# ---- enemy_tank_ai ----
Fig. 1: enemy_tank_ai, routed metal per tile
The bar under the picture is 20 um long. The die is cut into 24 by 24 equal tiles; black is low, pale yellow is high, scaled to the fullest tile. Values are wire area over tile area, all layers added.
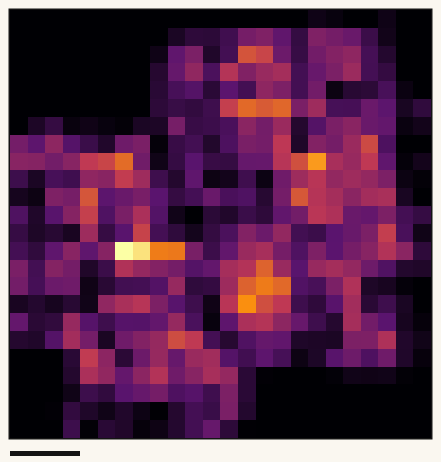
Fig. 2: enemy_tank_ai, placement by cell class
Fill, decap, tap and diode cells in gray.
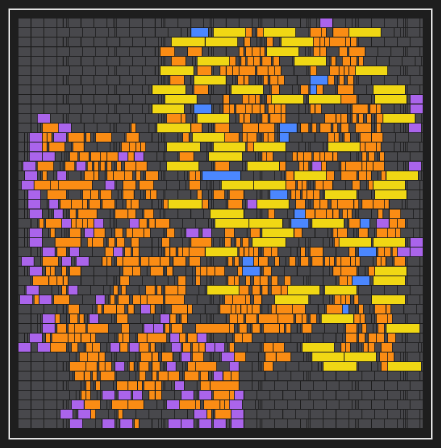
<file path="config.mk">
export PLATFORM = sky130hd
export DESIGN_NAME = enemy_tank_ai
export DESIGN_NICKNAME = d
export VERILOG_FILES = /design/src/rtl/enemy_tank_ai.sv
export SDC_FILE = /design/constraint.sdc
export NUM_CORES = 1
export LEC_CHECK = 0
export CAP_MARGIN = 20
export CORE_AREA = 2 2 118 120
export CTS_BUF_LIST = sky130_fd_sc_hd__clkbuf_4 sky130_fd_sc_hd__clkbuf_8
export DETAILED_ROUTE_END_ITERATION = 8
export DIE_AREA = 0 0 120 122
export SLEW_MARGIN = 20
export SYNTH_ARGS = -nofsm -noshare
export SYNTH_HDL_FRONTEND = slang
export SYNTH_SLANG_ARGS = --single-unit
</file>
<file path="constraint.sdc">
create_clock -name frame_clk -period 4.1 [get_ports frame_clk]
set_input_delay 0.82 -clock frame_clk [delete_from_list [all_inputs] [get_ports frame_clk]]
set_output_delay 0.82 -clock frame_clk [all_outputs]
set_load 0.05 [all_outputs]
</file>
<file path="src/rtl/enemy_tank_ai.sv">
// Autonomous enemy tank driver: LFSR-steered straight runs with pauses,
// escape from blocked moves, periodic and line-of-sight fire.
module enemy_tank_ai #(
    parameter logic [15:0] SEED        = 16'hACE1,
    parameter int          SPAWN_DELAY = 60,
    parameter int          MIN_RUN     = 32,
    parameter int          PAUSE_LEN   = 4,
    parameter int          BLOCK_LIMIT = 2,
    parameter int          FIRE_PERIOD = 90,
    parameter int          ALIGN_TOL   = 8
) (
    input  logic       frame_clk,
    input  logic       Reset,
    input  logic       enable,
    input  logic       dead,
    input  logic       got_hit,
    input  logic       blocked,
    input  logic [9:0] tank_x,
    input  logic [9:0] tank_y,
    input  logic [3:0] tank_dir,
    input  logic       bullet_active,
    input  logic [9:0] player_x,
    input  logic [9:0] player_y,
    output logic       move_up,
    output logic       move_down,
    output logic       move_left,
    output logic       move_right,
    output logic       fire,
    output logic [1:0] ai_state
);

    typedef enum logic [1:0] {
        SPAWN_WAIT = 2'd0,
        DRIVE      = 2'd1,
        PAUSE      = 2'd2
    } state_t;

    localparam logic [15:0] SEED_I  = (SEED == 16'h0) ? 16'hACE1 : SEED;
    localparam logic [7:0]  SPAWN_L = 8'(SPAWN_DELAY);
    localparam logic [7:0]  PAUSE_L = 8'(PAUSE_LEN);
    localparam logic [7:0]  FIRE_L  = 8'(FIRE_PERIOD);
    localparam logic [7:0]  FIRE_H  = 8'(FIRE_PERIOD / 2);
    localparam logic [8:0]  RUN_MIN = 9'(MIN_RUN);
    localparam logic [4:0]  BLK_L   = 5'(BLOCK_LIMIT);
    localparam logic [10:0] TOL     = 11'(ALIGN_TOL);

    state_t      state;
    logic [15:0] lfsr;
    logic [15:0] lfsr_nxt;
    logic [7:0]  spawn_cnt;
    logic [7:0]  pause_cnt;
    logic [7:0]  fire_cnt;
    logic [7:0]  fire_dec;
    logic [8:0]  run_cnt;
    logic [8:0]  run_load;
    logic [3:0]  blk_cnt;
    logic [3:0]  blk_inc;
    logic [1:0]  dir;
    logic [1:0]  rdir;
    logic [1:0]  pdir;
    logic        exit_blk;
    logic [3:0]  mv;
    logic        blk_exit;
    logic        los;
    logic        fire_go;
    logic [10:0] dx;
    logic [10:0] dy;
    logic [10:0] adx;
    logic [10:0] ady;

    function automatic logic [3:0] onehot(input logic [1:0] d);
        return 4'b0001 << d;
    endfunction

    assign lfsr_nxt = {1'b0, lfsr[15:1]} ^ (lfsr[0] ? 16'hB400 : 16'h0000);
    assign rdir     = lfsr[1:0];
    assign run_load = RUN_MIN + {2'b00, lfsr[6:0]};
    assign pdir     = (exit_blk && rdir == dir) ? dir + 2'd1 : rdir;
    assign blk_exit = ({1'b0, blk_cnt} + {4'b0000, blocked}) >= BLK_L;
    assign blk_inc  = (blk_cnt == 4'hF) ? blk_cnt : blk_cnt + 4'd1;

    assign dx  = {1'b0, player_x} - {1'b0, tank_x};
    assign dy  = {1'b0, player_y} - {1'b0, tank_y};
    assign adx = dx[10] ? (~dx + 11'd1) : dx;
    assign ady = dy[10] ? (~dy + 11'd1) : dy;

    assign los =
        ((adx <= TOL) &&
         ((tank_dir == 4'b0001 && dy[10]) ||
          (tank_dir == 4'b0010 && !dy[10] && dy != 11'd0))) ||
        ((ady <= TOL) &&
         ((tank_dir == 4'b0100 && dx[10]) ||
          (tank_dir == 4'b1000 && !dx[10] && dx != 11'd0)));

    // Fire decisions look at the count after this frame's decrement,
    // so shots land exactly FIRE_PERIOD frames apart.
    assign fire_dec = (fire_cnt == 8'd0) ? 8'd0 : fire_cnt - 8'd1;
    assign fire_go  = !bullet_active && !fire &&
                      (fire_dec == 8'd0 || (los && fire_dec <= FIRE_H));

    always_ff @(posedge frame_clk or posedge Reset) begin
        if (Reset) begin
            state     <= SPAWN_WAIT;
            spawn_cnt <= SPAWN_L;
            dir       <= 2'b00;
            exit_blk  <= 1'b0;
            run_cnt   <= 9'd0;
            pause_cnt <= 8'd0;
            blk_cnt   <= 4'd0;
            fire_cnt  <= FIRE_L;
            lfsr      <= SEED_I;
            mv        <= 4'b0000;
            fire      <= 1'b0;
        end else if (!enable) begin
            mv   <= 4'b0000;
            fire <= 1'b0;
        end else begin
            lfsr <= lfsr_nxt;
            mv   <= 4'b0000;
            fire <= 1'b0;
            if (dead) begin
                state     <= SPAWN_WAIT;
                spawn_cnt <= SPAWN_L;
            end else if (got_hit) begin
                state     <= SPAWN_WAIT;
                spawn_cnt <= SPAWN_L;
                fire_cnt  <= FIRE_L;
            end else begin
                if (state != SPAWN_WAIT) begin
                    fire     <= fire_go;
                    fire_cnt <= fire_go ? FIRE_L : fire_dec;
                end
                unique case (state)
                    SPAWN_WAIT: begin
                        if (spawn_cnt <= 8'd1) begin
                            state   <= DRIVE;
                            dir     <= rdir;
                            run_cnt <= run_load;
                            blk_cnt <= 4'd0;
                            mv      <= onehot(rdir);
                        end else begin
                            spawn_cnt <= spawn_cnt - 8'd1;
                        end
                    end
                    DRIVE: begin
                        run_cnt <= run_cnt - 9'd1;
                        blk_cnt <= blocked ? blk_inc : 4'd0;
                        if (blk_exit) begin
                            state     <= PAUSE;
                            pause_cnt <= PAUSE_L;
                            exit_blk  <= 1'b1;
                        end else if (run_cnt <= 9'd1) begin
                            state     <= PAUSE;
                            pause_cnt <= PAUSE_L;
                            exit_blk  <= 1'b0;
                        end else begin
                            mv <= onehot(dir);
                        end
                    end
                    PAUSE: begin
                        pause_cnt <= pause_cnt - 8'd1;
                        if (pause_cnt <= 8'd1) begin
                            state   <= DRIVE;
                            dir     <= pdir;
                            run_cnt <= run_load;
                            blk_cnt <= 4'd0;
                            mv      <= onehot(pdir);
                        end
                    end
                    default: state <= SPAWN_WAIT;
                endcase
            end
        end
    end

    assign move_up    = mv[0];
    assign move_down  = mv[1];
    assign move_left  = mv[2];
    assign move_right = mv[3];
    assign ai_state   = state;

endmodule

</file>
==> impl_metrics.tcl <==
# metrics dict for downstream scripts
set metrics [dict create \
    status "complete, no violations" \
    fin_crit_ns 3.936 \
    fp_util_pct 38.97 \
    syn_inst 643 \
    wl_met1_mm 5.518 \
    cp_top_family "AND-OR/OR-AND gates" \
    setup.worst_path.class "input pin to register" \
    slew_headroom_pct 30.46 \
    p_clk_share_pct 26.4 \
    layout_top_cells "nand2_1, nor2_1, clkdlybuf4s50_1, a21oi_1, dfrtp_1" \
    ys.flop_type "dfrtp_1" \
    dpl.cell_count 897 \
    min_to "lfsr[10]" \
    ys_chip_area_um2 5263 \
    sequentialPowerShare_pct 41.2 \
    post-dp-hpwl_mm 9.370 \
    rsz0062_at_grt "true" \
    antenna_cells 0 \
    use_met3_pct 2.809 \
    p_leak_nw 2.799 \
    floorplan.nets 735 \
    p_int_mw 1.368 \
    gp_congestion 0.8287 \
    drc 0 \
    busiest_layer "met2" \
    rr_worst_depth 12 \
    grt-ovfl-total 0 \
    synth_area_per_cell_um2 8.184 \
    drt_iter0_markers 346 \
    required_ns 4.36 \
    r2r_slack_ns 0.65 \
    wl_per_cell_um 13.11 \
    ctsResizeCount 0 \
    largestPowerGroup "sequential cells" \
    wl_met2_mm 5.894 \
    ys_async_sr_fraction_pct 100.0 \
    ys_seq_share_pct 30.34 \
    synth_warnings 0 \
]
About Fig. 1:
emptiest ninth of the die	top left
tiles over half the peak	5.7%
fullest tile	0.64
nearly empty tiles	24%
mean over tiles	0.13

About Fig. 2:
class	color	cells	share of their area
clock drivers and dummy loads	blue	16	3.1%
remaining buffers and delay cells	purple	96	14%
combinational and other logic	orange	558	58%
sequential cells	yellow	63	25%
sequential fraction of total cell area: 24.48%
design area: 6523 um^2
core area: 13500 um^2
# rows: 43
Core Util, Final: 48.30%

-- metrics by stage --
step / setup TNS (ns) / util [%] / hold slack, ns / worst slack [ns]
2_1_floorplan: 0 / - / 0.4609 / 0.3725
3_3_place_gp: -0.9956 / 46.35 / 0.4808 / -0.1766
3_5_place_dp: -1.665 / 46.35 / 0.4898 / -0.2872
4_1_cts: 0 / 47.81 / 0.5047 / 0.07211
5_1_grt: -0.02655 / 48.30 / 0.5375 / -0.02655
6_report: 0 / 48.30 / 0.4986 / 0.1643
-- cells in the mapped netlist (9+ instances only) --
master    count  area, um^2
nand2_1      67       251.5
nor2_1       62       232.7
a21oi_1      48       240.2
dfrtp_1      47        1176
inv_1        46       172.7
ha_1         39       488.0
o21ai_0      38       190.2
nor3_1       21       105.1
xnor2_1      20       175.2
clkbuf_1     19       71.32
dfstp_2      16       420.4
nand3_1      16       80.08
mux2_2       14       157.7
a21o_1       12       90.09
nand2b_1     11       68.82
nor4_1        9       56.30
xor2_1        9       78.83
-- area by class of cell --
cell class	instances	share of cell area, %
clock buffer	9	1.899
tap	180	3.453
timing repair buffer	96	13.24
sequential	63	24.48
inverter	46	2.647
multi-input combinational	512	53.17
clock inverter	7	1.113

# ---- regfile_port_arbiter ----
Fig. 3: regfile_port_arbiter, routed metal per tile
The bar under the picture is 20 um long. The die is cut into 15 by 15 equal tiles; black is low, pale yellow is high, scaled to the fullest tile. Values are wire area over tile area, all layers added.
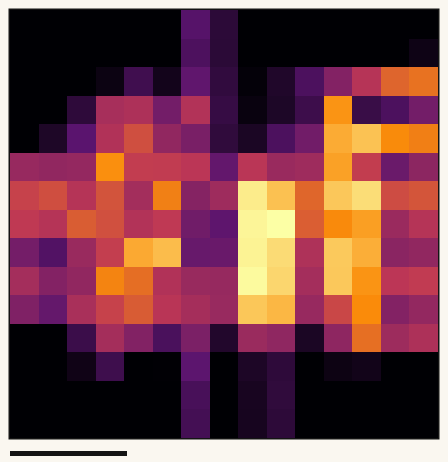
File: src/rtl/regfile_port_arbiter.sv
// regfile_port_arbiter
// Lets two requesters share the register file's single write/read-B port.
// Requester 0 is the processor core. Requester 1 is the key-load/debug engine.
// Arbitration is round-robin. A requester may lock the port for a short burst.
// Reads return data one cycle after acceptance.
module regfile_port_arbiter #(
    parameter int AW         = 2,
    parameter int DW         = 8,
    parameter int PRIO_RESET = 0,
    parameter int MAX_LOCK   = 4
) (
    input  logic                 Clk,
    input  logic                 Reset,
    input  logic [1:0]           ReqValid,
    output logic [1:0]           ReqReady,
    input  logic [1:0]           ReqWe,
    input  logic [1:0][AW-1:0]   ReqAddr,
    input  logic [1:0][DW-1:0]   ReqWdata,
    input  logic [1:0]           ReqLock,
    output logic [1:0]           RspValid,
    output logic [1:0][DW-1:0]   RspRdata,
    output logic                 RfWriteEn,
    output logic [AW-1:0]        RfAddrB,
    output logic [DW-1:0]        RfDataIn,
    input  logic [DW-1:0]        RfDataOutB
);

    // Lock counter only needs to reach MAX_LOCK-1, where release is forced.
    localparam int LCW = (MAX_LOCK > 1) ? $clog2(MAX_LOCK) : 1;
    localparam logic [LCW-1:0] LOCK_LAST = LCW'(MAX_LOCK - 1);
    localparam logic [LCW-1:0] LOCK_ONE  = LCW'(1);

    typedef enum logic [1:0] {
        ARB   = 2'd0,
        HOLD0 = 2'd1,
        HOLD1 = 2'd2
    } state_t;

    state_t           state_reg;
    state_t           state_next;
    logic             rr_ptr_reg;
    logic             rr_ptr_next;
    logic [LCW-1:0]   lock_cnt_reg;
    logic [LCW-1:0]   lock_cnt_next;

    // Grant vector. A grant implies the requester is valid, so grant[n] marks a transfer.
    logic [1:0]       grant;
    logic             gnt_any;
    logic             gnt_idx;
    logic             hold_idx;
    logic             release_hold;

    // Per-requester response registers.
    logic             rsp_valid_reg [2];
    logic [DW-1:0]    rsp_rdata_reg [2];

    // Arbitration state. Any burst in progress is abandoned when Reset is asserted.
    always_ff @(posedge Clk or posedge Reset) begin
        if (Reset) begin
            state_reg    <= ARB;
            rr_ptr_reg   <= 1'(PRIO_RESET);
            lock_cnt_reg <= '0;
        end else begin
            state_reg    <= state_next;
            rr_ptr_reg   <= rr_ptr_next;
            lock_cnt_reg <= lock_cnt_next;
        end
    end

    // Grant selection. While Reset is high, nothing is granted.
    always_comb begin
        grant    = '0;
        hold_idx = 1'b0;
        case (state_reg)
            ARB: begin
                if (ReqValid[0] && (!ReqValid[1] || !rr_ptr_reg)) begin
                    grant[0] = 1'b1;
                end else if (ReqValid[1]) begin
                    grant[1] = 1'b1;
                end
            end
            HOLD0: begin
                hold_idx = 1'b0;
                grant[0] = ReqValid[0];
            end
            HOLD1: begin
                hold_idx = 1'b1;
                grant[1] = ReqValid[1];
            end
            default: grant = '0;
        endcase
        if (Reset) begin
            grant = '0;
        end
        gnt_any = |grant;
        gnt_idx = grant[1];
    end

    // Next-state logic: round-robin pointer update, lock entry, and lock release.
    always_comb begin
        state_next    = state_reg;
        rr_ptr_next   = rr_ptr_reg;
        lock_cnt_next = lock_cnt_reg;
        release_hold  = 1'b0;
        case (state_reg)
            ARB: begin
                if (gnt_any) begin
                    rr_ptr_next = ~gnt_idx;
                    if (ReqLock[gnt_idx]) begin
                        state_next    = gnt_idx ? HOLD1 : HOLD0;
                        lock_cnt_next = '0;
                    end
                end
            end
            HOLD0, HOLD1: begin
                // The counter runs whether or not the owner transfers. Dropping
                // valid therefore cannot stretch the lock past MAX_LOCK cycles.
                lock_cnt_next = lock_cnt_reg + LOCK_ONE;
                release_hold  = (gnt_any && !ReqLock[hold_idx]) ||
                                (lock_cnt_reg == LOCK_LAST);
                if (release_hold) begin
                    state_next    = ARB;
                    rr_ptr_next   = ~hold_idx;
                    lock_cnt_next = '0;
                end
            end
            default: begin
                state_next    = ARB;
                lock_cnt_next = '0;
            end
        endcase
    end

    // Drive the register file port from the granted requester, or park it at zero.
    always_comb begin
        RfWriteEn = 1'b0;
        RfAddrB   = '0;
        RfDataIn  = '0;
        if (gnt_any) begin
            RfWriteEn = ReqWe[gnt_idx];
            RfAddrB   = ReqAddr[gnt_idx];
            RfDataIn  = ReqWdata[gnt_idx];
        end
    end

    assign ReqReady = grant;

    // One response path per requester.
    // Accepted reads capture B-port data one cycle later.
    // The data holds until the next read by the same requester.
    for (genvar gi = 0; gi < 2; gi++) begin : g_rsp
        logic rd_accept;
        assign rd_accept = grant[gi] & ~ReqWe[gi];

        // Response pulse and captured read data.
        // A read still pending when Reset arrives is discarded.
        always_ff @(posedge Clk or posedge Reset) begin
            if (Reset) begin
                rsp_valid_reg[gi] <= 1'b0;
                rsp_rdata_reg[gi] <= '0;
            end else begin
                rsp_valid_reg[gi] <= rd_accept;
                if (rd_accept) begin
                    rsp_rdata_reg[gi] <= RfDataOutB;
                end
            end
        end

        assign RspValid[gi] = rsp_valid_reg[gi];
        assign RspRdata[gi] = rsp_rdata_reg[gi];
    end

endmodule

File: config.mk
export PLATFORM = sky130hd
export DESIGN_NAME = regfile_port_arbiter
export DESIGN_NICKNAME = d
export VERILOG_FILES = /design/src/rtl/regfile_port_arbiter.sv
export SDC_FILE = /design/constraint.sdc
export NUM_CORES = 1
export LEC_CHECK = 0
export ABC_CLOCK_PERIOD_IN_PS = 4900
export CORE_MARGIN = 10
export CORE_UTILIZATION = 43
export CTS_BUF_LIST = sky130_fd_sc_hd__clkbuf_2 sky130_fd_sc_hd__clkbuf_4 sky130_fd_sc_hd__clkbuf_8
export DETAILED_ROUTE_END_ITERATION = 16
export PLACE_DENSITY = 0.95
export SLEW_MARGIN = 20
export SYNTH_ARGS = -nofsm -noshare
export SYNTH_HDL_FRONTEND = slang
export SYNTH_SLANG_ARGS = --single-unit
File: constraint.sdc
create_clock -name Clk -period 4.9 [get_ports Clk]
set_clock_uncertainty 0.15 [all_clocks]
set_input_delay 0.735 -clock Clk [delete_from_list [all_inputs] [get_ports Clk]]
set_output_delay 0.735 -clock Clk [all_outputs]
set_load 0.01 [all_outputs]
==> impl_metrics.tcl <==
# metrics dict for downstream scripts
set metrics [dict create \
    status "complete, no violations" \
    ys_seq_share_pct 47.03 \
    grt-ovfl-total 0 \
    synth_top_area_share_pct 47.03 \
    setup_violations 0 \
    ctsResizeCount 0 \
    clkCellAreaFrac_pct 1.424 \
    vias 1144 \
    min_path_type "register to register" \
    flop-count 23 \
    ys_cells 107 \
    synth_warnings 0 \
    gr-usage-met2_pct 28.27 \
    h-tree-depth 1 \
    ys_top_cells_by_area "dfrtp_1, mux2_2, a22o_1" \
    finalCritPeriodShare_pct 86.53 \
    setup_slack_ns 0.6601 \
    sequentialPowerShare_pct 33.2 \
    largest_register_ffs 16 \
    core_um2 2734 \
    critical_path_arrival_ns 3.35 \
    finalNetCount 215 \
    rsz0062_at_grt "false" \
    buffer_area_share_pct 34.17 \
    yosysTopAreaCell "dfrtp_1" \
    comb_cells 71 \
    final_max_slew_viol_count 0 \
    ys_chip_area_um2 1224 \
    grt_use_met1_pct 14.59 \
    p_sw_mw 0.3513 \
]
About Fig. 3:
tiles over half the peak	24%
mean over tiles	0.13
nearly empty tiles	29%
emptiest ninth of the die	top left
Routed wire per std cell: 20.22 um
Total Routed Length: 4.145 mm

cells by family (layout without fill, tap and decap cells):
group / after synthesis / after routing / synth area share, %
muxes: 17 / 17 / 15.54
DFF: 23 / 23 / 47.03
AOI/OAI and AO/OA: 30 / 30 / 20.35
buffers and inverters: 13 / 80 / 4.499
and+or+nand+nor: 20 / 20 / 8.488
adders and majority gates: 4 / 4 / 4.090
worst max-delay path: cells and delay by family:
kind | cells | cell delay [ns]
compound gates | 2 | 0.37
buf+inv | 3 | 1.24
simple gates | 2 | 1.00
through the flow:
stage	util, %	cells	cell area, um^2	hold WS, ns
floorplan	-	107	1224	0.3069
detailed placement	69.70	201	1906	0.3303
finish	70.71	205	1933	0.3429
global route	70.71	205	1933	0.3759
global placement	69.70	201	1906	0.3185
CTS	70.71	205	1933	0.3461
how the worst min path moves through the flow:
stage	to	slack, ns
2_1_floorplan	lock_cnt_reg[0]	0.31
3_3_place_gp	lock_cnt_reg[0]	0.32
3_5_place_dp	lock_cnt_reg[0]	0.33
4_1_cts	lock_cnt_reg[0]	0.35
5_1_grt	lock_cnt_reg[0]	0.38
6_report	lock_cnt_reg[0]	0.34

# ---- control_sequencer ----
==> src/rtl/sap_pkg.sv <==
// Shared definitions for the SAP-style bus machine: opcodes, control-word layout and
// the microcode LAST marker.
package sap_pkg;

  typedef enum logic [3:0] {
    OpNop = 4'h0,
    OpLda = 4'h1,
    OpAdd = 4'h2,
    OpSub = 4'h3,
    OpSta = 4'h4,
    OpLdi = 4'h5,
    OpJmp = 4'h6,
    OpJc  = 4'h7,
    OpJz  = 4'h8,
    OpOut = 4'hE,
    OpHlt = 4'hF
  } opcode_e;

  // Control-word bits are held active-high here; the top level inverts the _n ones.
  localparam int unsigned CwCo   = 0;
  localparam int unsigned CwMi   = 1;
  localparam int unsigned CwRo   = 2;
  localparam int unsigned CwIi   = 3;
  localparam int unsigned CwCe   = 4;
  localparam int unsigned CwIo   = 5;
  localparam int unsigned CwAi   = 6;
  localparam int unsigned CwBi   = 7;
  localparam int unsigned CwEo   = 8;
  localparam int unsigned CwFi   = 9;
  localparam int unsigned CwSu   = 10;
  localparam int unsigned CwRi   = 11;
  localparam int unsigned CwAo   = 12;
  localparam int unsigned CwJ    = 13;
  localparam int unsigned CwOi   = 14;
  localparam int unsigned CwHlt  = 15;
  localparam int unsigned CwFclr = 16;
  localparam int unsigned CwWidth = 17;

  // A microcode entry is the control word with the LAST marker appended on top.
  localparam int unsigned LAST    = CwWidth;
  localparam int unsigned UwWidth = CwWidth + 1;

  localparam logic [CwWidth-1:0] CwIdle = '0;

  function automatic logic [CwWidth-1:0] sig(input int unsigned idx);
    logic [CwWidth-1:0] w;
    w      = '0;
    w[idx] = 1'b1;
    return w;
  endfunction

  // True for opcodes that run at least one execute step.
  function automatic logic has_execute(input logic [3:0] op);
    return op inside {OpLda, OpAdd, OpSub, OpSta, OpLdi, OpJmp, OpJc, OpJz, OpOut, OpHlt};
  endfunction

endpackage

==> src/rtl/microcode_rom.sv <==
// Combinational microcode lookup: (opcode, step, flags) -> control word plus LAST marker.
module microcode_rom
  import sap_pkg::*;
(
  input  logic [3:0]         opcode_i,
  input  logic [2:0]         step_i,
  input  logic [1:0]         flags_i,
  output logic [UwWidth-1:0] uword_o
);

  logic [CwWidth-1:0] cw;
  logic               last;

  always_comb begin
    cw   = CwIdle;
    last = 1'b0;
    if (step_i == 3'd0) begin
      cw = sig(CwCo) | sig(CwMi);
    end else if (step_i == 3'd1) begin
      cw   = sig(CwRo) | sig(CwIi) | sig(CwCe);
      last = !has_execute(opcode_i);
    end else begin
      // Any step not listed below is past the instruction's end.
      last = 1'b1;
      case (opcode_i)
        OpLda: begin
          if (step_i == 3'd2) begin
            cw   = sig(CwIo) | sig(CwMi);
            last = 1'b0;
          end else if (step_i == 3'd3) begin
            cw = sig(CwRo) | sig(CwAi);
          end
        end
        OpAdd, OpSub: begin
          if (step_i == 3'd2) begin
            cw   = sig(CwIo) | sig(CwMi);
            last = 1'b0;
          end else if (step_i == 3'd3) begin
            cw   = sig(CwRo) | sig(CwBi) | ((opcode_i == OpSub) ? sig(CwSu) : CwIdle);
            last = 1'b0;
          end else if (step_i == 3'd4) begin
            cw = sig(CwEo) | sig(CwAi) | sig(CwFi) |
                 ((opcode_i == OpSub) ? sig(CwSu) : CwIdle);
          end
        end
        OpSta: begin
          if (step_i == 3'd2) begin
            cw   = sig(CwIo) | sig(CwMi);
            last = 1'b0;
          end else if (step_i == 3'd3) begin
            cw = sig(CwAo) | sig(CwRi);
          end
        end
        OpLdi: if (step_i == 3'd2) cw = sig(CwIo) | sig(CwAi);
        OpJmp: if (step_i == 3'd2) cw = sig(CwIo) | sig(CwJ);
        OpJc:  if (step_i == 3'd2 && flags_i[0]) cw = sig(CwIo) | sig(CwJ);
        OpJz:  if (step_i == 3'd2 && flags_i[1]) cw = sig(CwIo) | sig(CwJ);
        OpOut: if (step_i == 3'd2) cw = sig(CwAo) | sig(CwOi);
        OpHlt: begin
          if (step_i == 3'd2) begin
            cw   = sig(CwHlt);
            last = 1'b0;
          end
        end
        default: ;
      endcase
    end
  end

  assign uword_o = {last, cw};

endmodule

==> src/rtl/control_sequencer.sv <==
// Step counter and control-word driver for the bus machine; microcode lives in microcode_rom.
module control_sequencer
  import sap_pkg::*;
#(
  parameter int unsigned STEPS = 5
) (
  input  logic       clk,
  input  logic       reset,
  input  logic [3:0] opcode,
  input  logic [1:0] flags,
  output logic       hlt,
  output logic       mi_n,
  output logic       ri_n,
  output logic       ro_n,
  output logic       ii_n,
  output logic       io_n,
  output logic       ai_n,
  output logic       ao_n,
  output logic       eo_n,
  output logic       su,
  output logic       bi_n,
  output logic       oi_n,
  output logic       ce,
  output logic       co_n,
  output logic       j_n,
  output logic       fi_n,
  output logic       fclr_n,
  output logic [2:0] step
);

  logic [2:0]         step_q, step_d;
  logic [UwWidth-1:0] uword;
  logic [CwWidth-1:0] cw;

  microcode_rom u_rom (
    .opcode_i (opcode),
    .step_i   (step_q),
    .flags_i  (flags),
    .uword_o  (uword)
  );

  always_comb begin
    step_d = step_q + 3'd1;
    if (uword[LAST] || step_q == 3'(STEPS - 1)) step_d = 3'd0;
    // HLT parks the counter until reset.
    if (uword[CwHlt]) step_d = step_q;
  end

  always_ff @(posedge clk) begin
    if (reset) step_q <= 3'd0;
    else       step_q <= step_d;
  end

  // Reset suppresses every load immediately and clears the ALU flags.
  assign cw = reset ? sig(CwFclr) : uword[CwWidth-1:0];

  assign hlt    = cw[CwHlt];
  assign mi_n   = ~cw[CwMi];
  assign ri_n   = ~cw[CwRi];
  assign ro_n   = ~cw[CwRo];
  assign ii_n   = ~cw[CwIi];
  assign io_n   = ~cw[CwIo];
  assign ai_n   = ~cw[CwAi];
  assign ao_n   = ~cw[CwAo];
  assign eo_n   = ~cw[CwEo];
  assign su     = cw[CwSu];
  assign bi_n   = ~cw[CwBi];
  assign oi_n   = ~cw[CwOi];
  assign ce     = cw[CwCe];
  assign co_n   = ~cw[CwCo];
  assign j_n    = ~cw[CwJ];
  assign fi_n   = ~cw[CwFi];
  assign fclr_n = ~cw[CwFclr];
  assign step   = step_q;

endmodule
==> config.mk <==
export PLATFORM = sky130hd
export DESIGN_NAME = control_sequencer
export DESIGN_NICKNAME = d
export VERILOG_FILES = /design/src/rtl/sap_pkg.sv /design/src/rtl/microcode_rom.sv /design/src/rtl/control_sequencer.sv
export SDC_FILE = /design/constraint.sdc
export NUM_CORES = 1
export LEC_CHECK = 0
export CORE_MARGIN = 8
export CORE_UTILIZATION = 25
export DETAILED_ROUTE_END_ITERATION = 7
export MAX_ROUTING_LAYER = met4
export PLACE_DENSITY = 0.5
export SLEW_MARGIN = 40
export SYNTH_ARGS = -nofsm -noshare
export SYNTH_HDL_FRONTEND = slang
export SYNTH_HIERARCHICAL = 1
export SYNTH_SLANG_ARGS = --single-unit
==> constraint.sdc <==
create_clock -name clk -period 2.4 [get_ports clk]
set_input_delay 0.48 -clock clk [delete_from_list [all_inputs] [get_ports clk]]
set_output_delay 0.48 -clock clk [all_outputs]
set_load 0.01 [all_outputs]
Fig. 4: control_sequencer, placement by cell class
Fill, decap, tap and diode cells in gray.
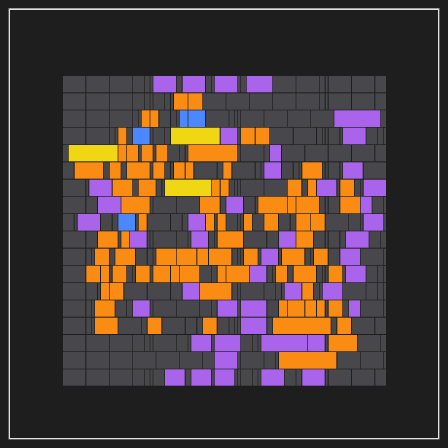
class	color	cells	share of their area
sequential cells	yellow	3	5.7%
clock drivers and dummy loads	blue	4	2.4%
combinational and other logic	orange	82	54%
remaining buffers and delay cells	purple	45	38%
core area: 2500 um^2
# rows: 18
sequential fraction of total cell area: 5.513%

Fig. 5: control_sequencer, cell placement
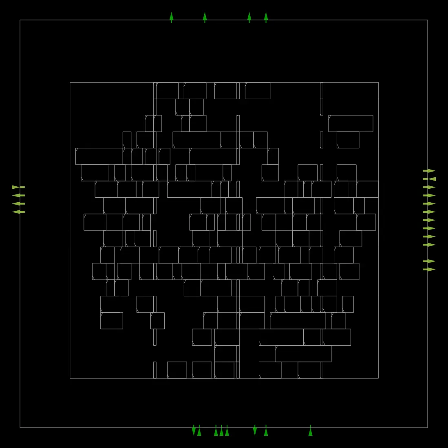
Tap Count: 30
Cell Count, Final, Fillers Out: 164
fillcell total: 274

==> impl_metrics.tcl <==
# metrics dict for downstream scripts
set metrics [dict create \
    rr_worst_depth 8 \
    grt_use_met1_pct 12.52 \
    gp_congestion 0.7806 \
    synth_area_per_cell_um2 6.895 \
    critical_path_arrival_ns 1.85 \
    status "complete, no violations" \
    power_frac_comb_pct 68.1 \
    gr-usage-met2_pct 18.16 \
    vias 800 \
    final_layout_size_suffix_gt1_share_pct 29.85 \
    grt-ovfl-total 0 \
    sequentialPower_mw 0.114 \
    fin_crit_ns 2.334 \
    r2r_slack_ns 0.51 \
    setup_slack_ns 0.06581 \
    h-tree-depth 1 \
    grt_max_degree 21 \
    floorplan.nets 106 \
    final_max_slew_viol_count 0 \
    p_clk_share_pct 14.3 \
    setup_violations 0 \
    largest_register_ffs 3 \
    cp_top_family "simple AND/OR/NAND/NOR gates" \
    drc 0 \
    rsz0062_at_grt "false" \
    grt_pass1_wl_mm 3.815 \
]
Fig. 6: control_sequencer, routed metal per tile
The bar under the picture is 20 um long. The die is cut into 13 by 13 equal tiles; black is low, pale yellow is high, scaled to the fullest tile. Values are wire area over tile area, all layers added.
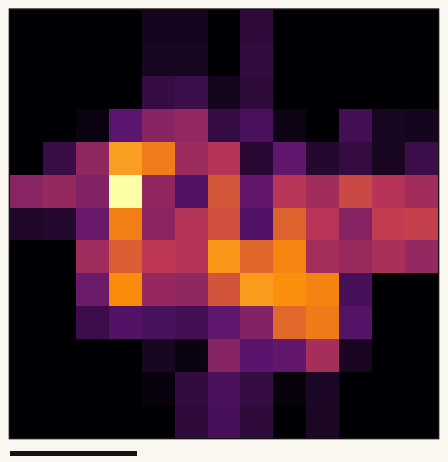
mean over tiles	0.079
emptiest ninth of the die	top right
fullest tile	0.39
tiles over half the peak	12%
densest ninth of the die	middle
nearly empty tiles	39%

cell type report:
type | instances | area (um^2)
repair buffers | 45 | 414.1
clock buffers | 4 | 26.28
inverters | 5 | 18.77
fillers | 274 | 1365
multi-input cells | 77 | 575.6
well taps | 30 | 37.54
flip-flops and latches | 3 | 62.56
worst register-to-register path: stages, from the launching register on:
cell       delay, ns
dfxtp_1         0.35
buf_4           0.18
nand2b_1        0.18
or4b_1          0.49
o2111ai_1       0.14
buf_4           0.17
nor3_1          0.04
o21ai_0         0.14
a21oi_1         0.08
cells in the final DEF (no fill, tap or decap), types with 2 or more instances in the layout:
cell type,synthesis,layout
nand2b_1,15,15
buf_4,7,13
clkdlybuf4s50_1,0,11
dlygate4sd2_1,0,11
nor2_1,10,9
a21oi_1,7,7
nand2_1,6,6
inv_1,5,5
clkbuf_4,0,3
buf_2,2,3
o31ai_1,3,3
buf_6,0,3
nor2b_2,1,2
or4b_1,3,2
ha_1,2,2
buf_12,0,2
dfxtp_2,0,2
nor3_2,0,2
nor4bb_4,0,2
a211oi_2,0,2
xor2_1,2,2

# ---- cgra_run_sequencer ----
===== src/rtl/cgra_run_sequencer.sv =====
// rtl/cgra_run_sequencer.sv - init/settle/run phase sequencer for one host-issued CGRA job
// Optional feature macro: RUN_CYC_CNT_EN (adds run_cnt output counting run cycles)
module cgra_run_sequencer #(
    parameter int H_C_W         = 32,
    parameter int EX_W          = 64,
    parameter int CNT_W         = 16,
    parameter int INIT_CYCLES   = 2,
    parameter int SETTLE_CYCLES = 1
) (
    input  logic             clk,
    input  logic             rst,
    input  logic             start_i,
    input  logic [CNT_W-1:0] run_cycles_i,
    input  logic [H_C_W-1:0] host_controller_i,
    input  logic [EX_W-1:0]  ex_bus_i,
    input  logic             abort_i,
    output logic             init,
    output logic             run,
    output logic [H_C_W-1:0] host_controller,
    output logic [EX_W-1:0]  ex_bus,
    output logic             busy,
    output logic             done
`ifdef RUN_CYC_CNT_EN
    ,
    output logic [CNT_W-1:0] run_cnt
`endif
);

    typedef enum logic [2:0] {
        S_IDLE   = 3'd0,
        S_INIT   = 3'd1,
        S_SETTLE = 3'd2,
        S_RUN    = 3'd3,
        S_DONE   = 3'd4
    } state_t;

    localparam logic [CNT_W-1:0] INIT_LOAD   = CNT_W'(INIT_CYCLES - 1);
    localparam logic [CNT_W-1:0] SETTLE_LOAD = CNT_W'((SETTLE_CYCLES > 0) ? SETTLE_CYCLES - 1 : 0);

    state_t           state;
    state_t           state_nxt;
    logic [CNT_W-1:0] cnt;
    logic [CNT_W-1:0] cnt_nxt;
    logic [CNT_W-1:0] run_len;
    logic             accept;

    assign accept = (state == S_IDLE) && start_i;

    // Phase counters hold (remaining cycles - 1), so a phase ends when cnt reaches 0
    // and run_cycles_i of all-ones never needs a wider value.
    always_comb begin
        state_nxt = state;
        cnt_nxt   = cnt;
        case (state)
            S_IDLE: begin
                if (start_i) begin
                    if (run_cycles_i != '0) begin
                        state_nxt = S_INIT;
                        cnt_nxt   = INIT_LOAD;
                    end else begin
                        state_nxt = S_DONE;
                        cnt_nxt   = '0;
                    end
                end
            end
            S_INIT: begin
                if (abort_i) begin
                    state_nxt = S_IDLE;
                    cnt_nxt   = '0;
                end else if (cnt == '0) begin
                    if (SETTLE_CYCLES > 0) begin
                        state_nxt = S_SETTLE;
                        cnt_nxt   = SETTLE_LOAD;
                    end else begin
                        state_nxt = S_RUN;
                        cnt_nxt   = run_len - CNT_W'(1);
                    end
                end else begin
                    cnt_nxt = cnt - CNT_W'(1);
                end
            end
            S_SETTLE: begin
                if (abort_i) begin
                    state_nxt = S_IDLE;
                    cnt_nxt   = '0;
                end else if (cnt == '0) begin
                    state_nxt = S_RUN;
                    cnt_nxt   = run_len - CNT_W'(1);
                end else begin
                    cnt_nxt = cnt - CNT_W'(1);
                end
            end
            S_RUN: begin
                if (abort_i) begin
                    state_nxt = S_IDLE;
                    cnt_nxt   = '0;
                end else if (cnt == '0) begin
                    state_nxt = S_DONE;
                end else begin
                    cnt_nxt = cnt - CNT_W'(1);
                end
            end
            S_DONE: begin
                state_nxt = S_IDLE;
                cnt_nxt   = '0;
            end
            default: begin
                state_nxt = S_IDLE;
                cnt_nxt   = '0;
            end
        endcase
    end

    // Status strobes are registered from the next state so they line up with the state itself.
    always_ff @(posedge clk) begin
        if (rst) begin
            state           <= S_IDLE;
            cnt             <= '0;
            run_len         <= '0;
            host_controller <= '0;
            ex_bus          <= '0;
            init            <= 1'b0;
            run             <= 1'b0;
            busy            <= 1'b0;
            done            <= 1'b0;
        end else begin
            state <= state_nxt;
            cnt   <= cnt_nxt;
            if (accept) begin
                run_len         <= run_cycles_i;
                host_controller <= host_controller_i;
                ex_bus          <= ex_bus_i;
            end
            init <= (state_nxt == S_INIT);
            run  <= (state_nxt == S_RUN);
            busy <= (state_nxt != S_IDLE);
            done <= (state_nxt == S_DONE);
        end
    end

`ifdef RUN_CYC_CNT_EN
    always_ff @(posedge clk) begin
        if (rst) begin
            run_cnt <= '0;
        end else if (accept) begin
            run_cnt <= '0;
        end else if (run && (run_cnt != '1)) begin
            run_cnt <= run_cnt + CNT_W'(1);
        end
    end
`endif

endmodule


===== config.mk =====
export PLATFORM = sky130hd
export DESIGN_NAME = cgra_run_sequencer
export DESIGN_NICKNAME = d
export VERILOG_FILES = /design/src/rtl/cgra_run_sequencer.sv
export SDC_FILE = /design/constraint.sdc
export NUM_CORES = 1
export LEC_CHECK = 0
export CAP_MARGIN = 15
export CORE_MARGIN = 8
export CORE_UTILIZATION = 47
export DETAILED_ROUTE_END_ITERATION = 12
export HOLD_SLACK_MARGIN = 0.12
export PLACE_DENSITY = 0.86
export SLEW_MARGIN = 15
export SYNTH_ARGS = -nofsm -noshare
export SYNTH_HDL_FRONTEND = slang
export SYNTH_SLANG_ARGS = --single-unit
export TNS_END_PERCENT = 20

===== constraint.sdc =====
create_clock -name clk -period 3.8 [get_ports clk]
set_input_delay 0.57 -clock clk [delete_from_list [all_inputs] [get_ports clk]]
set_output_delay 0.57 -clock clk [all_outputs]
set_load 0.01 [all_outputs]

Fig. 7: cgra_run_sequencer, routed metal per tile
The bar under the picture is 20 um long. The die is cut into 25 by 25 equal tiles; black is low, pale yellow is high, scaled to the fullest tile. Values are wire area over tile area, all layers added.
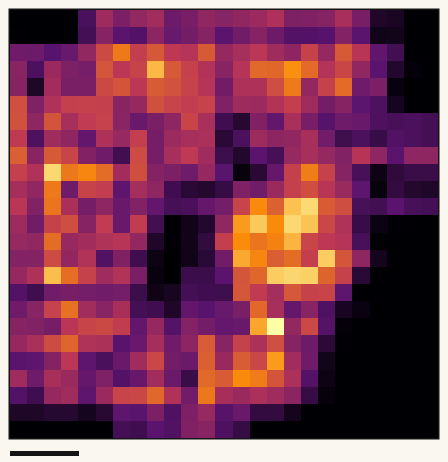
fullest tile	0.62
tiles over half the peak	22%
emptiest ninth of the die	bottom right
mean over tiles	0.20
nearly empty tiles	17%

==> impl_metrics.tcl <==
# metrics dict for downstream scripts
set metrics [dict create \
    min_from "ex_bus[39]" \
    wl_met1_mm 6.471 \
    crit_start "cnt[11]" \
    status "complete, no violations" \
    end_kind "register" \
    slowest_delay_ns 0.64 \
    ys_sh_simple_pct 24.84 \
    sequentialPowerShare_pct 38.0 \
    crit_cells 5 \
    critical_path_arrival_ns 3.12 \
    power_density_nw_per_um2 512.3 \
    viasPerCell 5.383 \
    drt_iter0_markers 501 \
    power_mw 4.204 \
    slew_headroom_pct 40.92 \
    setup.worst_path.class "register to register" \
    fin_area_um2 8207 \
    timing_hold_violations_final 0 \
    final_max_slew_viol_count 0 \
    startpoint_type "register" \
    fp.dieH_um 123.2 \
    syn2layout_area_growth_pct 52.00 \
    final_layout_size_suffix_gt1_share_pct 4.989 \
]
sequential cells by signal (all words and copies together) (netlist names), 3 cells and up:
name and flops:
ex_bus 64, state 3, run_len 16, host_controller 32, cnt 16
cell usage after synthesis (all sizes together) (2+ instances only):
cell type and instances:
o211ai 2, ha 3, and2 3, buf 2
xor2 9, a22o 6, nor4 13, o41ai 2
nor3 13, a21oi 119, or3 7, nand4 5
o32a 3, o21ai 27, o22ai 5, nand2 237
clkbuf 45, nand3 3, nor2b 2, inv 7
a2bb2oi 2, xnor2 5, or4 5, dfxtp 135
nor2 27
through the flow:
step                setup WS [ns]  cells
global route               0.8428   1045
finish                      1.045   1045
floorplan                   1.362    699
global placement            1.202   1013
CTS                         1.115   1045
detailed placement          1.127   1013
worst reg2reg max path, cell delays in order, from the launching register on:
cell,delay (ns)
dfxtp_1,0.37
or4_4,0.59
nor4_1,0.53
nand4_1,0.64
o21ai_0,0.41
a22o_1,0.16
area by class of cell:
class                           instances  area (um^2)
Inverter                                7        26.28
Multi-Input combinational cell        510         2495
Timing Repair Buffer                  218         2185
Clock buffer                           24        501.7
Clock inverter                          8        117.6
Sequential cell                       135         2703
Fill cell                             848         3114
Tap cell                              143        178.9

# ---- bias_quant_pipe ----
**src/rtl/bq_pkg.sv**
```systemverilog
// Shared widths, saturation bound helpers and stage payload type
// for the bias / ReLU / quantise pipeline.
package bq_pkg;

   localparam int ACC_W_D    = 18;
   localparam int BIAS_W_D   = 8;
   localparam int OUT_W_D    = 8;
   localparam int CHANNELS_D = 4;
   localparam int SHIFT_W_D  = 5;
   localparam int CNT_W_D    = 16;

   function automatic int sat_hi(input int out_w, input bit relu);
      return relu ? (1 << out_w) - 1 : (1 << (out_w - 1)) - 1;
   endfunction

   function automatic int sat_lo(input int out_w, input bit relu);
      return relu ? 0 : -(1 << (out_w - 1));
   endfunction

   typedef struct packed {
      logic signed [ACC_W_D:0]         sum;
      logic [$clog2(CHANNELS_D)-1:0]   ch;
      logic                            sat;
   } bq_stage_t;

endpackage

```
**src/rtl/bq_round_sat.sv**
```systemverilog
// Round-half-up arithmetic right shift followed by clamp to the
// output range; flags any beat that had to be clamped.
module bq_round_sat
   import bq_pkg::*;
#(
   parameter int ACC_W   = ACC_W_D,
   parameter int OUT_W   = OUT_W_D,
   parameter int SHIFT_W = SHIFT_W_D
) (
   input  logic signed [ACC_W:0]   sum,
   input  logic [SHIFT_W-1:0]      shift,
   input  logic                    relu_en,
   output logic [OUT_W-1:0]        q,
   output logic                    sat
);

   localparam int QW = ACC_W + 2;

   localparam logic signed [QW-1:0] U_HI = QW'(sat_hi(OUT_W, 1'b1));
   localparam logic signed [QW-1:0] U_LO = QW'(sat_lo(OUT_W, 1'b1));
   localparam logic signed [QW-1:0] S_HI = QW'(sat_hi(OUT_W, 1'b0));
   localparam logic signed [QW-1:0] S_LO = QW'(sat_lo(OUT_W, 1'b0));

   logic signed [QW-1:0] ext;
   logic signed [QW-1:0] rnd;
   logic signed [QW-1:0] acc;
   logic signed [QW-1:0] shq;
   logic signed [QW-1:0] hi;
   logic signed [QW-1:0] lo;
   logic signed [QW-1:0] clamped;
   logic                 big;

   assign ext = {sum[ACC_W], sum};
   assign big = int'(shift) > ACC_W;

   // Oversized shifts bypass the adder so the rounding term cannot
   // reach the sign bit; they collapse to 0 or -1.
   always_comb begin
      rnd = '0;
      if (shift != '0)
         rnd = QW'(1) << (shift - SHIFT_W'(1));
      acc = ext + rnd;
      shq = acc >>> shift;
      if (big)
         shq = ext[QW-1] ? '1 : '0;
   end

   assign hi = relu_en ? U_HI : S_HI;
   assign lo = relu_en ? U_LO : S_LO;

   always_comb begin
      clamped = shq;
      sat     = 1'b0;
      if (shq > hi) begin
         clamped = hi;
         sat     = 1'b1;
      end else if (shq < lo) begin
         clamped = lo;
         sat     = 1'b1;
      end
   end

   assign q = clamped[OUT_W-1:0];

endmodule

```
**src/rtl/bias_quant_pipe.sv**
```systemverilog
// Two-stage bias add / ReLU / quantise pipeline with a per-channel
// bias table, valid/ready on both sides and a saturation counter.
module bias_quant_pipe
   import bq_pkg::*;
#(
   parameter int ACC_W    = ACC_W_D,
   parameter int BIAS_W   = BIAS_W_D,
   parameter int OUT_W    = OUT_W_D,
   parameter int CHANNELS = CHANNELS_D,
   parameter int SHIFT_W  = SHIFT_W_D,
   parameter int CNT_W    = CNT_W_D,
   parameter int CH_W     = (CHANNELS > 1) ? $clog2(CHANNELS) : 1
) (
   input  logic                     clk,
   input  logic                     rst_n,
   input  logic                     cfg_bias_we,
   input  logic [CH_W-1:0]          cfg_ch,
   input  logic signed [BIAS_W-1:0] cfg_bias,
   input  logic [SHIFT_W-1:0]       cfg_shift,
   input  logic                     cfg_relu_en,
   input  logic                     sat_clr,
   input  logic                     in_valid,
   output logic                     in_ready,
   input  logic signed [ACC_W-1:0]  in_acc,
   input  logic [CH_W-1:0]          in_ch,
   output logic                     out_valid,
   input  logic                     out_ready,
   output logic [OUT_W-1:0]         dout,
   output logic [CH_W-1:0]          dout_ch,
   output logic [CNT_W-1:0]         sat_count
);

   logic signed [BIAS_W-1:0] bias_q [CHANNELS];
   logic signed [BIAS_W-1:0] bias_rd;

   logic signed [ACC_W:0] sum_d;
   logic signed [ACC_W:0] s1_sum;
   logic signed [ACC_W:0] relu_sum;
   logic [CH_W-1:0]       s1_ch;
   logic                  s1_valid;

   logic                  s2_sat;
   logic                  s2_adv;
   logic                  accept;
   logic                  out_fire;
   logic [OUT_W-1:0]      rs_q;
   logic                  rs_sat;

   assign s2_adv   = !out_valid || out_ready;
   assign in_ready = !s1_valid || s2_adv;
   assign accept   = in_valid && in_ready;
   assign out_fire = out_valid && out_ready;

   // Registered table: a same-edge write is seen from the next accept on.
   always_ff @(posedge clk or negedge rst_n) begin
      if (!rst_n) begin
         for (int i = 0; i < CHANNELS; i++)
            bias_q[i] <= '0;
      end else if (cfg_bias_we && (int'(cfg_ch) < CHANNELS)) begin
         bias_q[cfg_ch] <= cfg_bias;
      end
   end

   assign bias_rd = (int'(in_ch) < CHANNELS) ? bias_q[in_ch] : '0;

   assign sum_d = {in_acc[ACC_W-1], in_acc}
                + {{(ACC_W+1-BIAS_W){bias_rd[BIAS_W-1]}}, bias_rd};

   always_ff @(posedge clk or negedge rst_n) begin
      if (!rst_n) begin
         s1_valid <= 1'b0;
         s1_sum   <= '0;
         s1_ch    <= '0;
      end else if (in_ready) begin
         s1_valid <= in_valid;
         if (in_valid) begin
            s1_sum <= sum_d;
            s1_ch  <= in_ch;
         end
      end
   end

   assign relu_sum = (cfg_relu_en && s1_sum[ACC_W]) ? '0 : s1_sum;

   bq_round_sat #(
      .ACC_W   (ACC_W),
      .OUT_W   (OUT_W),
      .SHIFT_W (SHIFT_W)
   ) u_round_sat (
      .sum     (relu_sum),
      .shift   (cfg_shift),
      .relu_en (cfg_relu_en),
      .q       (rs_q),
      .sat     (rs_sat)
   );

   always_ff @(posedge clk or negedge rst_n) begin
      if (!rst_n) begin
         out_valid <= 1'b0;
         dout      <= '0;
         dout_ch   <= '0;
         s2_sat    <= 1'b0;
      end else if (s2_adv) begin
         out_valid <= s1_valid;
         if (s1_valid) begin
            dout    <= rs_q;
            dout_ch <= s1_ch;
            s2_sat  <= rs_sat;
         end
      end
   end

   always_ff @(posedge clk or negedge rst_n) begin
      if (!rst_n) begin
         sat_count <= '0;
      end else if (sat_clr) begin
         sat_count <= '0;
      end else if (out_fire && s2_sat && !(&sat_count)) begin
         sat_count <= sat_count + CNT_W'(1);
      end
   end

endmodule

```
**config.mk**
```make
export PLATFORM = sky130hd
export DESIGN_NAME = bias_quant_pipe
export DESIGN_NICKNAME = d
export VERILOG_FILES = /design/src/rtl/bq_pkg.sv /design/src/rtl/bq_round_sat.sv /design/src/rtl/bias_quant_pipe.sv
export SDC_FILE = /design/constraint.sdc
export NUM_CORES = 1
export LEC_CHECK = 0
export ABC_AREA = 1
export CELL_PAD_IN_SITES_DETAIL_PLACEMENT = 0
export CELL_PAD_IN_SITES_GLOBAL_PLACEMENT = 1
export CORE_ASPECT_RATIO = 1.5
export CORE_MARGIN = 2
export CORE_UTILIZATION = 43
export CTS_BUF_LIST = sky130_fd_sc_hd__clkbuf_4 sky130_fd_sc_hd__clkbuf_8
export DETAILED_ROUTE_END_ITERATION = 12
export PLACE_DENSITY = 0.83
export SKIP_CTS_REPAIR_TIMING = 1
export SLEW_MARGIN = 20
export SYNTH_ARGS = -nofsm -noshare
export SYNTH_HDL_FRONTEND = slang
export SYNTH_HIERARCHICAL = 1
export SYNTH_SLANG_ARGS = --single-unit
```
**constraint.sdc**
```tcl
create_clock -name clk -period 5.4 [get_ports clk]
set_input_delay 1.35 -clock clk [delete_from_list [all_inputs] [get_ports clk]]
set_output_delay 1.35 -clock clk [all_outputs]
set_load 0.02 [all_outputs]
```
Fig. 8: bias_quant_pipe, routed metal per tile
The bar under the picture is 20 um long. The die is cut into 23 by 34 equal tiles; black is low, pale yellow is high, scaled to the fullest tile. Values are wire area over tile area, all layers added.
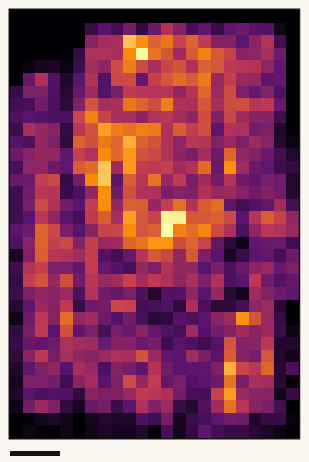
nearly empty tiles	8.3%
emptiest ninth of the die	top left
fullest tile	0.59
mean over tiles	0.20
GRT Resource Usage Total: 25.85%
Total Routed Length: 25.02 mm
Vias: 8691
Routed wire per std cell: 15.14 um

Fig. 9: bias_quant_pipe, where the registers sit
Other sequential cells in the stronger gray, the rest of the logic in the fainter gray.
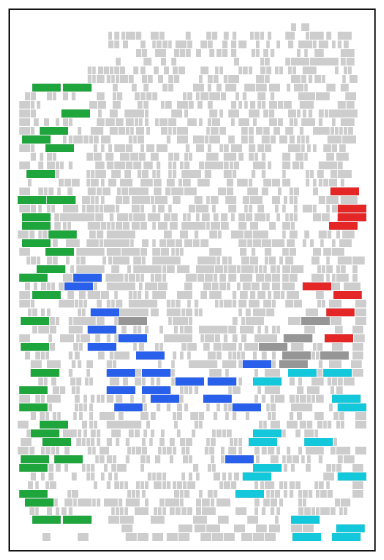
netlist name	color	placed flops
dout	red	8
sat_count	cyan	16
s1_sum	blue	19
bias_q	green	32
not colored	7

==> impl_metrics.tcl <==
# metrics dict for downstream scripts
set metrics [dict create \
    status "complete, no violations" \
    startpoint_type "input pin" \
    setup_violations 0 \
    worstReg2RegEnd "dout[7]" \
    warning_count 28 \
    xor_share_pct 1.553 \
    syn_area_um2 7894 \
    sequentialPowerShare_pct 27.5 \
    syn_inst 1240 \
    buffer_area_share_pct 16.29 \
    worstMarginPinSlew_ns 0.6832 \
    setup.worst_path.class "input pin to register" \
    irDropWorstVdd_uv 218.0 \
    clkTransAtPathRegs_ns 0.09 \
    timing_hold_violations_final 0 \
    ys.flop_type "dfrtp_1" \
    largestPowerGroup "combinational logic" \
    final_max_slew_viol_count 0 \
    grt-ovfl-total 0 \
    grt_pass1_wl_mm 39.89 \
    busiest_layer "met2" \
    die_w_um 114.6 \
    drt_iter0_markers 456 \
    grt_use_met1_pct 28.77 \
    fillers 1774 \
    edf_count 0 \
    reg_top3 "bias_q: 32 flops, s1_sum: 19 flops, sat_count: 16 flops" \
    fa_ha_area_share_pct 8.749 \
    drv_cap 0 \
    flop-count 82 \
    synth_warnings 6 \
    rsz0062_at_grt "true" \
    p_clk_share_pct 17.9 \
    comb_share_pct 54.18 \
    regArea_um2 2052 \
    setup_tns_ns 0 \
    cts_tree "built" \
    ys.flops 82 \
    comb_area_um2 5819 \
]
Fig. 10: bias_quant_pipe, placement by cell class
Fill, decap, tap and diode cells in gray.
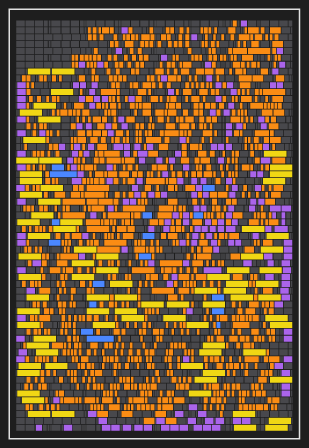
class	color	cells	share of their area
remaining buffers and delay cells	purple	207	17%
clock drivers and dummy loads	blue	16	2.2%
sequential cells	yellow	82	20%
combinational and other logic	orange	1131	62%
sequential fraction of total cell area: 19.11%
# rows: 60
core area: 17940 um^2
Core Util, Final: 59.86%
design area: 10740 um^2

==> cell usage after synthesis, types with 4 or more instances <==
| cell type | n | area share (%) |
|---|---|---|
| nand3_1 | 157 | 10 |
| nand3_2 | 10 | 1.3 |
| nor2_2 | 6 | 0.48 |
| clkinv_1 | 4 | 0.19 |
| nor2_1 | 109 | 5.2 |
| buf_2 | 7 | 0.44 |
| o21bai_1 | 5 | 0.48 |
| o21ai_1 | 11 | 0.70 |
| clkbuf_1 | 13 | 0.62 |
| nand2_1 | 370 | 18 |
| a21oi_2 | 6 | 0.67 |
| a21oi_1 | 49 | 3.1 |
| mux2_2 | 11 | 1.6 |
| nand3b_1 | 10 | 0.95 |
| ha_1 | 52 | 8.2 |
| o21ai_0 | 71 | 4.5 |
| nor3_1 | 10 | 0.63 |
| xor2_1 | 12 | 1.3 |
| nand2_2 | 20 | 1.6 |
| inv_2 | 12 | 0.57 |
| inv_1 | 143 | 6.8 |
| dfrtp_1 | 82 | 26 |
| nand4_1 | 14 | 1.1 |
| o22ai_1 | 11 | 0.87 |

# ---- keypad_matrix_scanner ----
Fig. 11: keypad_matrix_scanner, cell placement
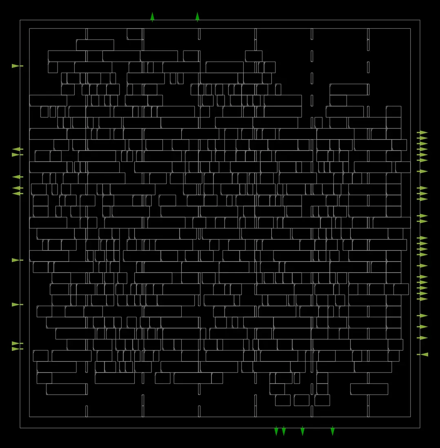
Fig. 12: keypad_matrix_scanner, placement by cell class
Fill, decap, tap and diode cells in gray.
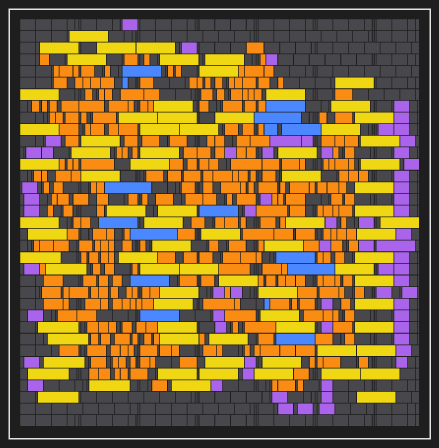
===== config.mk =====
export PLATFORM = sky130hd
export DESIGN_NAME = keypad_matrix_scanner
export DESIGN_NICKNAME = d
export VERILOG_FILES = /design/src/rtl/vm_pkg.sv /design/src/rtl/keypad_matrix_scanner_debounce.sv /design/src/rtl/keypad_matrix_scanner.sv
export SDC_FILE = /design/constraint.sdc
export NUM_CORES = 1
export LEC_CHECK = 0
export CORE_AREA = 2 2 96 98
export CTS_BUF_LIST = sky130_fd_sc_hd__clkbuf_16
export CTS_CLUSTER_SIZE = 16
export DETAILED_ROUTE_END_ITERATION = 7
export DIE_AREA = 0 0 98 100
export PLACE_DENSITY = 0.75
export SYNTH_ARGS = -nofsm -noshare
export SYNTH_HDL_FRONTEND = slang
export SYNTH_HIERARCHICAL = 1
export SYNTH_SLANG_ARGS = --single-unit

===== constraint.sdc =====
create_clock -name clk -period 4.7 [get_ports clk]
set_input_delay 0.94 -clock clk [delete_from_list [all_inputs] [get_ports clk]]
set_output_delay 0.94 -clock clk [all_outputs]
set_load 0.005 [all_outputs]

===== src/rtl/vm_pkg.sv =====
// Shared definitions for the vending-machine keypad front end.
//   N_ROWS / N_COLS / N_KEYS : 4x3 key matrix geometry, key index = row*N_COLS + col
//   KEY_CODE_W               : width of an encoded key index
//   scan_state_e             : column scan FSM encoding
//   key_popcount / lowest_key: helpers used by the debouncer
package vm_pkg;

  localparam int N_ROWS     = 4;
  localparam int N_COLS     = 3;
  localparam int N_KEYS     = 12;
  localparam int KEY_CODE_W = 4;

  typedef enum logic [1:0] {
    SCAN_IDLE  = 2'd0,
    SCAN_DRIVE = 2'd1,
    SCAN_EVAL  = 2'd2
  } scan_state_e;

  // Number of keys down in a snapshot (0..12 fits in 4 bits).
  function automatic logic [3:0] key_popcount(input logic [N_KEYS-1:0] v);
    logic [3:0] cnt;
    cnt = '0;
    for (int i = 0; i < N_KEYS; i++) cnt = cnt + {3'b000, v[i]};
    return cnt;
  endfunction

  // Index of the lowest set bit; 0 when nothing is set.
  function automatic logic [KEY_CODE_W-1:0] lowest_key(input logic [N_KEYS-1:0] v);
    logic [KEY_CODE_W-1:0] idx;
    idx = '0;
    for (int i = N_KEYS - 1; i >= 0; i--) begin
      if (v[i]) idx = KEY_CODE_W'(i);
    end
    return idx;
  endfunction

endpackage


===== src/rtl/keypad_matrix_scanner_debounce.sv =====
// Whole-scan debouncer for the key matrix.
//   clk, rst        : clock, asynchronous active-low reset
//   eval            : one-cycle strobe, snap holds a complete scan
//   snap[11:0]      : keys seen down during the last full scan
//   key_state       : debounced level, 1 = held
//   key_press       : one-cycle pulse of newly pressed keys (cycle after eval)
//   key_valid       : one-cycle pulse, high exactly when key_press is non-zero
//   key_code        : lowest index in key_press, updated with key_valid, else holds
//   ghost_err       : last evaluated scan had three or more keys down
module keypad_debounce
  import vm_pkg::*;
#(
  parameter int DEBOUNCE_SCANS = 8
) (
  input  logic                  clk,
  input  logic                  rst,
  input  logic                  eval,
  input  logic [N_KEYS-1:0]     snap,
  output logic [N_KEYS-1:0]     key_state,
  output logic [N_KEYS-1:0]     key_press,
  output logic                  key_valid,
  output logic [KEY_CODE_W-1:0] key_code,
  output logic                  ghost_err
);

  localparam int CNT_W = $clog2(DEBOUNCE_SCANS + 1);
  localparam logic [CNT_W-1:0] CNT_MAX = CNT_W'(DEBOUNCE_SCANS);

  logic [N_KEYS-1:0] prev_snap;
  logic [CNT_W-1:0]  stable_cnt;
  logic [CNT_W-1:0]  cnt_next;
  logic [N_KEYS-1:0] new_press;
  logic              ghost;

  always_comb begin
    cnt_next = CNT_W'(1);
    if (snap == prev_snap) begin
      cnt_next = (stable_cnt == CNT_MAX) ? stable_cnt : stable_cnt + CNT_W'(1);
    end
  end

  assign new_press = snap & ~key_state;
  // Three keys down in a 4x3 matrix without diodes can fake a fourth, so such
  // scans are not trusted and do not become the comparison baseline.
  assign ghost     = (key_popcount(snap) >= 4'd3);

  always_ff @(posedge clk or negedge rst) begin
    if (!rst) begin
      prev_snap  <= '0;
      stable_cnt <= '0;
      key_state  <= '0;
      key_press  <= '0;
      key_valid  <= 1'b0;
      key_code   <= '0;
      ghost_err  <= 1'b0;
    end else begin
      key_press <= '0;
      key_valid <= 1'b0;
      if (eval) begin
        if (ghost) begin
          ghost_err  <= 1'b1;
          stable_cnt <= '0;
        end else begin
          ghost_err  <= 1'b0;
          prev_snap  <= snap;
          stable_cnt <= cnt_next;
          if (cnt_next == CNT_MAX && snap != key_state) begin
            key_state <= snap;
            // Releases clear bits here but contribute nothing to new_press.
            key_press <= new_press;
            key_valid <= |new_press;
            if (|new_press) key_code <= lowest_key(new_press);
          end
        end
      end
    end
  end

endmodule


===== src/rtl/keypad_matrix_scanner.sv =====
// 4x3 keypad matrix scanner: drives one column low at a time, reads the rows
// back through a two-flop synchroniser and hands complete scans to the
// debouncer.
//   clk, rst   : clock, asynchronous active-low reset
//   scan_en    : 1 = scanning; 0 = columns idle high, scan restarts on return
//   row_n[3:0] : matrix rows, active-low, asynchronous
//   col_n[2:0] : matrix columns, one-hot active-low
//   key_state / key_press / key_valid / key_code / ghost_err : see keypad_debounce
//   dbg_state  : current scan FSM state
module keypad_matrix_scanner
  import vm_pkg::*;
#(
  parameter int SCAN_DIV       = 1000,
  parameter int DEBOUNCE_SCANS = 8
) (
  input  logic                  clk,
  input  logic                  rst,
  input  logic                  scan_en,
  input  logic [N_ROWS-1:0]     row_n,
  output logic [N_COLS-1:0]     col_n,
  output logic [N_KEYS-1:0]     key_state,
  output logic [N_KEYS-1:0]     key_press,
  output logic                  key_valid,
  output logic [KEY_CODE_W-1:0] key_code,
  output logic                  ghost_err,
  output scan_state_e           dbg_state
);

  localparam int DIV_W = $clog2(SCAN_DIV);
  localparam logic [DIV_W-1:0] DIV_LAST = DIV_W'(SCAN_DIV - 1);

  scan_state_e       state, state_d;
  logic [1:0]        col_idx, col_d;
  logic [DIV_W-1:0]  div, div_d;
  logic              capture;
  logic [N_ROWS-1:0] row_meta, row_sync;
  logic [N_KEYS-1:0] snap;
  logic              eval;

  // Rows idle high through the pull-ups, so the synchroniser resets high.
  always_ff @(posedge clk or negedge rst) begin
    if (!rst) begin
      row_meta <= '1;
      row_sync <= '1;
    end else begin
      row_meta <= row_n;
      row_sync <= row_meta;
    end
  end

  always_ff @(posedge clk or negedge rst) begin
    if (!rst) begin
      state   <= SCAN_IDLE;
      col_idx <= '0;
      div     <= '0;
    end else begin
      state   <= state_d;
      col_idx <= col_d;
      div     <= div_d;
    end
  end

  always_comb begin
    state_d = state;
    col_d   = col_idx;
    div_d   = div;
    capture = 1'b0;
    if (!scan_en) begin
      state_d = SCAN_IDLE;
      col_d   = '0;
      div_d   = '0;
    end else begin
      case (state)
        SCAN_IDLE: begin
          state_d = SCAN_DRIVE;
          col_d   = '0;
          div_d   = '0;
        end
        SCAN_DRIVE: begin
          if (div == DIV_LAST) begin
            capture = 1'b1;
            div_d   = '0;
            if (col_idx == 2'd2) state_d = SCAN_EVAL;
            else                 col_d   = col_idx + 2'd1;
          end else begin
            div_d = div + DIV_W'(1);
          end
        end
        SCAN_EVAL: begin
          state_d = SCAN_DRIVE;
          col_d   = '0;
          div_d   = '0;
        end
        default: state_d = SCAN_IDLE;
      endcase
    end
  end

  always_comb begin
    col_n = '1;
    if (state == SCAN_DRIVE) col_n = ~(N_COLS'(1) << col_idx);
  end

  // Rows are sampled on the last cycle of each column slot so they have had
  // the whole slot (minus synchroniser delay) to settle.
  always_ff @(posedge clk or negedge rst) begin
    if (!rst) begin
      snap <= '0;
    end else if (!scan_en) begin
      snap <= '0;
    end else if (capture) begin
      for (int r = 0; r < N_ROWS; r++) begin
        snap[r*N_COLS + int'(col_idx)] <= ~row_sync[r];
      end
    end
  end

  assign eval      = (state == SCAN_EVAL) && scan_en;
  assign dbg_state = state;

  keypad_debounce #(
    .DEBOUNCE_SCANS(DEBOUNCE_SCANS)
  ) u_debounce (
    .clk      (clk),
    .rst      (rst),
    .eval     (eval),
    .snap     (snap),
    .key_state(key_state),
    .key_press(key_press),
    .key_valid(key_valid),
    .key_code (key_code),
    .ghost_err(ghost_err)
  );

endmodule


==> impl_metrics.tcl <==
# metrics dict for downstream scripts
set metrics [dict create \
    end_kind "register" \
    slowest_delay_ns 0.54 \
    cts_setup_buffers 0 \
    min_from "row_meta[3]" \
    startpoint_type "register" \
    synth_warnings 6 \
    fillers 726 \
    nWellTaps 111 \
    critical_path_arrival_ns 4.84 \
    min_to "row_sync[3]" \
    setup_violations 0 \
    synth_top_cell_by_count "dfrtp_1" \
    edf_count 0 \
    clkTransAtPathRegs_ns 0.06 \
    synth_area_per_cell_um2 10.70 \
    setup_slack_ns 0.07906 \
    buffer_area_share_pct 11.13 \
    ctsResizeCount 0 \
    status "complete, no violations" \
    die_w_um 98 \
    ys.flop_type "dfrtp_1" \
    drc 0 \
    min_path_type "register to register" \
    grtUsageTotal_pct 19.92 \
    syn_inst 417 \
]
Notes on Fig. 11 above:
sequential fraction of total cell area: 36.69%
Cell Count, Final, Fillers Out: 598
core area: 8890 um^2
# rows: 35

Notes on Fig. 12 above:
class	color	cells	share of their area
sequential cells	yellow	80	38%
combinational and other logic	orange	327	44%
clock drivers and dummy loads	blue	16	6.8%
remaining buffers and delay cells	purple	64	11%
design area: 5484 um^2
Core Util, Final: 61.69%

registers in the layout, indices dropped and copies added, names as in the netlist, 2 cells and up:
signal / cells
snap: 12
u_debounce/key_press: 12
u_debounce/key_state: 12
u_debounce/prev_snap: 12
div: 10
row_meta: 4
row_sync: 4
u_debounce/key_code: 4
u_debounce/stable_cnt: 4
col_idx: 2
dbg_state: 2
worst max path at each step:
stage | to | cells after the start
2_1_floorplan | u_debounce/key_state[2] | 15
3_3_place_gp | u_debounce/key_state[7] | 15
3_5_place_dp | u_debounce/key_state[5] | 15
4_1_cts | u_debounce/key_state[9] | 15
5_1_grt | u_debounce/key_state[9] | 15
6_report | u_debounce/key_state[9] | 15
power by group:
| group | internal [mW] | leakage [nW] | switching, mW |
|---|---|---|---|
| combinational | 0.0103 | 1.32 | 0.0209 |
| clock | 0.571 | 0.183 | 0.270 |
| sequential | 0.696 | 1.02 | 0.00538 |
| total | 1.28 | 2.53 | 0.297 |
metal layers:
| metal | wire length, um | vias up |
|---|---|---|
| li1 | - | 1588 |
| met1 | 4118 | 1593 |
| met2 | 4829 | 78 |
| met3 | 397 | 15 |
| met4 | 173 | 0 |
| met5 | 0 | - |

# ---- decode_misc_mem_flat ----
Fig. 13: decode_misc_mem_flat, placement by cell class
Fill, decap, tap and diode cells in gray.
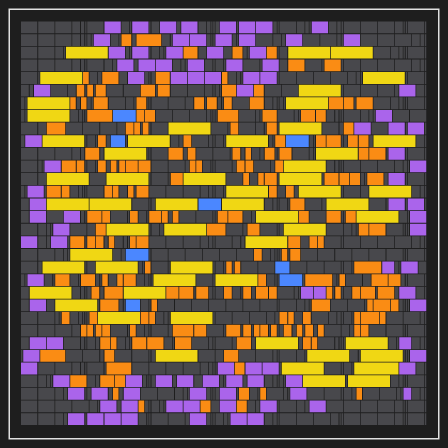
Fig. 14: decode_misc_mem_flat, routed metal per tile
The bar under the picture is 20 um long. The die is cut into 18 by 18 equal tiles; black is low, pale yellow is high, scaled to the fullest tile. Values are wire area over tile area, all layers added.
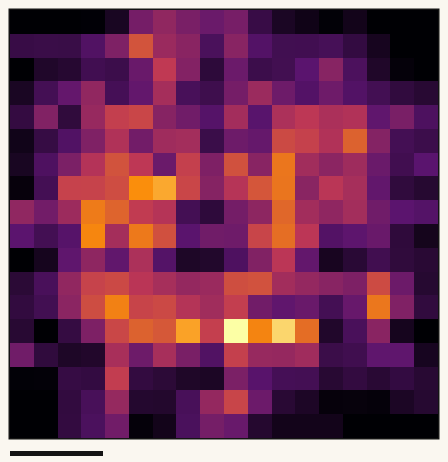
### src/rtl/decode_misc_mem_pkg.sv
`default_nettype none
// ============================================================================
//  Module   : decode_misc_mem_pkg
//  Brief    : Shared types and encodings for the MISC-MEM decoder.
//  Revision : 1.0 - initial release
// ============================================================================
package decode_misc_mem_pkg;

    typedef enum logic [2:0] {
        fk_invalid   = 3'd0,
        fk_fence     = 3'd1,
        fk_fence_i   = 3'd2,
        fk_fence_tso = 3'd3,
        fk_pause     = 3'd4
    } fence_kind_t;

    localparam logic [6:0] OPC_MISC_MEM = 7'b0001111;
    localparam logic [3:0] FM_NORMAL    = 4'b0000;
    localparam logic [3:0] FM_TSO       = 4'b1000;
    localparam logic [2:0] F3_FENCE     = 3'b000;
    localparam logic [2:0] F3_FENCE_I   = 3'b001;

    typedef struct packed {
        fence_kind_t kind;
        logic [3:0]  pred;
        logic [3:0]  succ;
        logic        illegal;
    } lane_dec_t;

    typedef enum logic [1:0] {
        ST_EMPTY = 2'd0,
        ST_ONE   = 2'd1,
        ST_TWO   = 2'd2
    } buf_state_t;

endpackage
`default_nettype wire

### src/rtl/decode_misc_mem_if.sv
`default_nettype none
// ============================================================================
//  Module   : decode_misc_mem_if
//  Brief    : Input bundle / decoded output handshake bus of the decoder.
//  Revision : 1.0 - initial release
// ============================================================================
interface decode_misc_mem_if #(
    parameter int LANES = 2
);
    import decode_misc_mem_pkg::*;

    logic                          in_valid;
    logic                          in_ready;
    logic [LANES-1:0]              in_lane_valid;
    logic [32*LANES-1:0]           in_instr;
    logic                          out_valid;
    logic                          out_ready;
    logic [LANES-1:0]              out_lane_valid;
    fence_kind_t [LANES-1:0]       out_kind;
    logic [4*LANES-1:0]            out_pred;
    logic [4*LANES-1:0]            out_succ;
    logic [LANES-1:0]              out_illegal;

    modport slave (
        input  in_valid, in_lane_valid, in_instr, out_ready,
        output in_ready, out_valid, out_lane_valid, out_kind,
               out_pred, out_succ, out_illegal
    );

    modport master (
        output in_valid, in_lane_valid, in_instr, out_ready,
        input  in_ready, out_valid, out_lane_valid, out_kind,
               out_pred, out_succ, out_illegal
    );

endinterface
`default_nettype wire

### src/rtl/decode_misc_mem_lane.sv
`default_nettype none
// ============================================================================
//  Module   : decode_misc_mem_lane
//  Brief    : Combinational decode of one 32-bit word as a MISC-MEM instruction.
//  Revision : 1.0 - initial release
// ============================================================================
module decode_misc_mem_lane
    import decode_misc_mem_pkg::*;
#(
    parameter bit ENABLE_FENCE_I = 1'b1,
    parameter bit ENABLE_TSO     = 1'b1
) (
    input  logic        i_lane_valid,
    input  logic [31:0] i_instr,
    output lane_dec_t   o_dec
);

    logic [6:0] w_opcode;
    logic [4:0] w_rd;
    logic [2:0] w_funct3;
    logic [4:0] w_rs1;
    logic [3:0] w_succ;
    logic [3:0] w_pred;
    logic [3:0] w_fm;

    assign w_opcode = i_instr[6:0];
    assign w_rd     = i_instr[11:7];
    assign w_funct3 = i_instr[14:12];
    assign w_rs1    = i_instr[19:15];
    assign w_succ   = i_instr[23:20];
    assign w_pred   = i_instr[27:24];
    assign w_fm     = i_instr[31:28];

    always_comb begin
        o_dec.kind    = fk_invalid;
        o_dec.pred    = 4'b0000;
        o_dec.succ    = 4'b0000;
        o_dec.illegal = 1'b0;
        if (i_lane_valid) begin
            if (w_opcode != OPC_MISC_MEM) begin
                o_dec.illegal = 1'b1;
            end else begin
                case (w_funct3)
                    F3_FENCE: begin
                        if (w_fm == FM_TSO && w_pred == 4'b0011 && w_succ == 4'b0011) begin
                            // Without TSO support the safe fallback is a full fence.
                            if (ENABLE_TSO) begin
                                o_dec.kind = fk_fence_tso;
                                o_dec.pred = 4'b0011;
                                o_dec.succ = 4'b0011;
                            end else begin
                                o_dec.kind = fk_fence;
                                o_dec.pred = 4'b1111;
                                o_dec.succ = 4'b1111;
                            end
                        end else if (w_fm == FM_NORMAL && w_pred == 4'b0001 && w_succ == 4'b0000
                                     && w_rs1 == 5'd0 && w_rd == 5'd0) begin
                            o_dec.kind = fk_pause;
                            o_dec.pred = 4'b0001;
                        end else begin
                            o_dec.kind = fk_fence;
                            o_dec.pred = w_pred;
                            o_dec.succ = w_succ;
                        end
                    end
                    F3_FENCE_I: begin
                        if (ENABLE_FENCE_I) begin
                            o_dec.kind = fk_fence_i;
                        end else begin
                            o_dec.illegal = 1'b1;
                        end
                    end
                    default: o_dec.illegal = 1'b1;
                endcase
            end
        end
    end

endmodule
`default_nettype wire

### src/rtl/decode_misc_mem.sv
`default_nettype none
// ============================================================================
//  Module   : decode_misc_mem
//  Brief    : Multi-lane MISC-MEM decoder behind a registered 2-entry skid buffer.
//  Revision : 1.0 - initial release
// ============================================================================
module decode_misc_mem
    import decode_misc_mem_pkg::*;
#(
    parameter int LANES          = 2,
    parameter bit ENABLE_FENCE_I = 1'b1,
    parameter bit ENABLE_TSO     = 1'b1
) (
    input  logic                 clk,
    input  logic                 rst,
    input  logic                 flush,
    decode_misc_mem_if.slave     bus
);

    lane_dec_t [LANES-1:0] w_dec;
    lane_dec_t [LANES-1:0] r_m_dec;
    lane_dec_t [LANES-1:0] r_s_dec;
    logic [LANES-1:0]      r_m_lv;
    logic [LANES-1:0]      r_s_lv;

    buf_state_t r_state;
    buf_state_t w_state_nxt;
    logic       r_in_ready;
    logic       r_out_valid;
    logic       w_accept;
    logic       w_pop;
    logic       w_load_m;
    logic       w_load_s;
    logic       w_shift;

    for (genvar i = 0; i < LANES; i++) begin : g_lane
        decode_misc_mem_lane #(
            .ENABLE_FENCE_I (ENABLE_FENCE_I),
            .ENABLE_TSO     (ENABLE_TSO)
        ) u_lane (
            .i_lane_valid (bus.in_lane_valid[i]),
            .i_instr      (bus.in_instr[32*i +: 32]),
            .o_dec        (w_dec[i])
        );
    end

    assign w_accept = bus.in_valid & r_in_ready & ~flush;
    assign w_pop    = r_out_valid & bus.out_ready;

    always_comb begin
        w_state_nxt = r_state;
        w_load_m    = 1'b0;
        w_load_s    = 1'b0;
        w_shift     = 1'b0;
        case (r_state)
            ST_EMPTY: begin
                if (w_accept) begin
                    w_state_nxt = ST_ONE;
                    w_load_m    = 1'b1;
                end
            end
            ST_ONE: begin
                case ({w_accept, w_pop})
                    2'b10: begin
                        w_state_nxt = ST_TWO;
                        w_load_s    = 1'b1;
                    end
                    2'b01:   w_state_nxt = ST_EMPTY;
                    2'b11:   w_load_m    = 1'b1;
                    default: w_state_nxt = ST_ONE;
                endcase
            end
            ST_TWO: begin
                if (w_pop) begin
                    w_state_nxt = ST_ONE;
                    w_shift     = 1'b1;
                end
            end
            default: w_state_nxt = ST_EMPTY;
        endcase
        if (flush) begin
            w_state_nxt = ST_EMPTY;
            w_load_m    = 1'b0;
            w_load_s    = 1'b0;
            w_shift     = 1'b0;
        end
    end

    // Handshake flags are registered from the next state so neither output
    // has a combinational path from in_valid or out_ready.
    always_ff @(posedge clk or negedge rst) begin
        if (!rst) begin
            r_state     <= ST_EMPTY;
            r_in_ready  <= 1'b1;
            r_out_valid <= 1'b0;
        end else begin
            r_state     <= w_state_nxt;
            r_in_ready  <= (w_state_nxt != ST_TWO);
            r_out_valid <= (w_state_nxt != ST_EMPTY);
        end
    end

    always_ff @(posedge clk or negedge rst) begin
        if (!rst) begin
            r_m_dec <= '0;
            r_m_lv  <= '0;
            r_s_dec <= '0;
            r_s_lv  <= '0;
        end else begin
            if (w_load_m) begin
                r_m_dec <= w_dec;
                r_m_lv  <= bus.in_lane_valid;
            end else if (w_shift) begin
                r_m_dec <= r_s_dec;
                r_m_lv  <= r_s_lv;
            end
            if (w_load_s) begin
                r_s_dec <= w_dec;
                r_s_lv  <= bus.in_lane_valid;
            end
        end
    end

    assign bus.in_ready       = r_in_ready;
    assign bus.out_valid      = r_out_valid;
    assign bus.out_lane_valid = r_m_lv;

    for (genvar i = 0; i < LANES; i++) begin : g_out
        assign bus.out_kind[i]        = r_m_dec[i].kind;
        assign bus.out_pred[4*i +: 4] = r_m_dec[i].pred;
        assign bus.out_succ[4*i +: 4] = r_m_dec[i].succ;
        assign bus.out_illegal[i]     = r_m_dec[i].illegal;
    end

endmodule
`default_nettype wire
### src/flat_wrapper.sv
// flat-port wrapper written by rule: the top's interface ports become plain ports
module decode_misc_mem_flat import decode_misc_mem_pkg::*;
#(
    parameter int LANES          = 2,
    parameter bit ENABLE_FENCE_I = 1'b1,
    parameter bit ENABLE_TSO     = 1'b1
)
  (clk, rst, flush, bus_in_valid, bus_in_lane_valid, bus_in_instr, bus_out_ready, bus_in_ready, bus_out_valid, bus_out_lane_valid, bus_out_kind, bus_out_pred, bus_out_succ, bus_out_illegal);
  decode_misc_mem_if #(.LANES(LANES)) bus_i ();
  input  logic clk;
  input  logic rst;
  input  logic flush;
  input wire logic [$bits(bus_i.in_valid)-1:0] bus_in_valid;
  input wire logic [$bits(bus_i.in_lane_valid)-1:0] bus_in_lane_valid;
  input wire logic [$bits(bus_i.in_instr)-1:0] bus_in_instr;
  input wire logic [$bits(bus_i.out_ready)-1:0] bus_out_ready;
  output wire logic [$bits(bus_i.in_ready)-1:0] bus_in_ready;
  output wire logic [$bits(bus_i.out_valid)-1:0] bus_out_valid;
  output wire logic [$bits(bus_i.out_lane_valid)-1:0] bus_out_lane_valid;
  output wire logic [$bits(bus_i.out_kind)-1:0] bus_out_kind;
  output wire logic [$bits(bus_i.out_pred)-1:0] bus_out_pred;
  output wire logic [$bits(bus_i.out_succ)-1:0] bus_out_succ;
  output wire logic [$bits(bus_i.out_illegal)-1:0] bus_out_illegal;
  assign bus_i.in_valid = bus_in_valid;
  assign bus_i.in_lane_valid = bus_in_lane_valid;
  assign bus_i.in_instr = bus_in_instr;
  assign bus_i.out_ready = bus_out_ready;
  assign bus_in_ready = bus_i.in_ready;
  assign bus_out_valid = bus_i.out_valid;
  assign bus_out_lane_valid = bus_i.out_lane_valid;
  assign bus_out_kind = bus_i.out_kind;
  assign bus_out_pred = bus_i.out_pred;
  assign bus_out_succ = bus_i.out_succ;
  assign bus_out_illegal = bus_i.out_illegal;
  decode_misc_mem #(.LANES(LANES), .ENABLE_FENCE_I(ENABLE_FENCE_I), .ENABLE_TSO(ENABLE_TSO)) u_core (.clk(clk), .rst(rst), .flush(flush), .bus(bus_i));
endmodule
### config.mk
export PLATFORM = sky130hd
export DESIGN_NAME = decode_misc_mem_flat
export DESIGN_NICKNAME = d
export VERILOG_FILES = /design/src/rtl/decode_misc_mem_pkg.sv /design/src/rtl/decode_misc_mem_if.sv /design/src/rtl/decode_misc_mem_lane.sv /design/src/rtl/decode_misc_mem.sv /design/src/flat_wrapper.sv
export SDC_FILE = /design/constraint.sdc
export NUM_CORES = 1
export LEC_CHECK = 0
export CELL_PAD_IN_SITES_DETAIL_PLACEMENT = 0
export CELL_PAD_IN_SITES_GLOBAL_PLACEMENT = 1
export CORE_MARGIN = 2
export CORE_UTILIZATION = 36
export CTS_CLUSTER_SIZE = 25
export DETAILED_ROUTE_END_ITERATION = 8
export PLACE_DENSITY_LB_ADDON = 0.1
export SYNTH_ARGS = -nofsm -noshare
export SYNTH_HDL_FRONTEND = slang
export SYNTH_SLANG_ARGS = --single-unit
### constraint.sdc
create_clock -name clk -period 4.7 [get_ports clk]
set_input_delay 0.94 -clock clk [delete_from_list [all_inputs] [get_ports clk]]
set_output_delay 0.94 -clock clk [all_outputs]
set_load 0.02 [all_outputs]
==> impl_metrics.tcl <==
# metrics dict for downstream scripts
set metrics [dict create \
    slew_headroom_pct 35.62 \
    clock_power_mw 0.279 \
    yosysTopAreaCell "dfrtp_1" \
    wl_met2_mm 3.688 \
    clkCellAreaFrac_pct 2.409 \
    r2r_start "u_core.r_state[0]" \
    largest_register "u_core.r_s_dec" \
    crit_end "u_core.bus.out_lane_valid[1]" \
    worstReg2RegEnd "u_core.bus.out_lane_valid[1]" \
    finalNetCount 437 \
    h-tree-depth 2 \
    comb_area_um2 1305 \
    xor_share_pct 0.3131 \
    status "complete, no violations" \
    crit_start "bus_out_ready" \
    synth_top_cell_by_count "dfrtp_1" \
    io_pins 99 \
    cp_cell_sequence "clkdlybuf4s50_1 > and4b_1 > a21oi_4 > nor2_1 > mux2_2" \
    antenna_found_initial 0 \
]
About Fig. 13:
class	color	cells	share of their area
sequential cells	yellow	56	37%
combinational and other logic	orange	201	34%
remaining buffers and delay cells	purple	102	26%
clock drivers and dummy loads	blue	8	2.5%
core area: 7607 um^2
design area: 3948 um^2
Core Util, Final: 51.89%
# rows: 32

About Fig. 14:
nearly empty tiles	9.6%
emptiest ninth of the die	bottom right
mean over tiles	0.14
Total Routed Length: 7.688 mm
Vias: 2510
Routed wire per std cell: 16.39 um
GRT Resource Usage Total: 19.12%

placed cells by master, fill, tap and decap left out, types with 3 or more instances in the layout:
master and n:
clkdlybuf4s50_1 97, dfrtp_1 55, nand2_1 40, nand3_1 22, o21ai_0 14, and2_1 9, a211oi_1 9, a2bb2oi_1 9
nor2_1 8, nor4_1 8, a221o_1 8, a21oi_1 7, and3_1 6, a31o_2 6, and4_1 5, nand4_1 5
clkbuf_8 5, nor4b_1 4, mux2_2 4, buf_4 4, inv_1 3, nor4b_2 3
how the worst min path moves through the flow:
stage                       startpoint                 end  slack, ns
finish              u_core.r_s_dec[15]  u_core.r_s_dec[15]       0.48
global route        u_core.r_s_dec[20]  u_core.r_s_dec[20]       0.50
CTS                 u_core.r_s_dec[17]  u_core.r_s_dec[17]       0.48
detailed placement  u_core.r_s_dec[17]  u_core.r_s_dec[17]       0.46
global placement    u_core.r_s_dec[16]  u_core.r_s_dec[16]       0.45
floorplan           u_core.r_s_dec[14]  u_core.r_s_dec[14]       0.44
kinds of logic after synthesis:
kind of cell / count (synthesis)
simple gates: 122
mux: 6
buf+inv: 18
compound gates: 69
xor+xnor: 1
flops: 56

# ---- sbus_frame_ctrl ----
Fig. 15: sbus_frame_ctrl, zoomed window
The bar under the picture is 20 um long. Window x 0 to 50, y 7 to 57 um. Cells in gray, sequential cells in the stronger gray; small squares are vias.
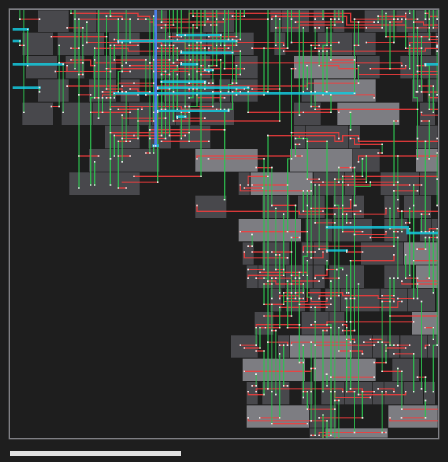
Fig. 16: sbus_frame_ctrl, cell placement
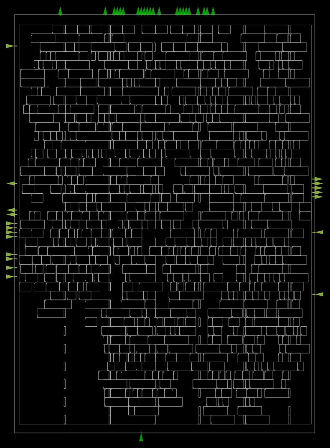
===== src/rtl/sbus_pkg.sv =====
// Shared definitions for the S.BUS receive path: frame constants,
// flag bit positions and the frame sequencer state encoding.
package sbus_pkg;

  typedef enum logic [2:0] {
    WAIT_GAP,
    HDR,
    DATA,
    FLAGS,
    FOOTER,
    COMMIT
  } sbus_state_e;

  localparam logic [7:0] SBUS_HDR = 8'h0F;
  localparam logic [7:0] SBUS_FTR = 8'h00;

  localparam int unsigned SBUS_NCH   = 16;
  localparam int unsigned SBUS_CHW   = 11;
  localparam int unsigned SBUS_NDATA = 22;

  localparam int unsigned FLAG_CH17 = 0;
  localparam int unsigned FLAG_CH18 = 1;
  localparam int unsigned FLAG_FS   = 3;

  // S.BUS2 footers 0x04/0x14/0x24/0x34
  function automatic logic is_sbus2_ftr(input logic [7:0] b);
    return (b[7:6] == 2'b00) && (b[3:0] == 4'h4);
  endfunction

endpackage


===== src/rtl/sbus_ch_unpack.sv =====
// Bit accumulator that turns the 22 S.BUS data bytes into 16 11-bit
// channel writes, LSB-first, at most one registered write per byte.
module sbus_ch_unpack
  import sbus_pkg::*;
(
  input  logic                clk,
  input  logic                rst,
  input  logic                clr,
  input  logic                byte_stb,
  input  logic [7:0]          byte_data,
  output logic                ch_we,
  output logic [3:0]          ch_addr,
  output logic [SBUS_CHW-1:0] ch_data
);

  localparam int unsigned ACC_W = 19;

  logic [ACC_W-1:0] acc;
  logic [ACC_W-1:0] acc_sum;
  logic [4:0]       nbits;
  logic [4:0]       nb_sum;
  logic [3:0]       ch_idx;
  logic             ch_full;

  always_comb begin
    acc_sum = acc | (ACC_W'(byte_data) << nbits);
    nb_sum  = nbits + 5'd8;
    ch_full = (nb_sum >= 5'(SBUS_CHW));
  end

  always_ff @(posedge clk) begin
    if (rst) begin
      acc     <= '0;
      nbits   <= '0;
      ch_idx  <= '0;
      ch_we   <= 1'b0;
      ch_addr <= '0;
      ch_data <= '0;
    end else if (clr) begin
      acc    <= '0;
      nbits  <= '0;
      ch_idx <= '0;
      ch_we  <= 1'b0;
    end else begin
      ch_we <= 1'b0;
      if (byte_stb) begin
        if (ch_full) begin
          ch_we   <= 1'b1;
          ch_addr <= ch_idx;
          ch_data <= acc_sum[SBUS_CHW-1:0];
          acc     <= acc_sum >> SBUS_CHW;
          nbits   <= nb_sum - 5'(SBUS_CHW);
          ch_idx  <= ch_idx + 4'd1;
        end else begin
          acc   <= acc_sum;
          nbits <= nb_sum;
        end
      end
    end
  end

endmodule


===== src/rtl/sbus_frame_ctrl.sv =====
// S.BUS frame sequencer: gap-qualified header search, channel unpacking,
// flags/footer check, commit/abort pulses, and link-loss supervision.
module sbus_frame_ctrl
  import sbus_pkg::*;
#(
  parameter int unsigned GAP_CYC     = 10000,
  parameter int unsigned BYTE_TO_CYC = 15000,
  parameter int unsigned LOST_CYC    = 5000000,
  parameter bit          SBUS2_EN    = 1'b0
) (
  input  logic        clk,
  input  logic        rst,
  input  logic        byte_valid,
  input  logic [7:0]  byte_data,
  input  logic        byte_err,
  output logic        ch_we,
  output logic [3:0]  ch_addr,
  output logic [10:0] ch_data,
  output logic        frame_ok,
  output logic        frame_abort,
  output logic        ch17,
  output logic        ch18,
  output logic        failsafe,
  output logic        link_lost,
  output logic [7:0]  err_cnt
);

  localparam int unsigned GAP_W  = $clog2(GAP_CYC + 1);
  localparam int unsigned BTO_W  = $clog2(BYTE_TO_CYC + 1);
  localparam int unsigned LOST_W = $clog2(LOST_CYC + 1);
  localparam int unsigned IDX_W  = $clog2(SBUS_NCH + 1);

  sbus_state_e       state, state_n;
  logic [GAP_W-1:0]  gap_cnt;
  logic [BTO_W-1:0]  bto_cnt;
  logic [LOST_W-1:0] lost_cnt;
  logic [IDX_W-1:0]  byte_idx;
  logic              fl_ch17, fl_ch18, fl_fs, fs_flag;

  logic byte_ok, bto_hit, ftr_good, in_frame;
  logic abort_n, unp_clr, unp_stb, flags_ld;

  always_comb begin
    byte_ok  = byte_valid && !byte_err;
    bto_hit  = !byte_valid && (bto_cnt == BTO_W'(BYTE_TO_CYC));
    ftr_good = (byte_data == SBUS_FTR) || (SBUS2_EN && is_sbus2_ftr(byte_data));
    in_frame = (state == DATA) || (state == FLAGS) || (state == FOOTER);
  end

  always_comb begin
    state_n  = state;
    abort_n  = 1'b0;
    unp_clr  = 1'b0;
    unp_stb  = 1'b0;
    flags_ld = 1'b0;
    unique case (state)
      WAIT_GAP: if (!byte_valid && gap_cnt == GAP_W'(GAP_CYC)) state_n = HDR;
      HDR: begin
        if (byte_valid) begin
          if (byte_ok && byte_data == SBUS_HDR) begin
            state_n = DATA;
            unp_clr = 1'b1;
          end else begin
            state_n = WAIT_GAP;
          end
        end
      end
      DATA: begin
        if ((byte_valid && byte_err) || bto_hit) begin
          abort_n = 1'b1;
        end else if (byte_valid) begin
          unp_stb = 1'b1;
          if (byte_idx == IDX_W'(SBUS_NDATA - 1)) state_n = FLAGS;
        end
      end
      FLAGS: begin
        if ((byte_valid && byte_err) || bto_hit) begin
          abort_n = 1'b1;
        end else if (byte_valid) begin
          flags_ld = 1'b1;
          state_n  = FOOTER;
        end
      end
      FOOTER: begin
        if (bto_hit) begin
          abort_n = 1'b1;
        end else if (byte_valid) begin
          if (byte_ok && ftr_good) state_n = COMMIT;
          else                     abort_n = 1'b1;
        end
      end
      COMMIT:  state_n = WAIT_GAP;
      default: state_n = WAIT_GAP;
    endcase
    if (abort_n) state_n = WAIT_GAP;
  end

  always_ff @(posedge clk) begin
    if (rst) begin
      state       <= WAIT_GAP;
      gap_cnt     <= '0;
      bto_cnt     <= '0;
      lost_cnt    <= '0;
      byte_idx    <= '0;
      fl_ch17     <= 1'b0;
      fl_ch18     <= 1'b0;
      fl_fs       <= 1'b0;
      fs_flag     <= 1'b0;
      link_lost   <= 1'b1;
      frame_ok    <= 1'b0;
      frame_abort <= 1'b0;
      ch17        <= 1'b0;
      ch18        <= 1'b0;
      err_cnt     <= '0;
    end else begin
      state       <= state_n;
      frame_ok    <= (state == COMMIT);
      frame_abort <= abort_n;

      if (byte_valid || state == COMMIT || abort_n)
        gap_cnt <= '0;
      else if (state == WAIT_GAP && gap_cnt != GAP_W'(GAP_CYC))
        gap_cnt <= gap_cnt + 1'b1;

      if (byte_valid || !in_frame)
        bto_cnt <= '0;
      else if (bto_cnt != BTO_W'(BYTE_TO_CYC))
        bto_cnt <= bto_cnt + 1'b1;

      if (unp_clr)      byte_idx <= '0;
      else if (unp_stb) byte_idx <= byte_idx + 1'b1;

      // only the flag bits this block acts on are held
      if (flags_ld) begin
        fl_ch17 <= byte_data[FLAG_CH17];
        fl_ch18 <= byte_data[FLAG_CH18];
        fl_fs   <= byte_data[FLAG_FS];
      end

      if (state == COMMIT) begin
        ch17      <= fl_ch17;
        ch18      <= fl_ch18;
        fs_flag   <= fl_fs;
        lost_cnt  <= '0;
        link_lost <= 1'b0;
      end else if (lost_cnt != LOST_W'(LOST_CYC)) begin
        lost_cnt <= lost_cnt + 1'b1;
      end else begin
        link_lost <= 1'b1;
      end

      if (abort_n && err_cnt != '1) err_cnt <= err_cnt + 8'd1;
    end
  end

  assign failsafe = fs_flag | link_lost;

  sbus_ch_unpack u_unpack (
    .clk      (clk),
    .rst      (rst),
    .clr      (unp_clr),
    .byte_stb (unp_stb),
    .byte_data(byte_data),
    .ch_we    (ch_we),
    .ch_addr  (ch_addr),
    .ch_data  (ch_data)
  );

endmodule


===== config.mk =====
export PLATFORM = sky130hd
export DESIGN_NAME = sbus_frame_ctrl
export DESIGN_NICKNAME = d
export VERILOG_FILES = /design/src/rtl/sbus_pkg.sv /design/src/rtl/sbus_ch_unpack.sv /design/src/rtl/sbus_frame_ctrl.sv
export SDC_FILE = /design/constraint.sdc
export NUM_CORES = 1
export LEC_CHECK = 0
export ABC_AREA = 0
export CAP_MARGIN = 40
export CORE_ASPECT_RATIO = 1.4
export CORE_UTILIZATION = 50
export CTS_BUF_LIST = sky130_fd_sc_hd__clkbuf_4 sky130_fd_sc_hd__clkbuf_8
export DETAILED_ROUTE_END_ITERATION = 12
export PLACE_DENSITY = 0.7
export SLEW_MARGIN = 30
export SYNTH_ARGS = -nofsm -noshare
export SYNTH_HDL_FRONTEND = slang
export SYNTH_SLANG_ARGS = --single-unit

===== constraint.sdc =====
create_clock -name clk -period 2.4 [get_ports clk]
set_input_delay 0.36 -clock clk [delete_from_list [all_inputs] [get_ports clk]]
set_output_delay 0.36 -clock clk [all_outputs]
set_load 0.02 [all_outputs]

==> impl_metrics.tcl <==
# metrics dict for downstream scripts
set metrics [dict create \
    status "complete, no violations" \
    crit_buf_inv 0 \
    fin_area_um2 6850 \
    place_area_um2 6440 \
    min_path_cells 2 \
    top_layer "met4" \
    port_buffers 41 \
    sequentialPower_mw 2.00 \
    regArea_um2 2402 \
    irDropWorstVdd_uv 480.1 \
    ant_nets 0 \
    first_global_vias 4837 \
    cts_tree "built" \
    edf_count 0 \
    antenna_found_initial 0 \
    finalCritPeriodShare_pct 90.68 \
    floorplan.nets 685 \
    flop-count 120 \
    final_layout_size_suffix_gt1_share_pct 12.57 \
    p_leak_nw 2.406 \
    power_frac_comb_pct 3.6 \
    busiest_layer "met2" \
    fmax_mhz 459.5 \
    use_met3_pct 5.516 \
    antenna_cells 0 \
    inverters 17 \
    finalNetCount 751 \
    comb_cells 494 \
    synth_warnings 0 \
    gp_congestion 0.9166 \
]
About Fig. 15:
layer	color
metal 3	cyan
metal 1	red
metal 2	green
metal 4	blue
most frequent	nor2_1 (20), dfxtp_1 (13), buf_4 (12)
cells with their middle in the window	134
sequential cells in the window	13
netlist names of flops here include	gap_cnt (11), u_unpack.nbits (2)

About Fig. 16:
Cell Count, Final, Fillers Out: 881
# rows: 45
sequential fraction of total cell area: 35.07%
core area: 10980 um^2

cell usage after synthesis (all sizes together) (8+ instances only):
| master | number |
|---|---|
| nand2 | 52 |
| a21oi | 42 |
| ha | 12 |
| a211oi | 12 |
| nand4 | 14 |
| inv | 16 |
| and3 | 8 |
| xnor2 | 21 |
| xor2 | 26 |
| nor2 | 109 |
| nor3 | 19 |
| or3 | 13 |
| buf | 12 |
| o21ai | 19 |
| nand3 | 25 |
| a31oi | 8 |
| mux2i | 9 |
| dfxtp | 120 |
| nand2b | 10 |
| clkbuf | 18 |
cells by family (layout without fill, tap and decap cells):
group / count (synthesis) / count (layout) / share of synthesized area [%]
compound gates: 127 / 127 / 14.92
mux: 18 / 18 / 3.954
flops: 120 / 120 / 42.18
simple gates: 290 / 290 / 25.46
buf+inv: 47 / 126 / 3.624
fa+ha+maj: 12 / 12 / 2.636
xor+xnor: 47 / 47 / 7.228
worst paths after layout:
path                             from                  end  slack [ns]
setup / recovery           bto_cnt[7]           gap_cnt[7]        0.22
hold / removal    u_unpack.ch_addr[0]  u_unpack.ch_addr[0]        0.46
setup reg to reg           bto_cnt[7]           gap_cnt[7]        0.22
hold reg to reg   u_unpack.ch_addr[0]  u_unpack.ch_addr[0]        0.46

# ---- ts_os_detector ----
Fig. 17: ts_os_detector, routed metal per tile
The bar under the picture is 20 um long. The die is cut into 23 by 23 equal tiles; black is low, pale yellow is high, scaled to the fullest tile. Values are wire area over tile area, all layers added.
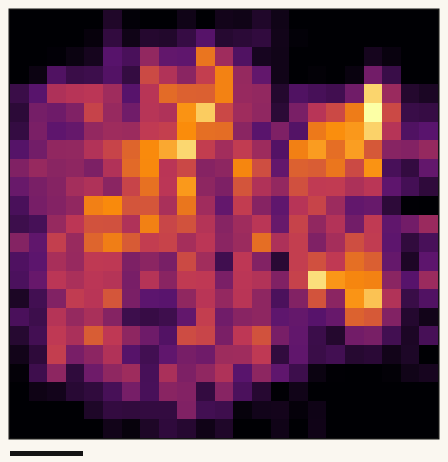
`src/rtl/ozdefs_pkg.sv`:
```
// ozdefs: shared symbol constants, framing FSM states and captured header
// fields for the per-lane TS1/TS2 ordered-set detector.
package ozdefs;

  localparam logic [7:0] COM    = 8'hBC;  // K28.5, k=1
  localparam logic [7:0] PAD    = 8'hF7;  // K23.7, k=1
  localparam logic [7:0] TS1_ID = 8'h4A;  // D10.2, k=0
  localparam logic [7:0] TS2_ID = 8'h45;  // D5.2,  k=0

  typedef enum logic [1:0] {
    HUNT = 2'd0,
    HDR  = 2'd1,
    ID   = 2'd2,
    DONE = 2'd3
  } os_fsm_e;

  typedef struct packed {
    logic [7:0] link;
    logic [7:0] lane;
    logic [7:0] nfts;
    logic [7:0] rate;
    logic [7:0] ctrl;
    logic       link_pad;
    logic       lane_pad;
  } ts_fields_t;

endpackage

```
`src/rtl/ts_match_ctr.sv`:
```
// ts_match_ctr: consecutive identical-set counters for TS1 and TS2.
//   clk, reset          : clock, asynchronous active-high reset
//   clr                 : clears both counters and the previous-set record
//   done                : a well-formed set completed this cycle
//   is_ts2, link, lane,
//   link_pad, lane_pad  : identity of the completed set
//   ts1_cnt, ts2_cnt    : saturating consecutive-match counts
//   ts1_done, ts2_done  : count has reached NTS
module ts_match_ctr
  import ozdefs::*;
#(
  parameter int NTS = 1024,
  parameter int CW  = 11
) (
  input  logic          clk,
  input  logic          reset,
  input  logic          clr,
  input  logic          done,
  input  logic          is_ts2,
  input  logic [7:0]    link,
  input  logic [7:0]    lane,
  input  logic          link_pad,
  input  logic          lane_pad,
  output logic [CW-1:0] ts1_cnt,
  output logic [CW-1:0] ts2_cnt,
  output logic          ts1_done,
  output logic          ts2_done
);

  localparam logic [CW-1:0] CNT_MAX = {CW{1'b1}};

  function automatic logic [CW-1:0] sat_inc(input logic [CW-1:0] v);
    return (v == CNT_MAX) ? v : v + 1'b1;
  endfunction

  logic       prev_vld;
  logic       prev_ts2;
  logic [7:0] prev_link;
  logic [7:0] prev_lane;
  logic       prev_link_pad;
  logic       prev_lane_pad;
  logic       match;

  // Only the fields that identify the link/lane assignment take part in the
  // compare; nfts/rate/ctrl may differ between otherwise identical sets.
  assign match = prev_vld && (prev_ts2 == is_ts2) &&
                 (prev_link == link) && (prev_lane == lane) &&
                 (prev_link_pad == link_pad) && (prev_lane_pad == lane_pad);

  always_ff @(posedge clk or posedge reset) begin
    if (reset) begin
      ts1_cnt       <= '0;
      ts2_cnt       <= '0;
      prev_vld      <= 1'b0;
      prev_ts2      <= 1'b0;
      prev_link     <= '0;
      prev_lane     <= '0;
      prev_link_pad <= 1'b0;
      prev_lane_pad <= 1'b0;
    end else if (clr) begin
      // Clear has priority over a completing set.
      ts1_cnt  <= '0;
      ts2_cnt  <= '0;
      prev_vld <= 1'b0;
    end else if (done) begin
      prev_vld      <= 1'b1;
      prev_ts2      <= is_ts2;
      prev_link     <= link;
      prev_lane     <= lane;
      prev_link_pad <= link_pad;
      prev_lane_pad <= lane_pad;
      if (is_ts2) begin
        ts2_cnt <= match ? sat_inc(ts2_cnt) : CW'(1);
        ts1_cnt <= '0;
      end else begin
        ts1_cnt <= match ? sat_inc(ts1_cnt) : CW'(1);
        ts2_cnt <= '0;
      end
    end
  end

  assign ts1_done = (ts1_cnt >= CW'(NTS));
  assign ts2_done = (ts2_cnt >= CW'(NTS));

endmodule

```
`src/rtl/ts_os_detector.sv`:
```
// ts_os_detector: per-lane receive-side TS1/TS2 ordered-set framer.
//   clk, reset      : symbol clock, asynchronous active-high reset
//   en_n            : lane electrical idle; aborts framing, clears counters
//   clr_cnt         : synchronous counter clear from the LTSSM
//   rxdata/rxdatak  : received symbol and K flag
//   rxvalid         : symbol qualifier; unqualified symbols are ignored
//   os_valid        : one-cycle pulse per complete well-formed set
//   os_is_ts2, os_link(_pad), os_lane(_pad), os_nfts, os_rate, os_ctrl
//                   : fields of the last completed set
//   ts1_cnt/ts2_cnt : consecutive identical-set counts
//   ts1_done/ts2_done : counts have reached NTS
//   sym_err         : one-cycle pulse on a framing violation
module ts_os_detector
  import ozdefs::*;
#(
  parameter int NTS = 1024,
  parameter int CW  = 11
) (
  input  logic          clk,
  input  logic          reset,
  input  logic          en_n,
  input  logic          clr_cnt,
  input  logic [7:0]    rxdata,
  input  logic          rxdatak,
  input  logic          rxvalid,
  output logic          os_valid,
  output logic          os_is_ts2,
  output logic [7:0]    os_link,
  output logic          os_link_pad,
  output logic [7:0]    os_lane,
  output logic          os_lane_pad,
  output logic [7:0]    os_nfts,
  output logic [7:0]    os_rate,
  output logic [7:0]    os_ctrl,
  output logic [CW-1:0] ts1_cnt,
  output logic [CW-1:0] ts2_cnt,
  output logic          ts1_done,
  output logic          ts2_done,
  output logic          sym_err
);

  os_fsm_e    state, state_n;
  logic [3:0] idx, idx_n;
  logic       err_n;
  logic       done_n;
  logic       cap_en;
  logic       type_en;
  logic       type_val;
  logic       is_com;
  logic [7:0] id_sym;

  ts_fields_t shadow;
  logic       shadow_ts2;
  ts_fields_t os_f;

  assign is_com = rxdatak && (rxdata == COM);
  assign id_sym = shadow_ts2 ? TS2_ID : TS1_ID;

  // Framing state register
  always_ff @(posedge clk or posedge reset) begin
    if (reset) begin
      state <= HUNT;
      idx   <= '0;
    end else begin
      state <= state_n;
      idx   <= idx_n;
    end
  end

  always_comb begin
    state_n  = state;
    idx_n    = idx;
    err_n    = 1'b0;
    done_n   = 1'b0;
    cap_en   = 1'b0;
    type_en  = 1'b0;
    type_val = 1'b0;
    if (en_n) begin
      state_n = HUNT;
      idx_n   = '0;
    end else if (!rxvalid) begin
      // DONE lasts exactly one cycle even when no symbol is offered.
      if (state == DONE) state_n = HUNT;
    end else begin
      case (state)
        HUNT, DONE: begin
          // DONE behaves like HUNT so back-to-back sets need no gap.
          if (is_com) begin
            state_n = HDR;
            idx_n   = 4'd1;
          end else begin
            state_n = HUNT;
            idx_n   = '0;
          end
        end
        HDR: begin
          if (is_com) begin
            err_n   = 1'b1;
            state_n = HDR;
            idx_n   = 4'd1;
          end else if (rxdatak && ((idx > 4'd2) || (rxdata != PAD))) begin
            err_n   = 1'b1;
            state_n = HUNT;
            idx_n   = '0;
          end else begin
            cap_en = 1'b1;
            if (idx == 4'd5) begin
              state_n = ID;
              idx_n   = 4'd6;
            end else begin
              idx_n = idx + 4'd1;
            end
          end
        end
        ID: begin
          if (is_com) begin
            err_n   = 1'b1;
            state_n = HDR;
            idx_n   = 4'd1;
          end else if (idx == 4'd6) begin
            if (!rxdatak && (rxdata == TS1_ID)) begin
              type_en  = 1'b1;
              type_val = 1'b0;
              idx_n    = 4'd7;
            end else if (!rxdatak && (rxdata == TS2_ID)) begin
              type_en  = 1'b1;
              type_val = 1'b1;
              idx_n    = 4'd7;
            end else begin
              err_n   = 1'b1;
              state_n = HUNT;
              idx_n   = '0;
            end
          end else if (rxdatak || (rxdata != id_sym)) begin
            err_n   = 1'b1;
            state_n = HUNT;
            idx_n   = '0;
          end else if (idx == 4'd15) begin
            state_n = DONE;
            idx_n   = '0;
            done_n  = 1'b1;
          end else begin
            idx_n = idx + 4'd1;
          end
        end
        default: begin
          state_n = HUNT;
          idx_n   = '0;
        end
      endcase
    end
  end

  // Shadow capture and published fields
  always_ff @(posedge clk or posedge reset) begin
    if (reset) begin
      shadow     <= '0;
      shadow_ts2 <= 1'b0;
      os_f       <= '0;
      os_is_ts2  <= 1'b0;
      sym_err    <= 1'b0;
    end else begin
      if (cap_en) begin
        // In HDR a K symbol only gets this far if it is PAD.
        case (idx)
          4'd1: begin
            shadow.link     <= rxdata;
            shadow.link_pad <= rxdatak;
          end
          4'd2: begin
            shadow.lane     <= rxdata;
            shadow.lane_pad <= rxdatak;
          end
          4'd3:    shadow.nfts <= rxdata;
          4'd4:    shadow.rate <= rxdata;
          4'd5:    shadow.ctrl <= rxdata;
          default: ;
        endcase
      end
      if (type_en) shadow_ts2 <= type_val;
      if (done_n) begin
        os_f      <= shadow;
        os_is_ts2 <= shadow_ts2;
      end
      sym_err <= err_n;
    end
  end

  assign os_valid    = (state == DONE);
  assign os_link     = os_f.link;
  assign os_link_pad = os_f.link_pad;
  assign os_lane     = os_f.lane;
  assign os_lane_pad = os_f.lane_pad;
  assign os_nfts     = os_f.nfts;
  assign os_rate     = os_f.rate;
  assign os_ctrl     = os_f.ctrl;

  ts_match_ctr #(
    .NTS(NTS),
    .CW (CW)
  ) u_match (
    .clk     (clk),
    .reset   (reset),
    .clr     (en_n | clr_cnt | err_n),
    .done    (done_n),
    .is_ts2  (shadow_ts2),
    .link    (shadow.link),
    .lane    (shadow.lane),
    .link_pad(shadow.link_pad),
    .lane_pad(shadow.lane_pad),
    .ts1_cnt (ts1_cnt),
    .ts2_cnt (ts2_cnt),
    .ts1_done(ts1_done),
    .ts2_done(ts2_done)
  );

endmodule

```
`config.mk`:
```
export PLATFORM = sky130hd
export DESIGN_NAME = ts_os_detector
export DESIGN_NICKNAME = d
export VERILOG_FILES = /design/src/rtl/ozdefs_pkg.sv /design/src/rtl/ts_match_ctr.sv /design/src/rtl/ts_os_detector.sv
export SDC_FILE = /design/constraint.sdc
export NUM_CORES = 1
export LEC_CHECK = 0
export CORE_MARGIN = 4
export CORE_UTILIZATION = 54
export CTS_BUF_LIST = sky130_fd_sc_hd__clkbuf_8
export DETAILED_ROUTE_END_ITERATION = 7
export PLACE_DENSITY = 0.84
export SLEW_MARGIN = 10
export SYNTH_ARGS = -nofsm -noshare
export SYNTH_HDL_FRONTEND = slang
export SYNTH_SLANG_ARGS = --single-unit
```
`constraint.sdc`:
```
create_clock -name clk -period 5.45 [get_ports clk]
set_input_delay 0.8175 -clock clk [delete_from_list [all_inputs] [get_ports clk]]
set_output_delay 0.8175 -clock clk [all_outputs]
set_load 0.05 [all_outputs]
```
==> impl_metrics.tcl <==
# metrics dict for downstream scripts
set metrics [dict create \
    cts_sinks 135 \
    r2r_slack_ns 2.30 \
    dpl.cell_count 825 \
    finalCritPeriodShare_pct 68.12 \
    status "complete, no violations" \
    comb_share_pct 37.02 \
    power_density_nw_per_um2 239.3 \
    worstReg2RegEnd "u_match.prev_link[0]" \
    drv_cap 0 \
    syn_area_um2 6394 \
    ys.flops 135 \
    io_pins 83 \
    utilization_pct 66.80 \
    seq_share_pct 43.92 \
    clkTransAtPathRegs_ns 0.07 \
    comb_area_um2 2848 \
    finalClockSkew_ns 0.009409 \
    cts_buffers 17 \
    ys_cells 622 \
    ys_async_sr_fraction_pct 100.0 \
    core_um2 11520 \
    flop-count 135 \
    signal_buffers 86 \
    busiest_layer "met2" \
    final_max_slew_viol_count 0 \
    post-dp-hpwl_mm 10.54 \
    fmax_mhz 269.4 \
    wl_met1_mm 6.589 \
    power_mw 1.841 \
    inverters 16 \
    layout_top_cells "nand2_1, dfrtp_1, clkdlybuf4s50_1, mux2_2, nor2_1" \
    grt_use_met1_pct 30.55 \
    port_buffers 82 \
    cts_tree "built" \
    synth_area_per_cell_um2 10.28 \
    finalNetCount 726 \
]
## Picture notes: Fig. 17
fullest tile	0.60
mean over tiles	0.18
emptiest ninth of the die	bottom right
nearly empty tiles	17%
tiles over half the peak	21%

[Yosys cell counts, drive strengths merged (2+ instances only)]
cell	instances	area, um^2
nand3b	3	22.52
a31oi	8	50.05
a21oi	21	105.1
o31ai	2	15.01
o221ai	2	17.52
a211oi	3	22.52
o22ai	3	18.77
nand3	18	90.09
dfrtp	135	3378
nand4	11	68.82
or4b	2	20.02
and4	2	17.52
nand4b	3	26.28
nor2b	4	25.02
inv	16	60.06
o21a	3	22.52
and2	4	25.02
nand4bb	2	22.52
nand2	159	596.8
a2111oi	2	55.05
xor2	20	175.2
nor2	26	100.1
o211ai	3	22.52
or3	5	31.28
and3	5	31.28
a31o	3	26.28
ha	11	137.6
nor3	20	130.1
nand2b	3	18.77
buf	8	51.29
mux2	60	675.6
o21ai	14	70.07
nor4	9	56.30
clkbuf	18	67.56
[worst min-delay path, cell delays in order (launching register included)]
cell and delay (ns):
dfrtp_1 0.34, nand2_1 0.05, nand2_1 0.05
[power breakdown]
group          internal [mW]  leakage [nW]  switching (mW)
clock network          0.399         0.190           0.385
registers               1.00          1.89        0.000981
logic                 0.0144          1.63          0.0400

# ---- base_deserializer ----
Fig. 18: base_deserializer, where the registers sit
Other sequential cells in the stronger gray, the rest of the logic in the fainter gray.
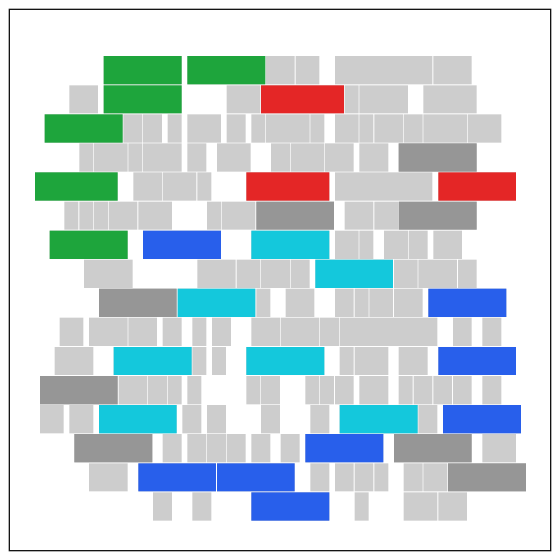
--- config.mk ---
export PLATFORM = sky130hd
export DESIGN_NAME = base_deserializer
export DESIGN_NICKNAME = d
export VERILOG_FILES = /design/src/rtl/base_deserializer.sv
export SDC_FILE = /design/constraint.sdc
export NUM_CORES = 1
export LEC_CHECK = 0
export CAP_MARGIN = 20
export CORE_MARGIN = 2
export CORE_UTILIZATION = 57
export CTS_BUF_LIST = sky130_fd_sc_hd__clkbuf_4
export CTS_CLUSTER_DIAMETER = 120
export DETAILED_ROUTE_END_ITERATION = 8
export DONT_BUFFER_PORTS = 1
export MAX_ROUTING_LAYER = met4
export PLACE_DENSITY = 0.75
export SLEW_MARGIN = 0
export SYNTH_ARGS = -nofsm -noshare
export SYNTH_HDL_FRONTEND = slang
export SYNTH_SLANG_ARGS = --single-unit
export TNS_END_PERCENT = 10
--- constraint.sdc ---
create_clock -name clock -period 1.41 [get_ports clock]
set_input_delay 0.141 -clock clock [delete_from_list [all_inputs] [get_ports clock]]
set_output_delay 0.141 -clock clock [all_outputs]
set_load 0.01 [all_outputs]
--- src/rtl/base_deserializer.sv ---
// Serial-to-parallel receiver for the base_serializer link, sampling ser_clock/ser_data in the
// system clock domain and handing each MSB-first word to a valid/ack holding register.
module base_deserializer #(
  parameter int WIDTH       = 8,
  parameter int SYNC_STAGES = 2,
  parameter int TIMEOUT     = 64
) (
  input  logic             clock,
  input  logic             reset,
  input  logic             ser_clock,
  input  logic             ser_data,
  input  logic             ack,
  output logic [WIDTH-1:0] par_data,
  output logic             valid,
  output logic             overrun,
  output logic             frame_err,
  output logic             busy
);

  localparam int CNT_W  = (WIDTH > 1) ? $clog2(WIDTH) : 1;
  localparam int IDLE_W = (TIMEOUT > 1) ? $clog2(TIMEOUT) : 1;

  logic [SYNC_STAGES-1:0] sclk_sync_q, sclk_sync_d;
  logic [SYNC_STAGES-1:0] sdat_sync_q, sdat_sync_d;
  logic                   sclk_d_q, sclk_d_d;
  logic [CNT_W-1:0]       bit_cnt_q, bit_cnt_d;
  logic [IDLE_W-1:0]      idle_q, idle_d;
  logic [WIDTH-1:0]       shreg_q, shreg_d;
  logic [WIDTH-1:0]       par_data_q, par_data_d;
  logic                   valid_q, valid_d;
  logic                   overrun_q, overrun_d;
  logic                   frame_err_q, frame_err_d;

  logic             sclk_s, sdat_s, rise, busy_w, complete, timeout;
  logic [WIDTH-1:0] word;

  assign sclk_s   = sclk_sync_q[SYNC_STAGES-1];
  assign sdat_s   = sdat_sync_q[SYNC_STAGES-1];
  assign rise     = sclk_s & ~sclk_d_q;
  assign busy_w   = (bit_cnt_q != '0);
  assign complete = rise && (bit_cnt_q == CNT_W'(WIDTH - 1));
  assign word     = {shreg_q[WIDTH-2:0], sdat_s};
  // A rise in the timeout cycle keeps the bit, so timeout requires no rise.
  assign timeout  = busy_w && !rise && (idle_q == IDLE_W'(TIMEOUT - 1));

  always_comb begin
    sclk_sync_d = {sclk_sync_q[SYNC_STAGES-2:0], ser_clock};
    sdat_sync_d = {sdat_sync_q[SYNC_STAGES-2:0], ser_data};
    sclk_d_d    = sclk_s;
    bit_cnt_d   = bit_cnt_q;
    idle_d      = idle_q;
    shreg_d     = shreg_q;
    par_data_d  = par_data_q;
    valid_d     = valid_q;
    overrun_d   = overrun_q;
    frame_err_d = 1'b0;

    if (rise) begin
      shreg_d = word;
      idle_d  = '0;
      if (complete) bit_cnt_d = '0;
      else          bit_cnt_d = bit_cnt_q + 1'b1;
    end else if (!busy_w) begin
      idle_d = '0;
    end else if (timeout) begin
      bit_cnt_d   = '0;
      idle_d      = '0;
      frame_err_d = 1'b1;
    end else begin
      idle_d = idle_q + 1'b1;
    end

    if (valid_q && ack) begin
      valid_d   = 1'b0;
      overrun_d = 1'b0;
    end

    // Overrun set takes priority over the ack clear above.
    if (complete) begin
      if (!valid_q || ack) begin
        par_data_d = word;
        valid_d    = 1'b1;
      end else begin
        overrun_d = 1'b1;
      end
    end
  end

  always_ff @(posedge clock) begin
    if (reset) begin
      sclk_sync_q <= '0;
      sdat_sync_q <= '0;
      sclk_d_q    <= 1'b0;
      bit_cnt_q   <= '0;
      idle_q      <= '0;
      shreg_q     <= '0;
      par_data_q  <= '0;
      valid_q     <= 1'b0;
      overrun_q   <= 1'b0;
      frame_err_q <= 1'b0;
    end else begin
      sclk_sync_q <= sclk_sync_d;
      sdat_sync_q <= sdat_sync_d;
      sclk_d_q    <= sclk_d_d;
      bit_cnt_q   <= bit_cnt_d;
      idle_q      <= idle_d;
      shreg_q     <= shreg_d;
      par_data_q  <= par_data_d;
      valid_q     <= valid_d;
      overrun_q   <= overrun_d;
      frame_err_q <= frame_err_d;
    end
  end

  assign par_data  = par_data_q;
  assign valid     = valid_q;
  assign overrun   = overrun_q;
  assign frame_err = frame_err_q;
  assign busy      = busy_w;

endmodule

==> impl_metrics.tcl <==
# metrics dict for downstream scripts
set metrics [dict create \
    violations "negative hold slack, negative setup slack" \
    ys_async_sr_fraction_pct 0 \
    gp_congestion 0.7783 \
    lay_top_count "dfxtp_1" \
    ctsResizeCount 16 \
    place_area_um2 1290 \
    drv_cap 0 \
    ys_top_logic_family "simple AND/OR/NAND/NOR gates" \
    whs_ns -0.1430 \
    final_layout_size_suffix_gt1_share_pct 20.51 \
    ant_nets 0 \
    worstMarginPinSlew_ns 0.3417 \
    setup_slack_ns -0.01489 \
    fa_ha_area_share_pct 4.057 \
    drc 0 \
    die_w_um 50.52 \
    clkCellAreaFrac_pct 3.738 \
    setup_violations 1 \
    slew_headroom_pct 77.11 \
    slowest_delay_ns 0.37 \
    wl_per_cell_um 14.95 \
    end_kind "primary output" \
    aoi_share_pct 15.52 \
    timing_hold_violations_final 20 \
    io_pins 17 \
    clock_latency_ns 0.33 \
    status "complete, but fails checks" \
    cts_buffer_depth 2 \
    finalNetCount 164 \
]
## Picture notes: Fig. 18
netlist name	color	placed flops
shreg_q	cyan	7
idle_q	green	6
bit_cnt_q	red	3
par_data	blue	8
not colored	8
Core Util, Final: 75.25%
sequential fraction of total cell area: 42.77%
register area: 644.4 um^2
power of the sequential group: 0.919 mW

-- worst max-delay path by stage --
stage | startpoint | end | slack [ns] | cells past startpoint
2_1_floorplan | bit_cnt_q[0] | bit_cnt_q[2] | 0.03 | 5
3_3_place_gp | bit_cnt_q[0] | bit_cnt_q[2] | 0.04 | 5
3_5_place_dp | bit_cnt_q[0] | bit_cnt_q[2] | -0.04 | 5
4_1_cts | bit_cnt_q[1] | busy | -0.0003 | 6
5_1_grt | bit_cnt_q[1] | busy | -0.07 | 6
6_report | bit_cnt_q[1] | busy | -0.01 | 6
-- layer usage --
metal	wire, um	global-route usage (%)	vias up
met1	1232	27.76	488
li1	-	-	511
met4	94	13.51	0
met3	116	7.143	9
met2	1292	39.47	24
met5	0	-	-
-- state kept, by name, summed over array words and instances, names as in the netlist --
signal,count
bit_cnt_q,3
frame_err,1
idle_q,6
overrun,1
par_data,8
sclk_d_q,1
sclk_sync_q,2
sdat_sync_q,2
shreg_q,7
valid,1
-- where the power goes --
part	internal [mW]	switching [mW]
Clock	0.230	0.289
Combinational	0.0365	0.0303
Sequential	0.913	0.00662

# ---- fanout_broadcast ----
==> config.mk <==
export PLATFORM = sky130hd
export DESIGN_NAME = fanout_broadcast
export DESIGN_NICKNAME = d
export VERILOG_FILES = /design/src/rtl/fanout_broadcast.sv
export SDC_FILE = /design/constraint.sdc
export NUM_CORES = 1
export LEC_CHECK = 0
export CORE_MARGIN = 4
export CORE_UTILIZATION = 40
export DETAILED_ROUTE_END_ITERATION = 10
export GPL_ROUTABILITY_DRIVEN = 0
export PLACE_DENSITY = 0.8
export SLEW_MARGIN = 20
export SYNTH_ARGS = -nofsm -noshare
export SYNTH_HDL_FRONTEND = slang
export SYNTH_SLANG_ARGS = --single-unit
==> constraint.sdc <==
create_clock -name clk -period 5.1 [get_ports clk]
set_input_delay 1.02 -clock clk [delete_from_list [all_inputs] [get_ports clk]]
set_output_delay 1.02 -clock clk [all_outputs]
set_load 0.02 [all_outputs]
==> src/rtl/fanout_broadcast.sv <==
// Eager broadcast fork: holds one upstream token and delivers it to every
// enabled and selected consumer, each of which may accept in its own cycle.
module fanout_broadcast #(
    parameter int NUM_OUT    = 9,
    parameter int DATA_WIDTH = 17
) (
    input  logic                  clk,
    input  logic                  rst_n,
    input  logic                  flush,
    input  logic [NUM_OUT-1:0]    out_en,
    input  logic [NUM_OUT-1:0]    out_sel,
    input  logic [DATA_WIDTH-1:0] in_data,
    input  logic                  in_valid,
    output logic                  in_ready,
    output logic [DATA_WIDTH-1:0] out_data,
    output logic [NUM_OUT-1:0]    out_valid,
    input  logic [NUM_OUT-1:0]    out_ready,
    output logic [15:0]           tok_count
);

    logic                  r_full;
    logic [DATA_WIDTH-1:0] r_data;
    logic [NUM_OUT-1:0]    r_tgt;
    logic [NUM_OUT-1:0]    r_done;
    logic [15:0]           r_tokCount;

    logic [NUM_OUT-1:0]    w_tgt;
    logic [NUM_OUT-1:0]    w_take;
    logic                  w_release;
    logic                  w_accept;
    logic                  w_load;
    logic                  w_zeroAccept;

    // The route mask is only meaningful at load time; the held token keeps its snapshot.
    assign w_tgt        = out_en & out_sel;
    assign out_valid    = {NUM_OUT{r_full}} & r_tgt & ~r_done;
    assign out_data     = r_data;
    assign w_take       = out_valid & out_ready;
    assign w_release    = r_full & (&(r_done | w_take | ~r_tgt));
    assign in_ready     = ~r_full | w_release;
    assign w_accept     = in_valid & in_ready;
    assign w_load       = w_accept & (|w_tgt);
    assign w_zeroAccept = w_accept & ~(|w_tgt);
    assign tok_count    = r_tokCount;

    always_ff @(posedge clk or negedge rst_n) begin
        if (!rst_n) begin
            r_full     <= 1'b0;
            r_data     <= '0;
            r_tgt      <= '0;
            r_done     <= '0;
            r_tokCount <= '0;
        end else if (flush) begin
            r_full     <= 1'b0;
            r_data     <= '0;
            r_tgt      <= '0;
            r_done     <= '0;
            r_tokCount <= '0;
        end else begin
            // A load in the release cycle simply overwrites the finished token.
            if (w_load) begin
                r_full <= 1'b1;
                r_data <= in_data;
                r_tgt  <= w_tgt;
                r_done <= '0;
            end else if (w_release) begin
                r_full <= 1'b0;
                r_done <= '0;
            end else if (r_full) begin
                r_done <= r_done | w_take;
            end
            r_tokCount <= r_tokCount + 16'(w_release) + 16'(w_zeroAccept);
        end
    end

endmodule

Fig. 19: fanout_broadcast, cell placement
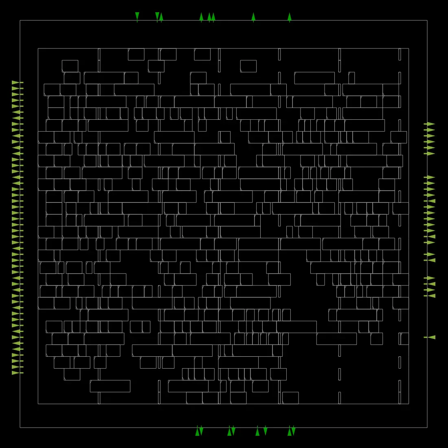
fillcell total: 628
Core Util, Final: 56.86%

Fig. 20: fanout_broadcast, zoomed window
The bar under the picture is 20 um long. Window x 0 to 50, y 0 to 50 um. Cells in gray, sequential cells in the stronger gray; small squares are vias.
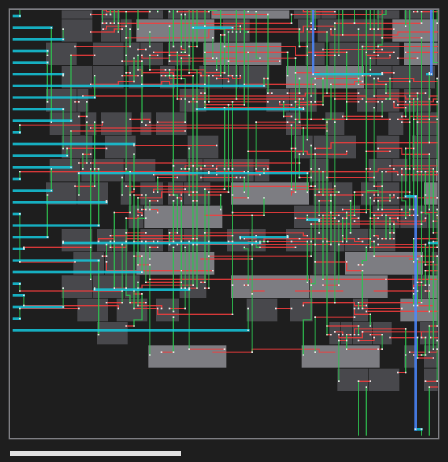
layer	color
metal 3	cyan
metal 1	red
metal 4	blue
metal 2	green
netlist names of flops here include	out_data (7), r_tgt (4)
most frequent	clkdlybuf4s50_1 (30), nand3_1 (21)
sequential cells in the window	12
cells with their middle in the window	124

==> impl_metrics.tcl <==
# metrics dict for downstream scripts
set metrics [dict create \
    slew_headroom_pct 30.50 \
    cts_buffers 5 \
    ctsResizeCount 0 \
    die_w_um 93.48 \
    cts_setup_buffers 0 \
    clock_latency_ns 0.31 \
    ys_top_logic_family "simple AND/OR/NAND/NOR gates" \
    crit_buf_inv 4 \
    syn2layout_area_growth_pct 35.10 \
    timing_hold_violations_final 0 \
    finalCritPeriodShare_pct 83.24 \
    ys.flops 52 \
    routed_wl_mm 8.208 \
    status "complete, no violations" \
    cts_hold_buf 0 \
    grt_pass1_wl_mm 13.42 \
    power_mw 0.9274 \
    crit_fanout 27 \
    finalNetCount 441 \
    crit_top_cell "clkdlybuf4s50_1" \
    clockRootBuffer "clkbuf_8" \
    finalClockSkew_ns 0.007864 \
    setup_tns_ns 0 \
    drv_cap 0 \
    lay_top_count "clkdlybuf4s50_1" \
    fp_util_pct 42.09 \
    grtUsageTotal_pct 19.22 \
]
-- area by class of cell --
class                      instances  share of cell area, %
clock inverter                     2                 0.3802
inverter                          12                  1.141
clock buffer                       6                  2.091
sequential                        52                  32.95
timing repair buffer              98                  24.40
tap                               96                  3.042
multi-input combinational        222                  35.99
-- worst min path at each step --
| stage | depth (start not counted) | slack (ns) | endpoint |
|---|---|---|---|
| 2_1_floorplan | 2 | 0.52 | r_done[0] |
| 3_3_place_gp | 2 | 0.53 | tok_count[15] |
| 3_5_place_dp | 2 | 0.53 | tok_count[15] |
| 4_1_cts | 2 | 0.56 | tok_count[15] |
| 5_1_grt | 2 | 0.61 | out_data[10] |
| 6_report | 2 | 0.55 | tok_count[15] |
-- power by group --
part	leakage, nW	total, mW	internal [mW]	switching (mW)
Clock	0.0434	0.251	0.110	0.141
Combinational	0.742	0.225	0.0923	0.133
Sequential	0.712	0.451	0.430	0.0210
-- layer usage --
metal / track usage, % / vias up / wire, um
met5: 0 / - / 0
met4: 4.151 / 0 / 80
met3: 5.551 / 6 / 724
met2: 29.96 / 113 / 3655
met1: 26.53 / 1341 / 3748
li1: - / 1340 / -


==> notes/layouts.md <==
Pictures saved along the way, in no particular order.

Where the registers sit.
Other sequential cells in the stronger gray, the rest of the logic in the fainter gray.
image #1
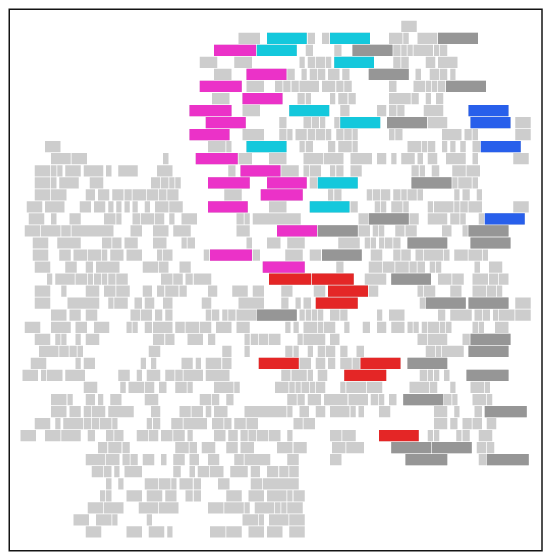
image #2
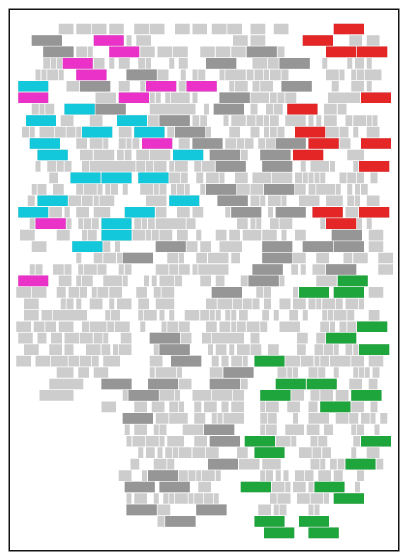
image #3
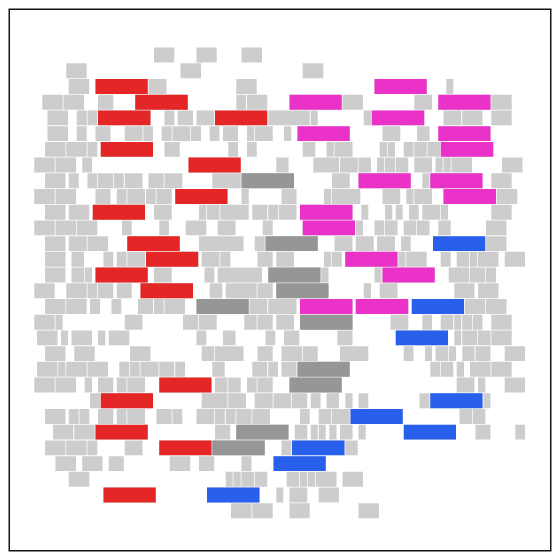
image #4
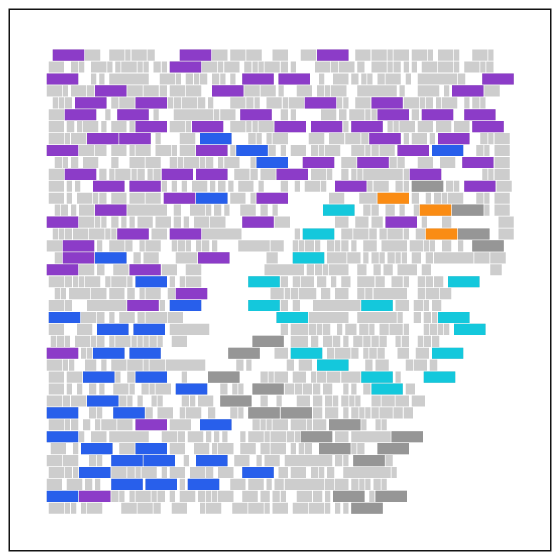
image #5
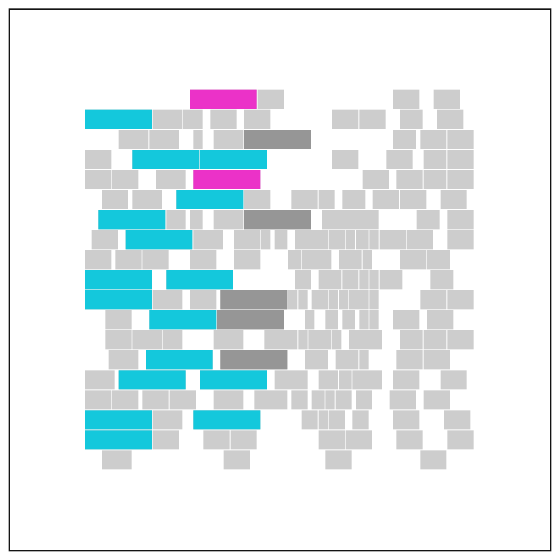
image #6
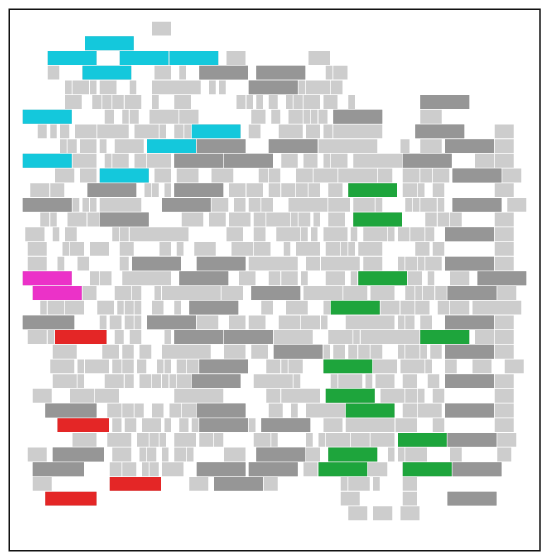
Image #4 is cgra_run_sequencer.
Image #6 is keypad_matrix_scanner.
Image #5 is regfile_port_arbiter.
Image #2 is sbus_frame_ctrl.
Image #3 is fanout_broadcast.
Image #1 is enemy_tank_ai.


## Gallery

Routed metal per tile.
picture 1
The bar under the picture is 20 um long. The die is cut into 10 by 10 equal tiles; black is low, pale yellow is high, scaled to the fullest tile. Values are wire area over tile area, all layers added.
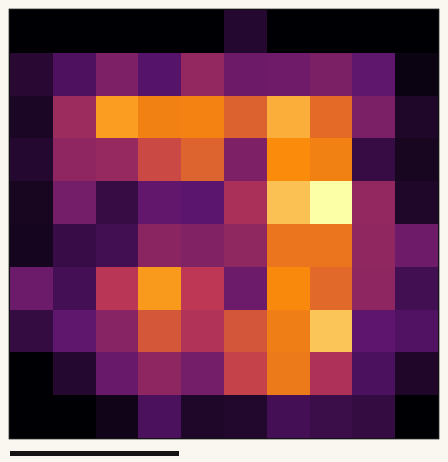
picture 2
The bar under the picture is 20 um long. The die is cut into 19 by 19 equal tiles; black is low, pale yellow is high, scaled to the fullest tile. Values are wire area over tile area, all layers added.
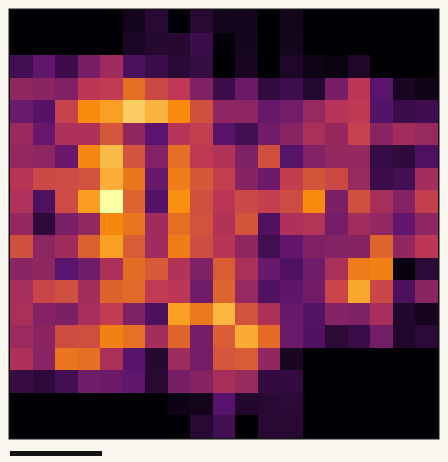
picture 3
The bar under the picture is 20 um long. The die is cut into 20 by 20 equal tiles; black is low, pale yellow is high, scaled to the fullest tile. Values are wire area over tile area, all layers added.
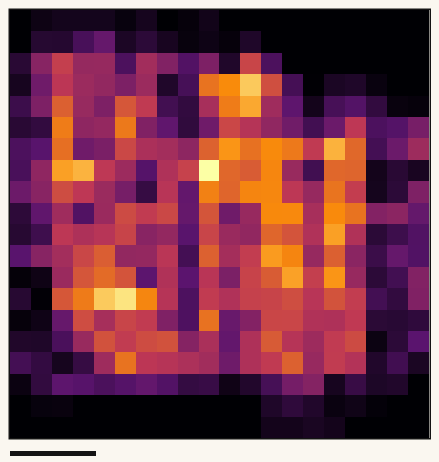
picture 4
The bar under the picture is 20 um long. The die is cut into 18 by 26 equal tiles; black is low, pale yellow is high, scaled to the fullest tile. Values are wire area over tile area, all layers added.
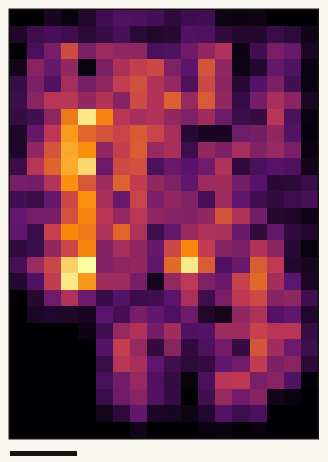
| picture | from |
|---|---|
| picture 4 | sbus_frame_ctrl |
| picture 1 | base_deserializer |
| picture 2 | fanout_broadcast |
| picture 3 | keypad_matrix_scanner |
The one with the largest die is picture 4.

Power and IR drop assume default switching activity.
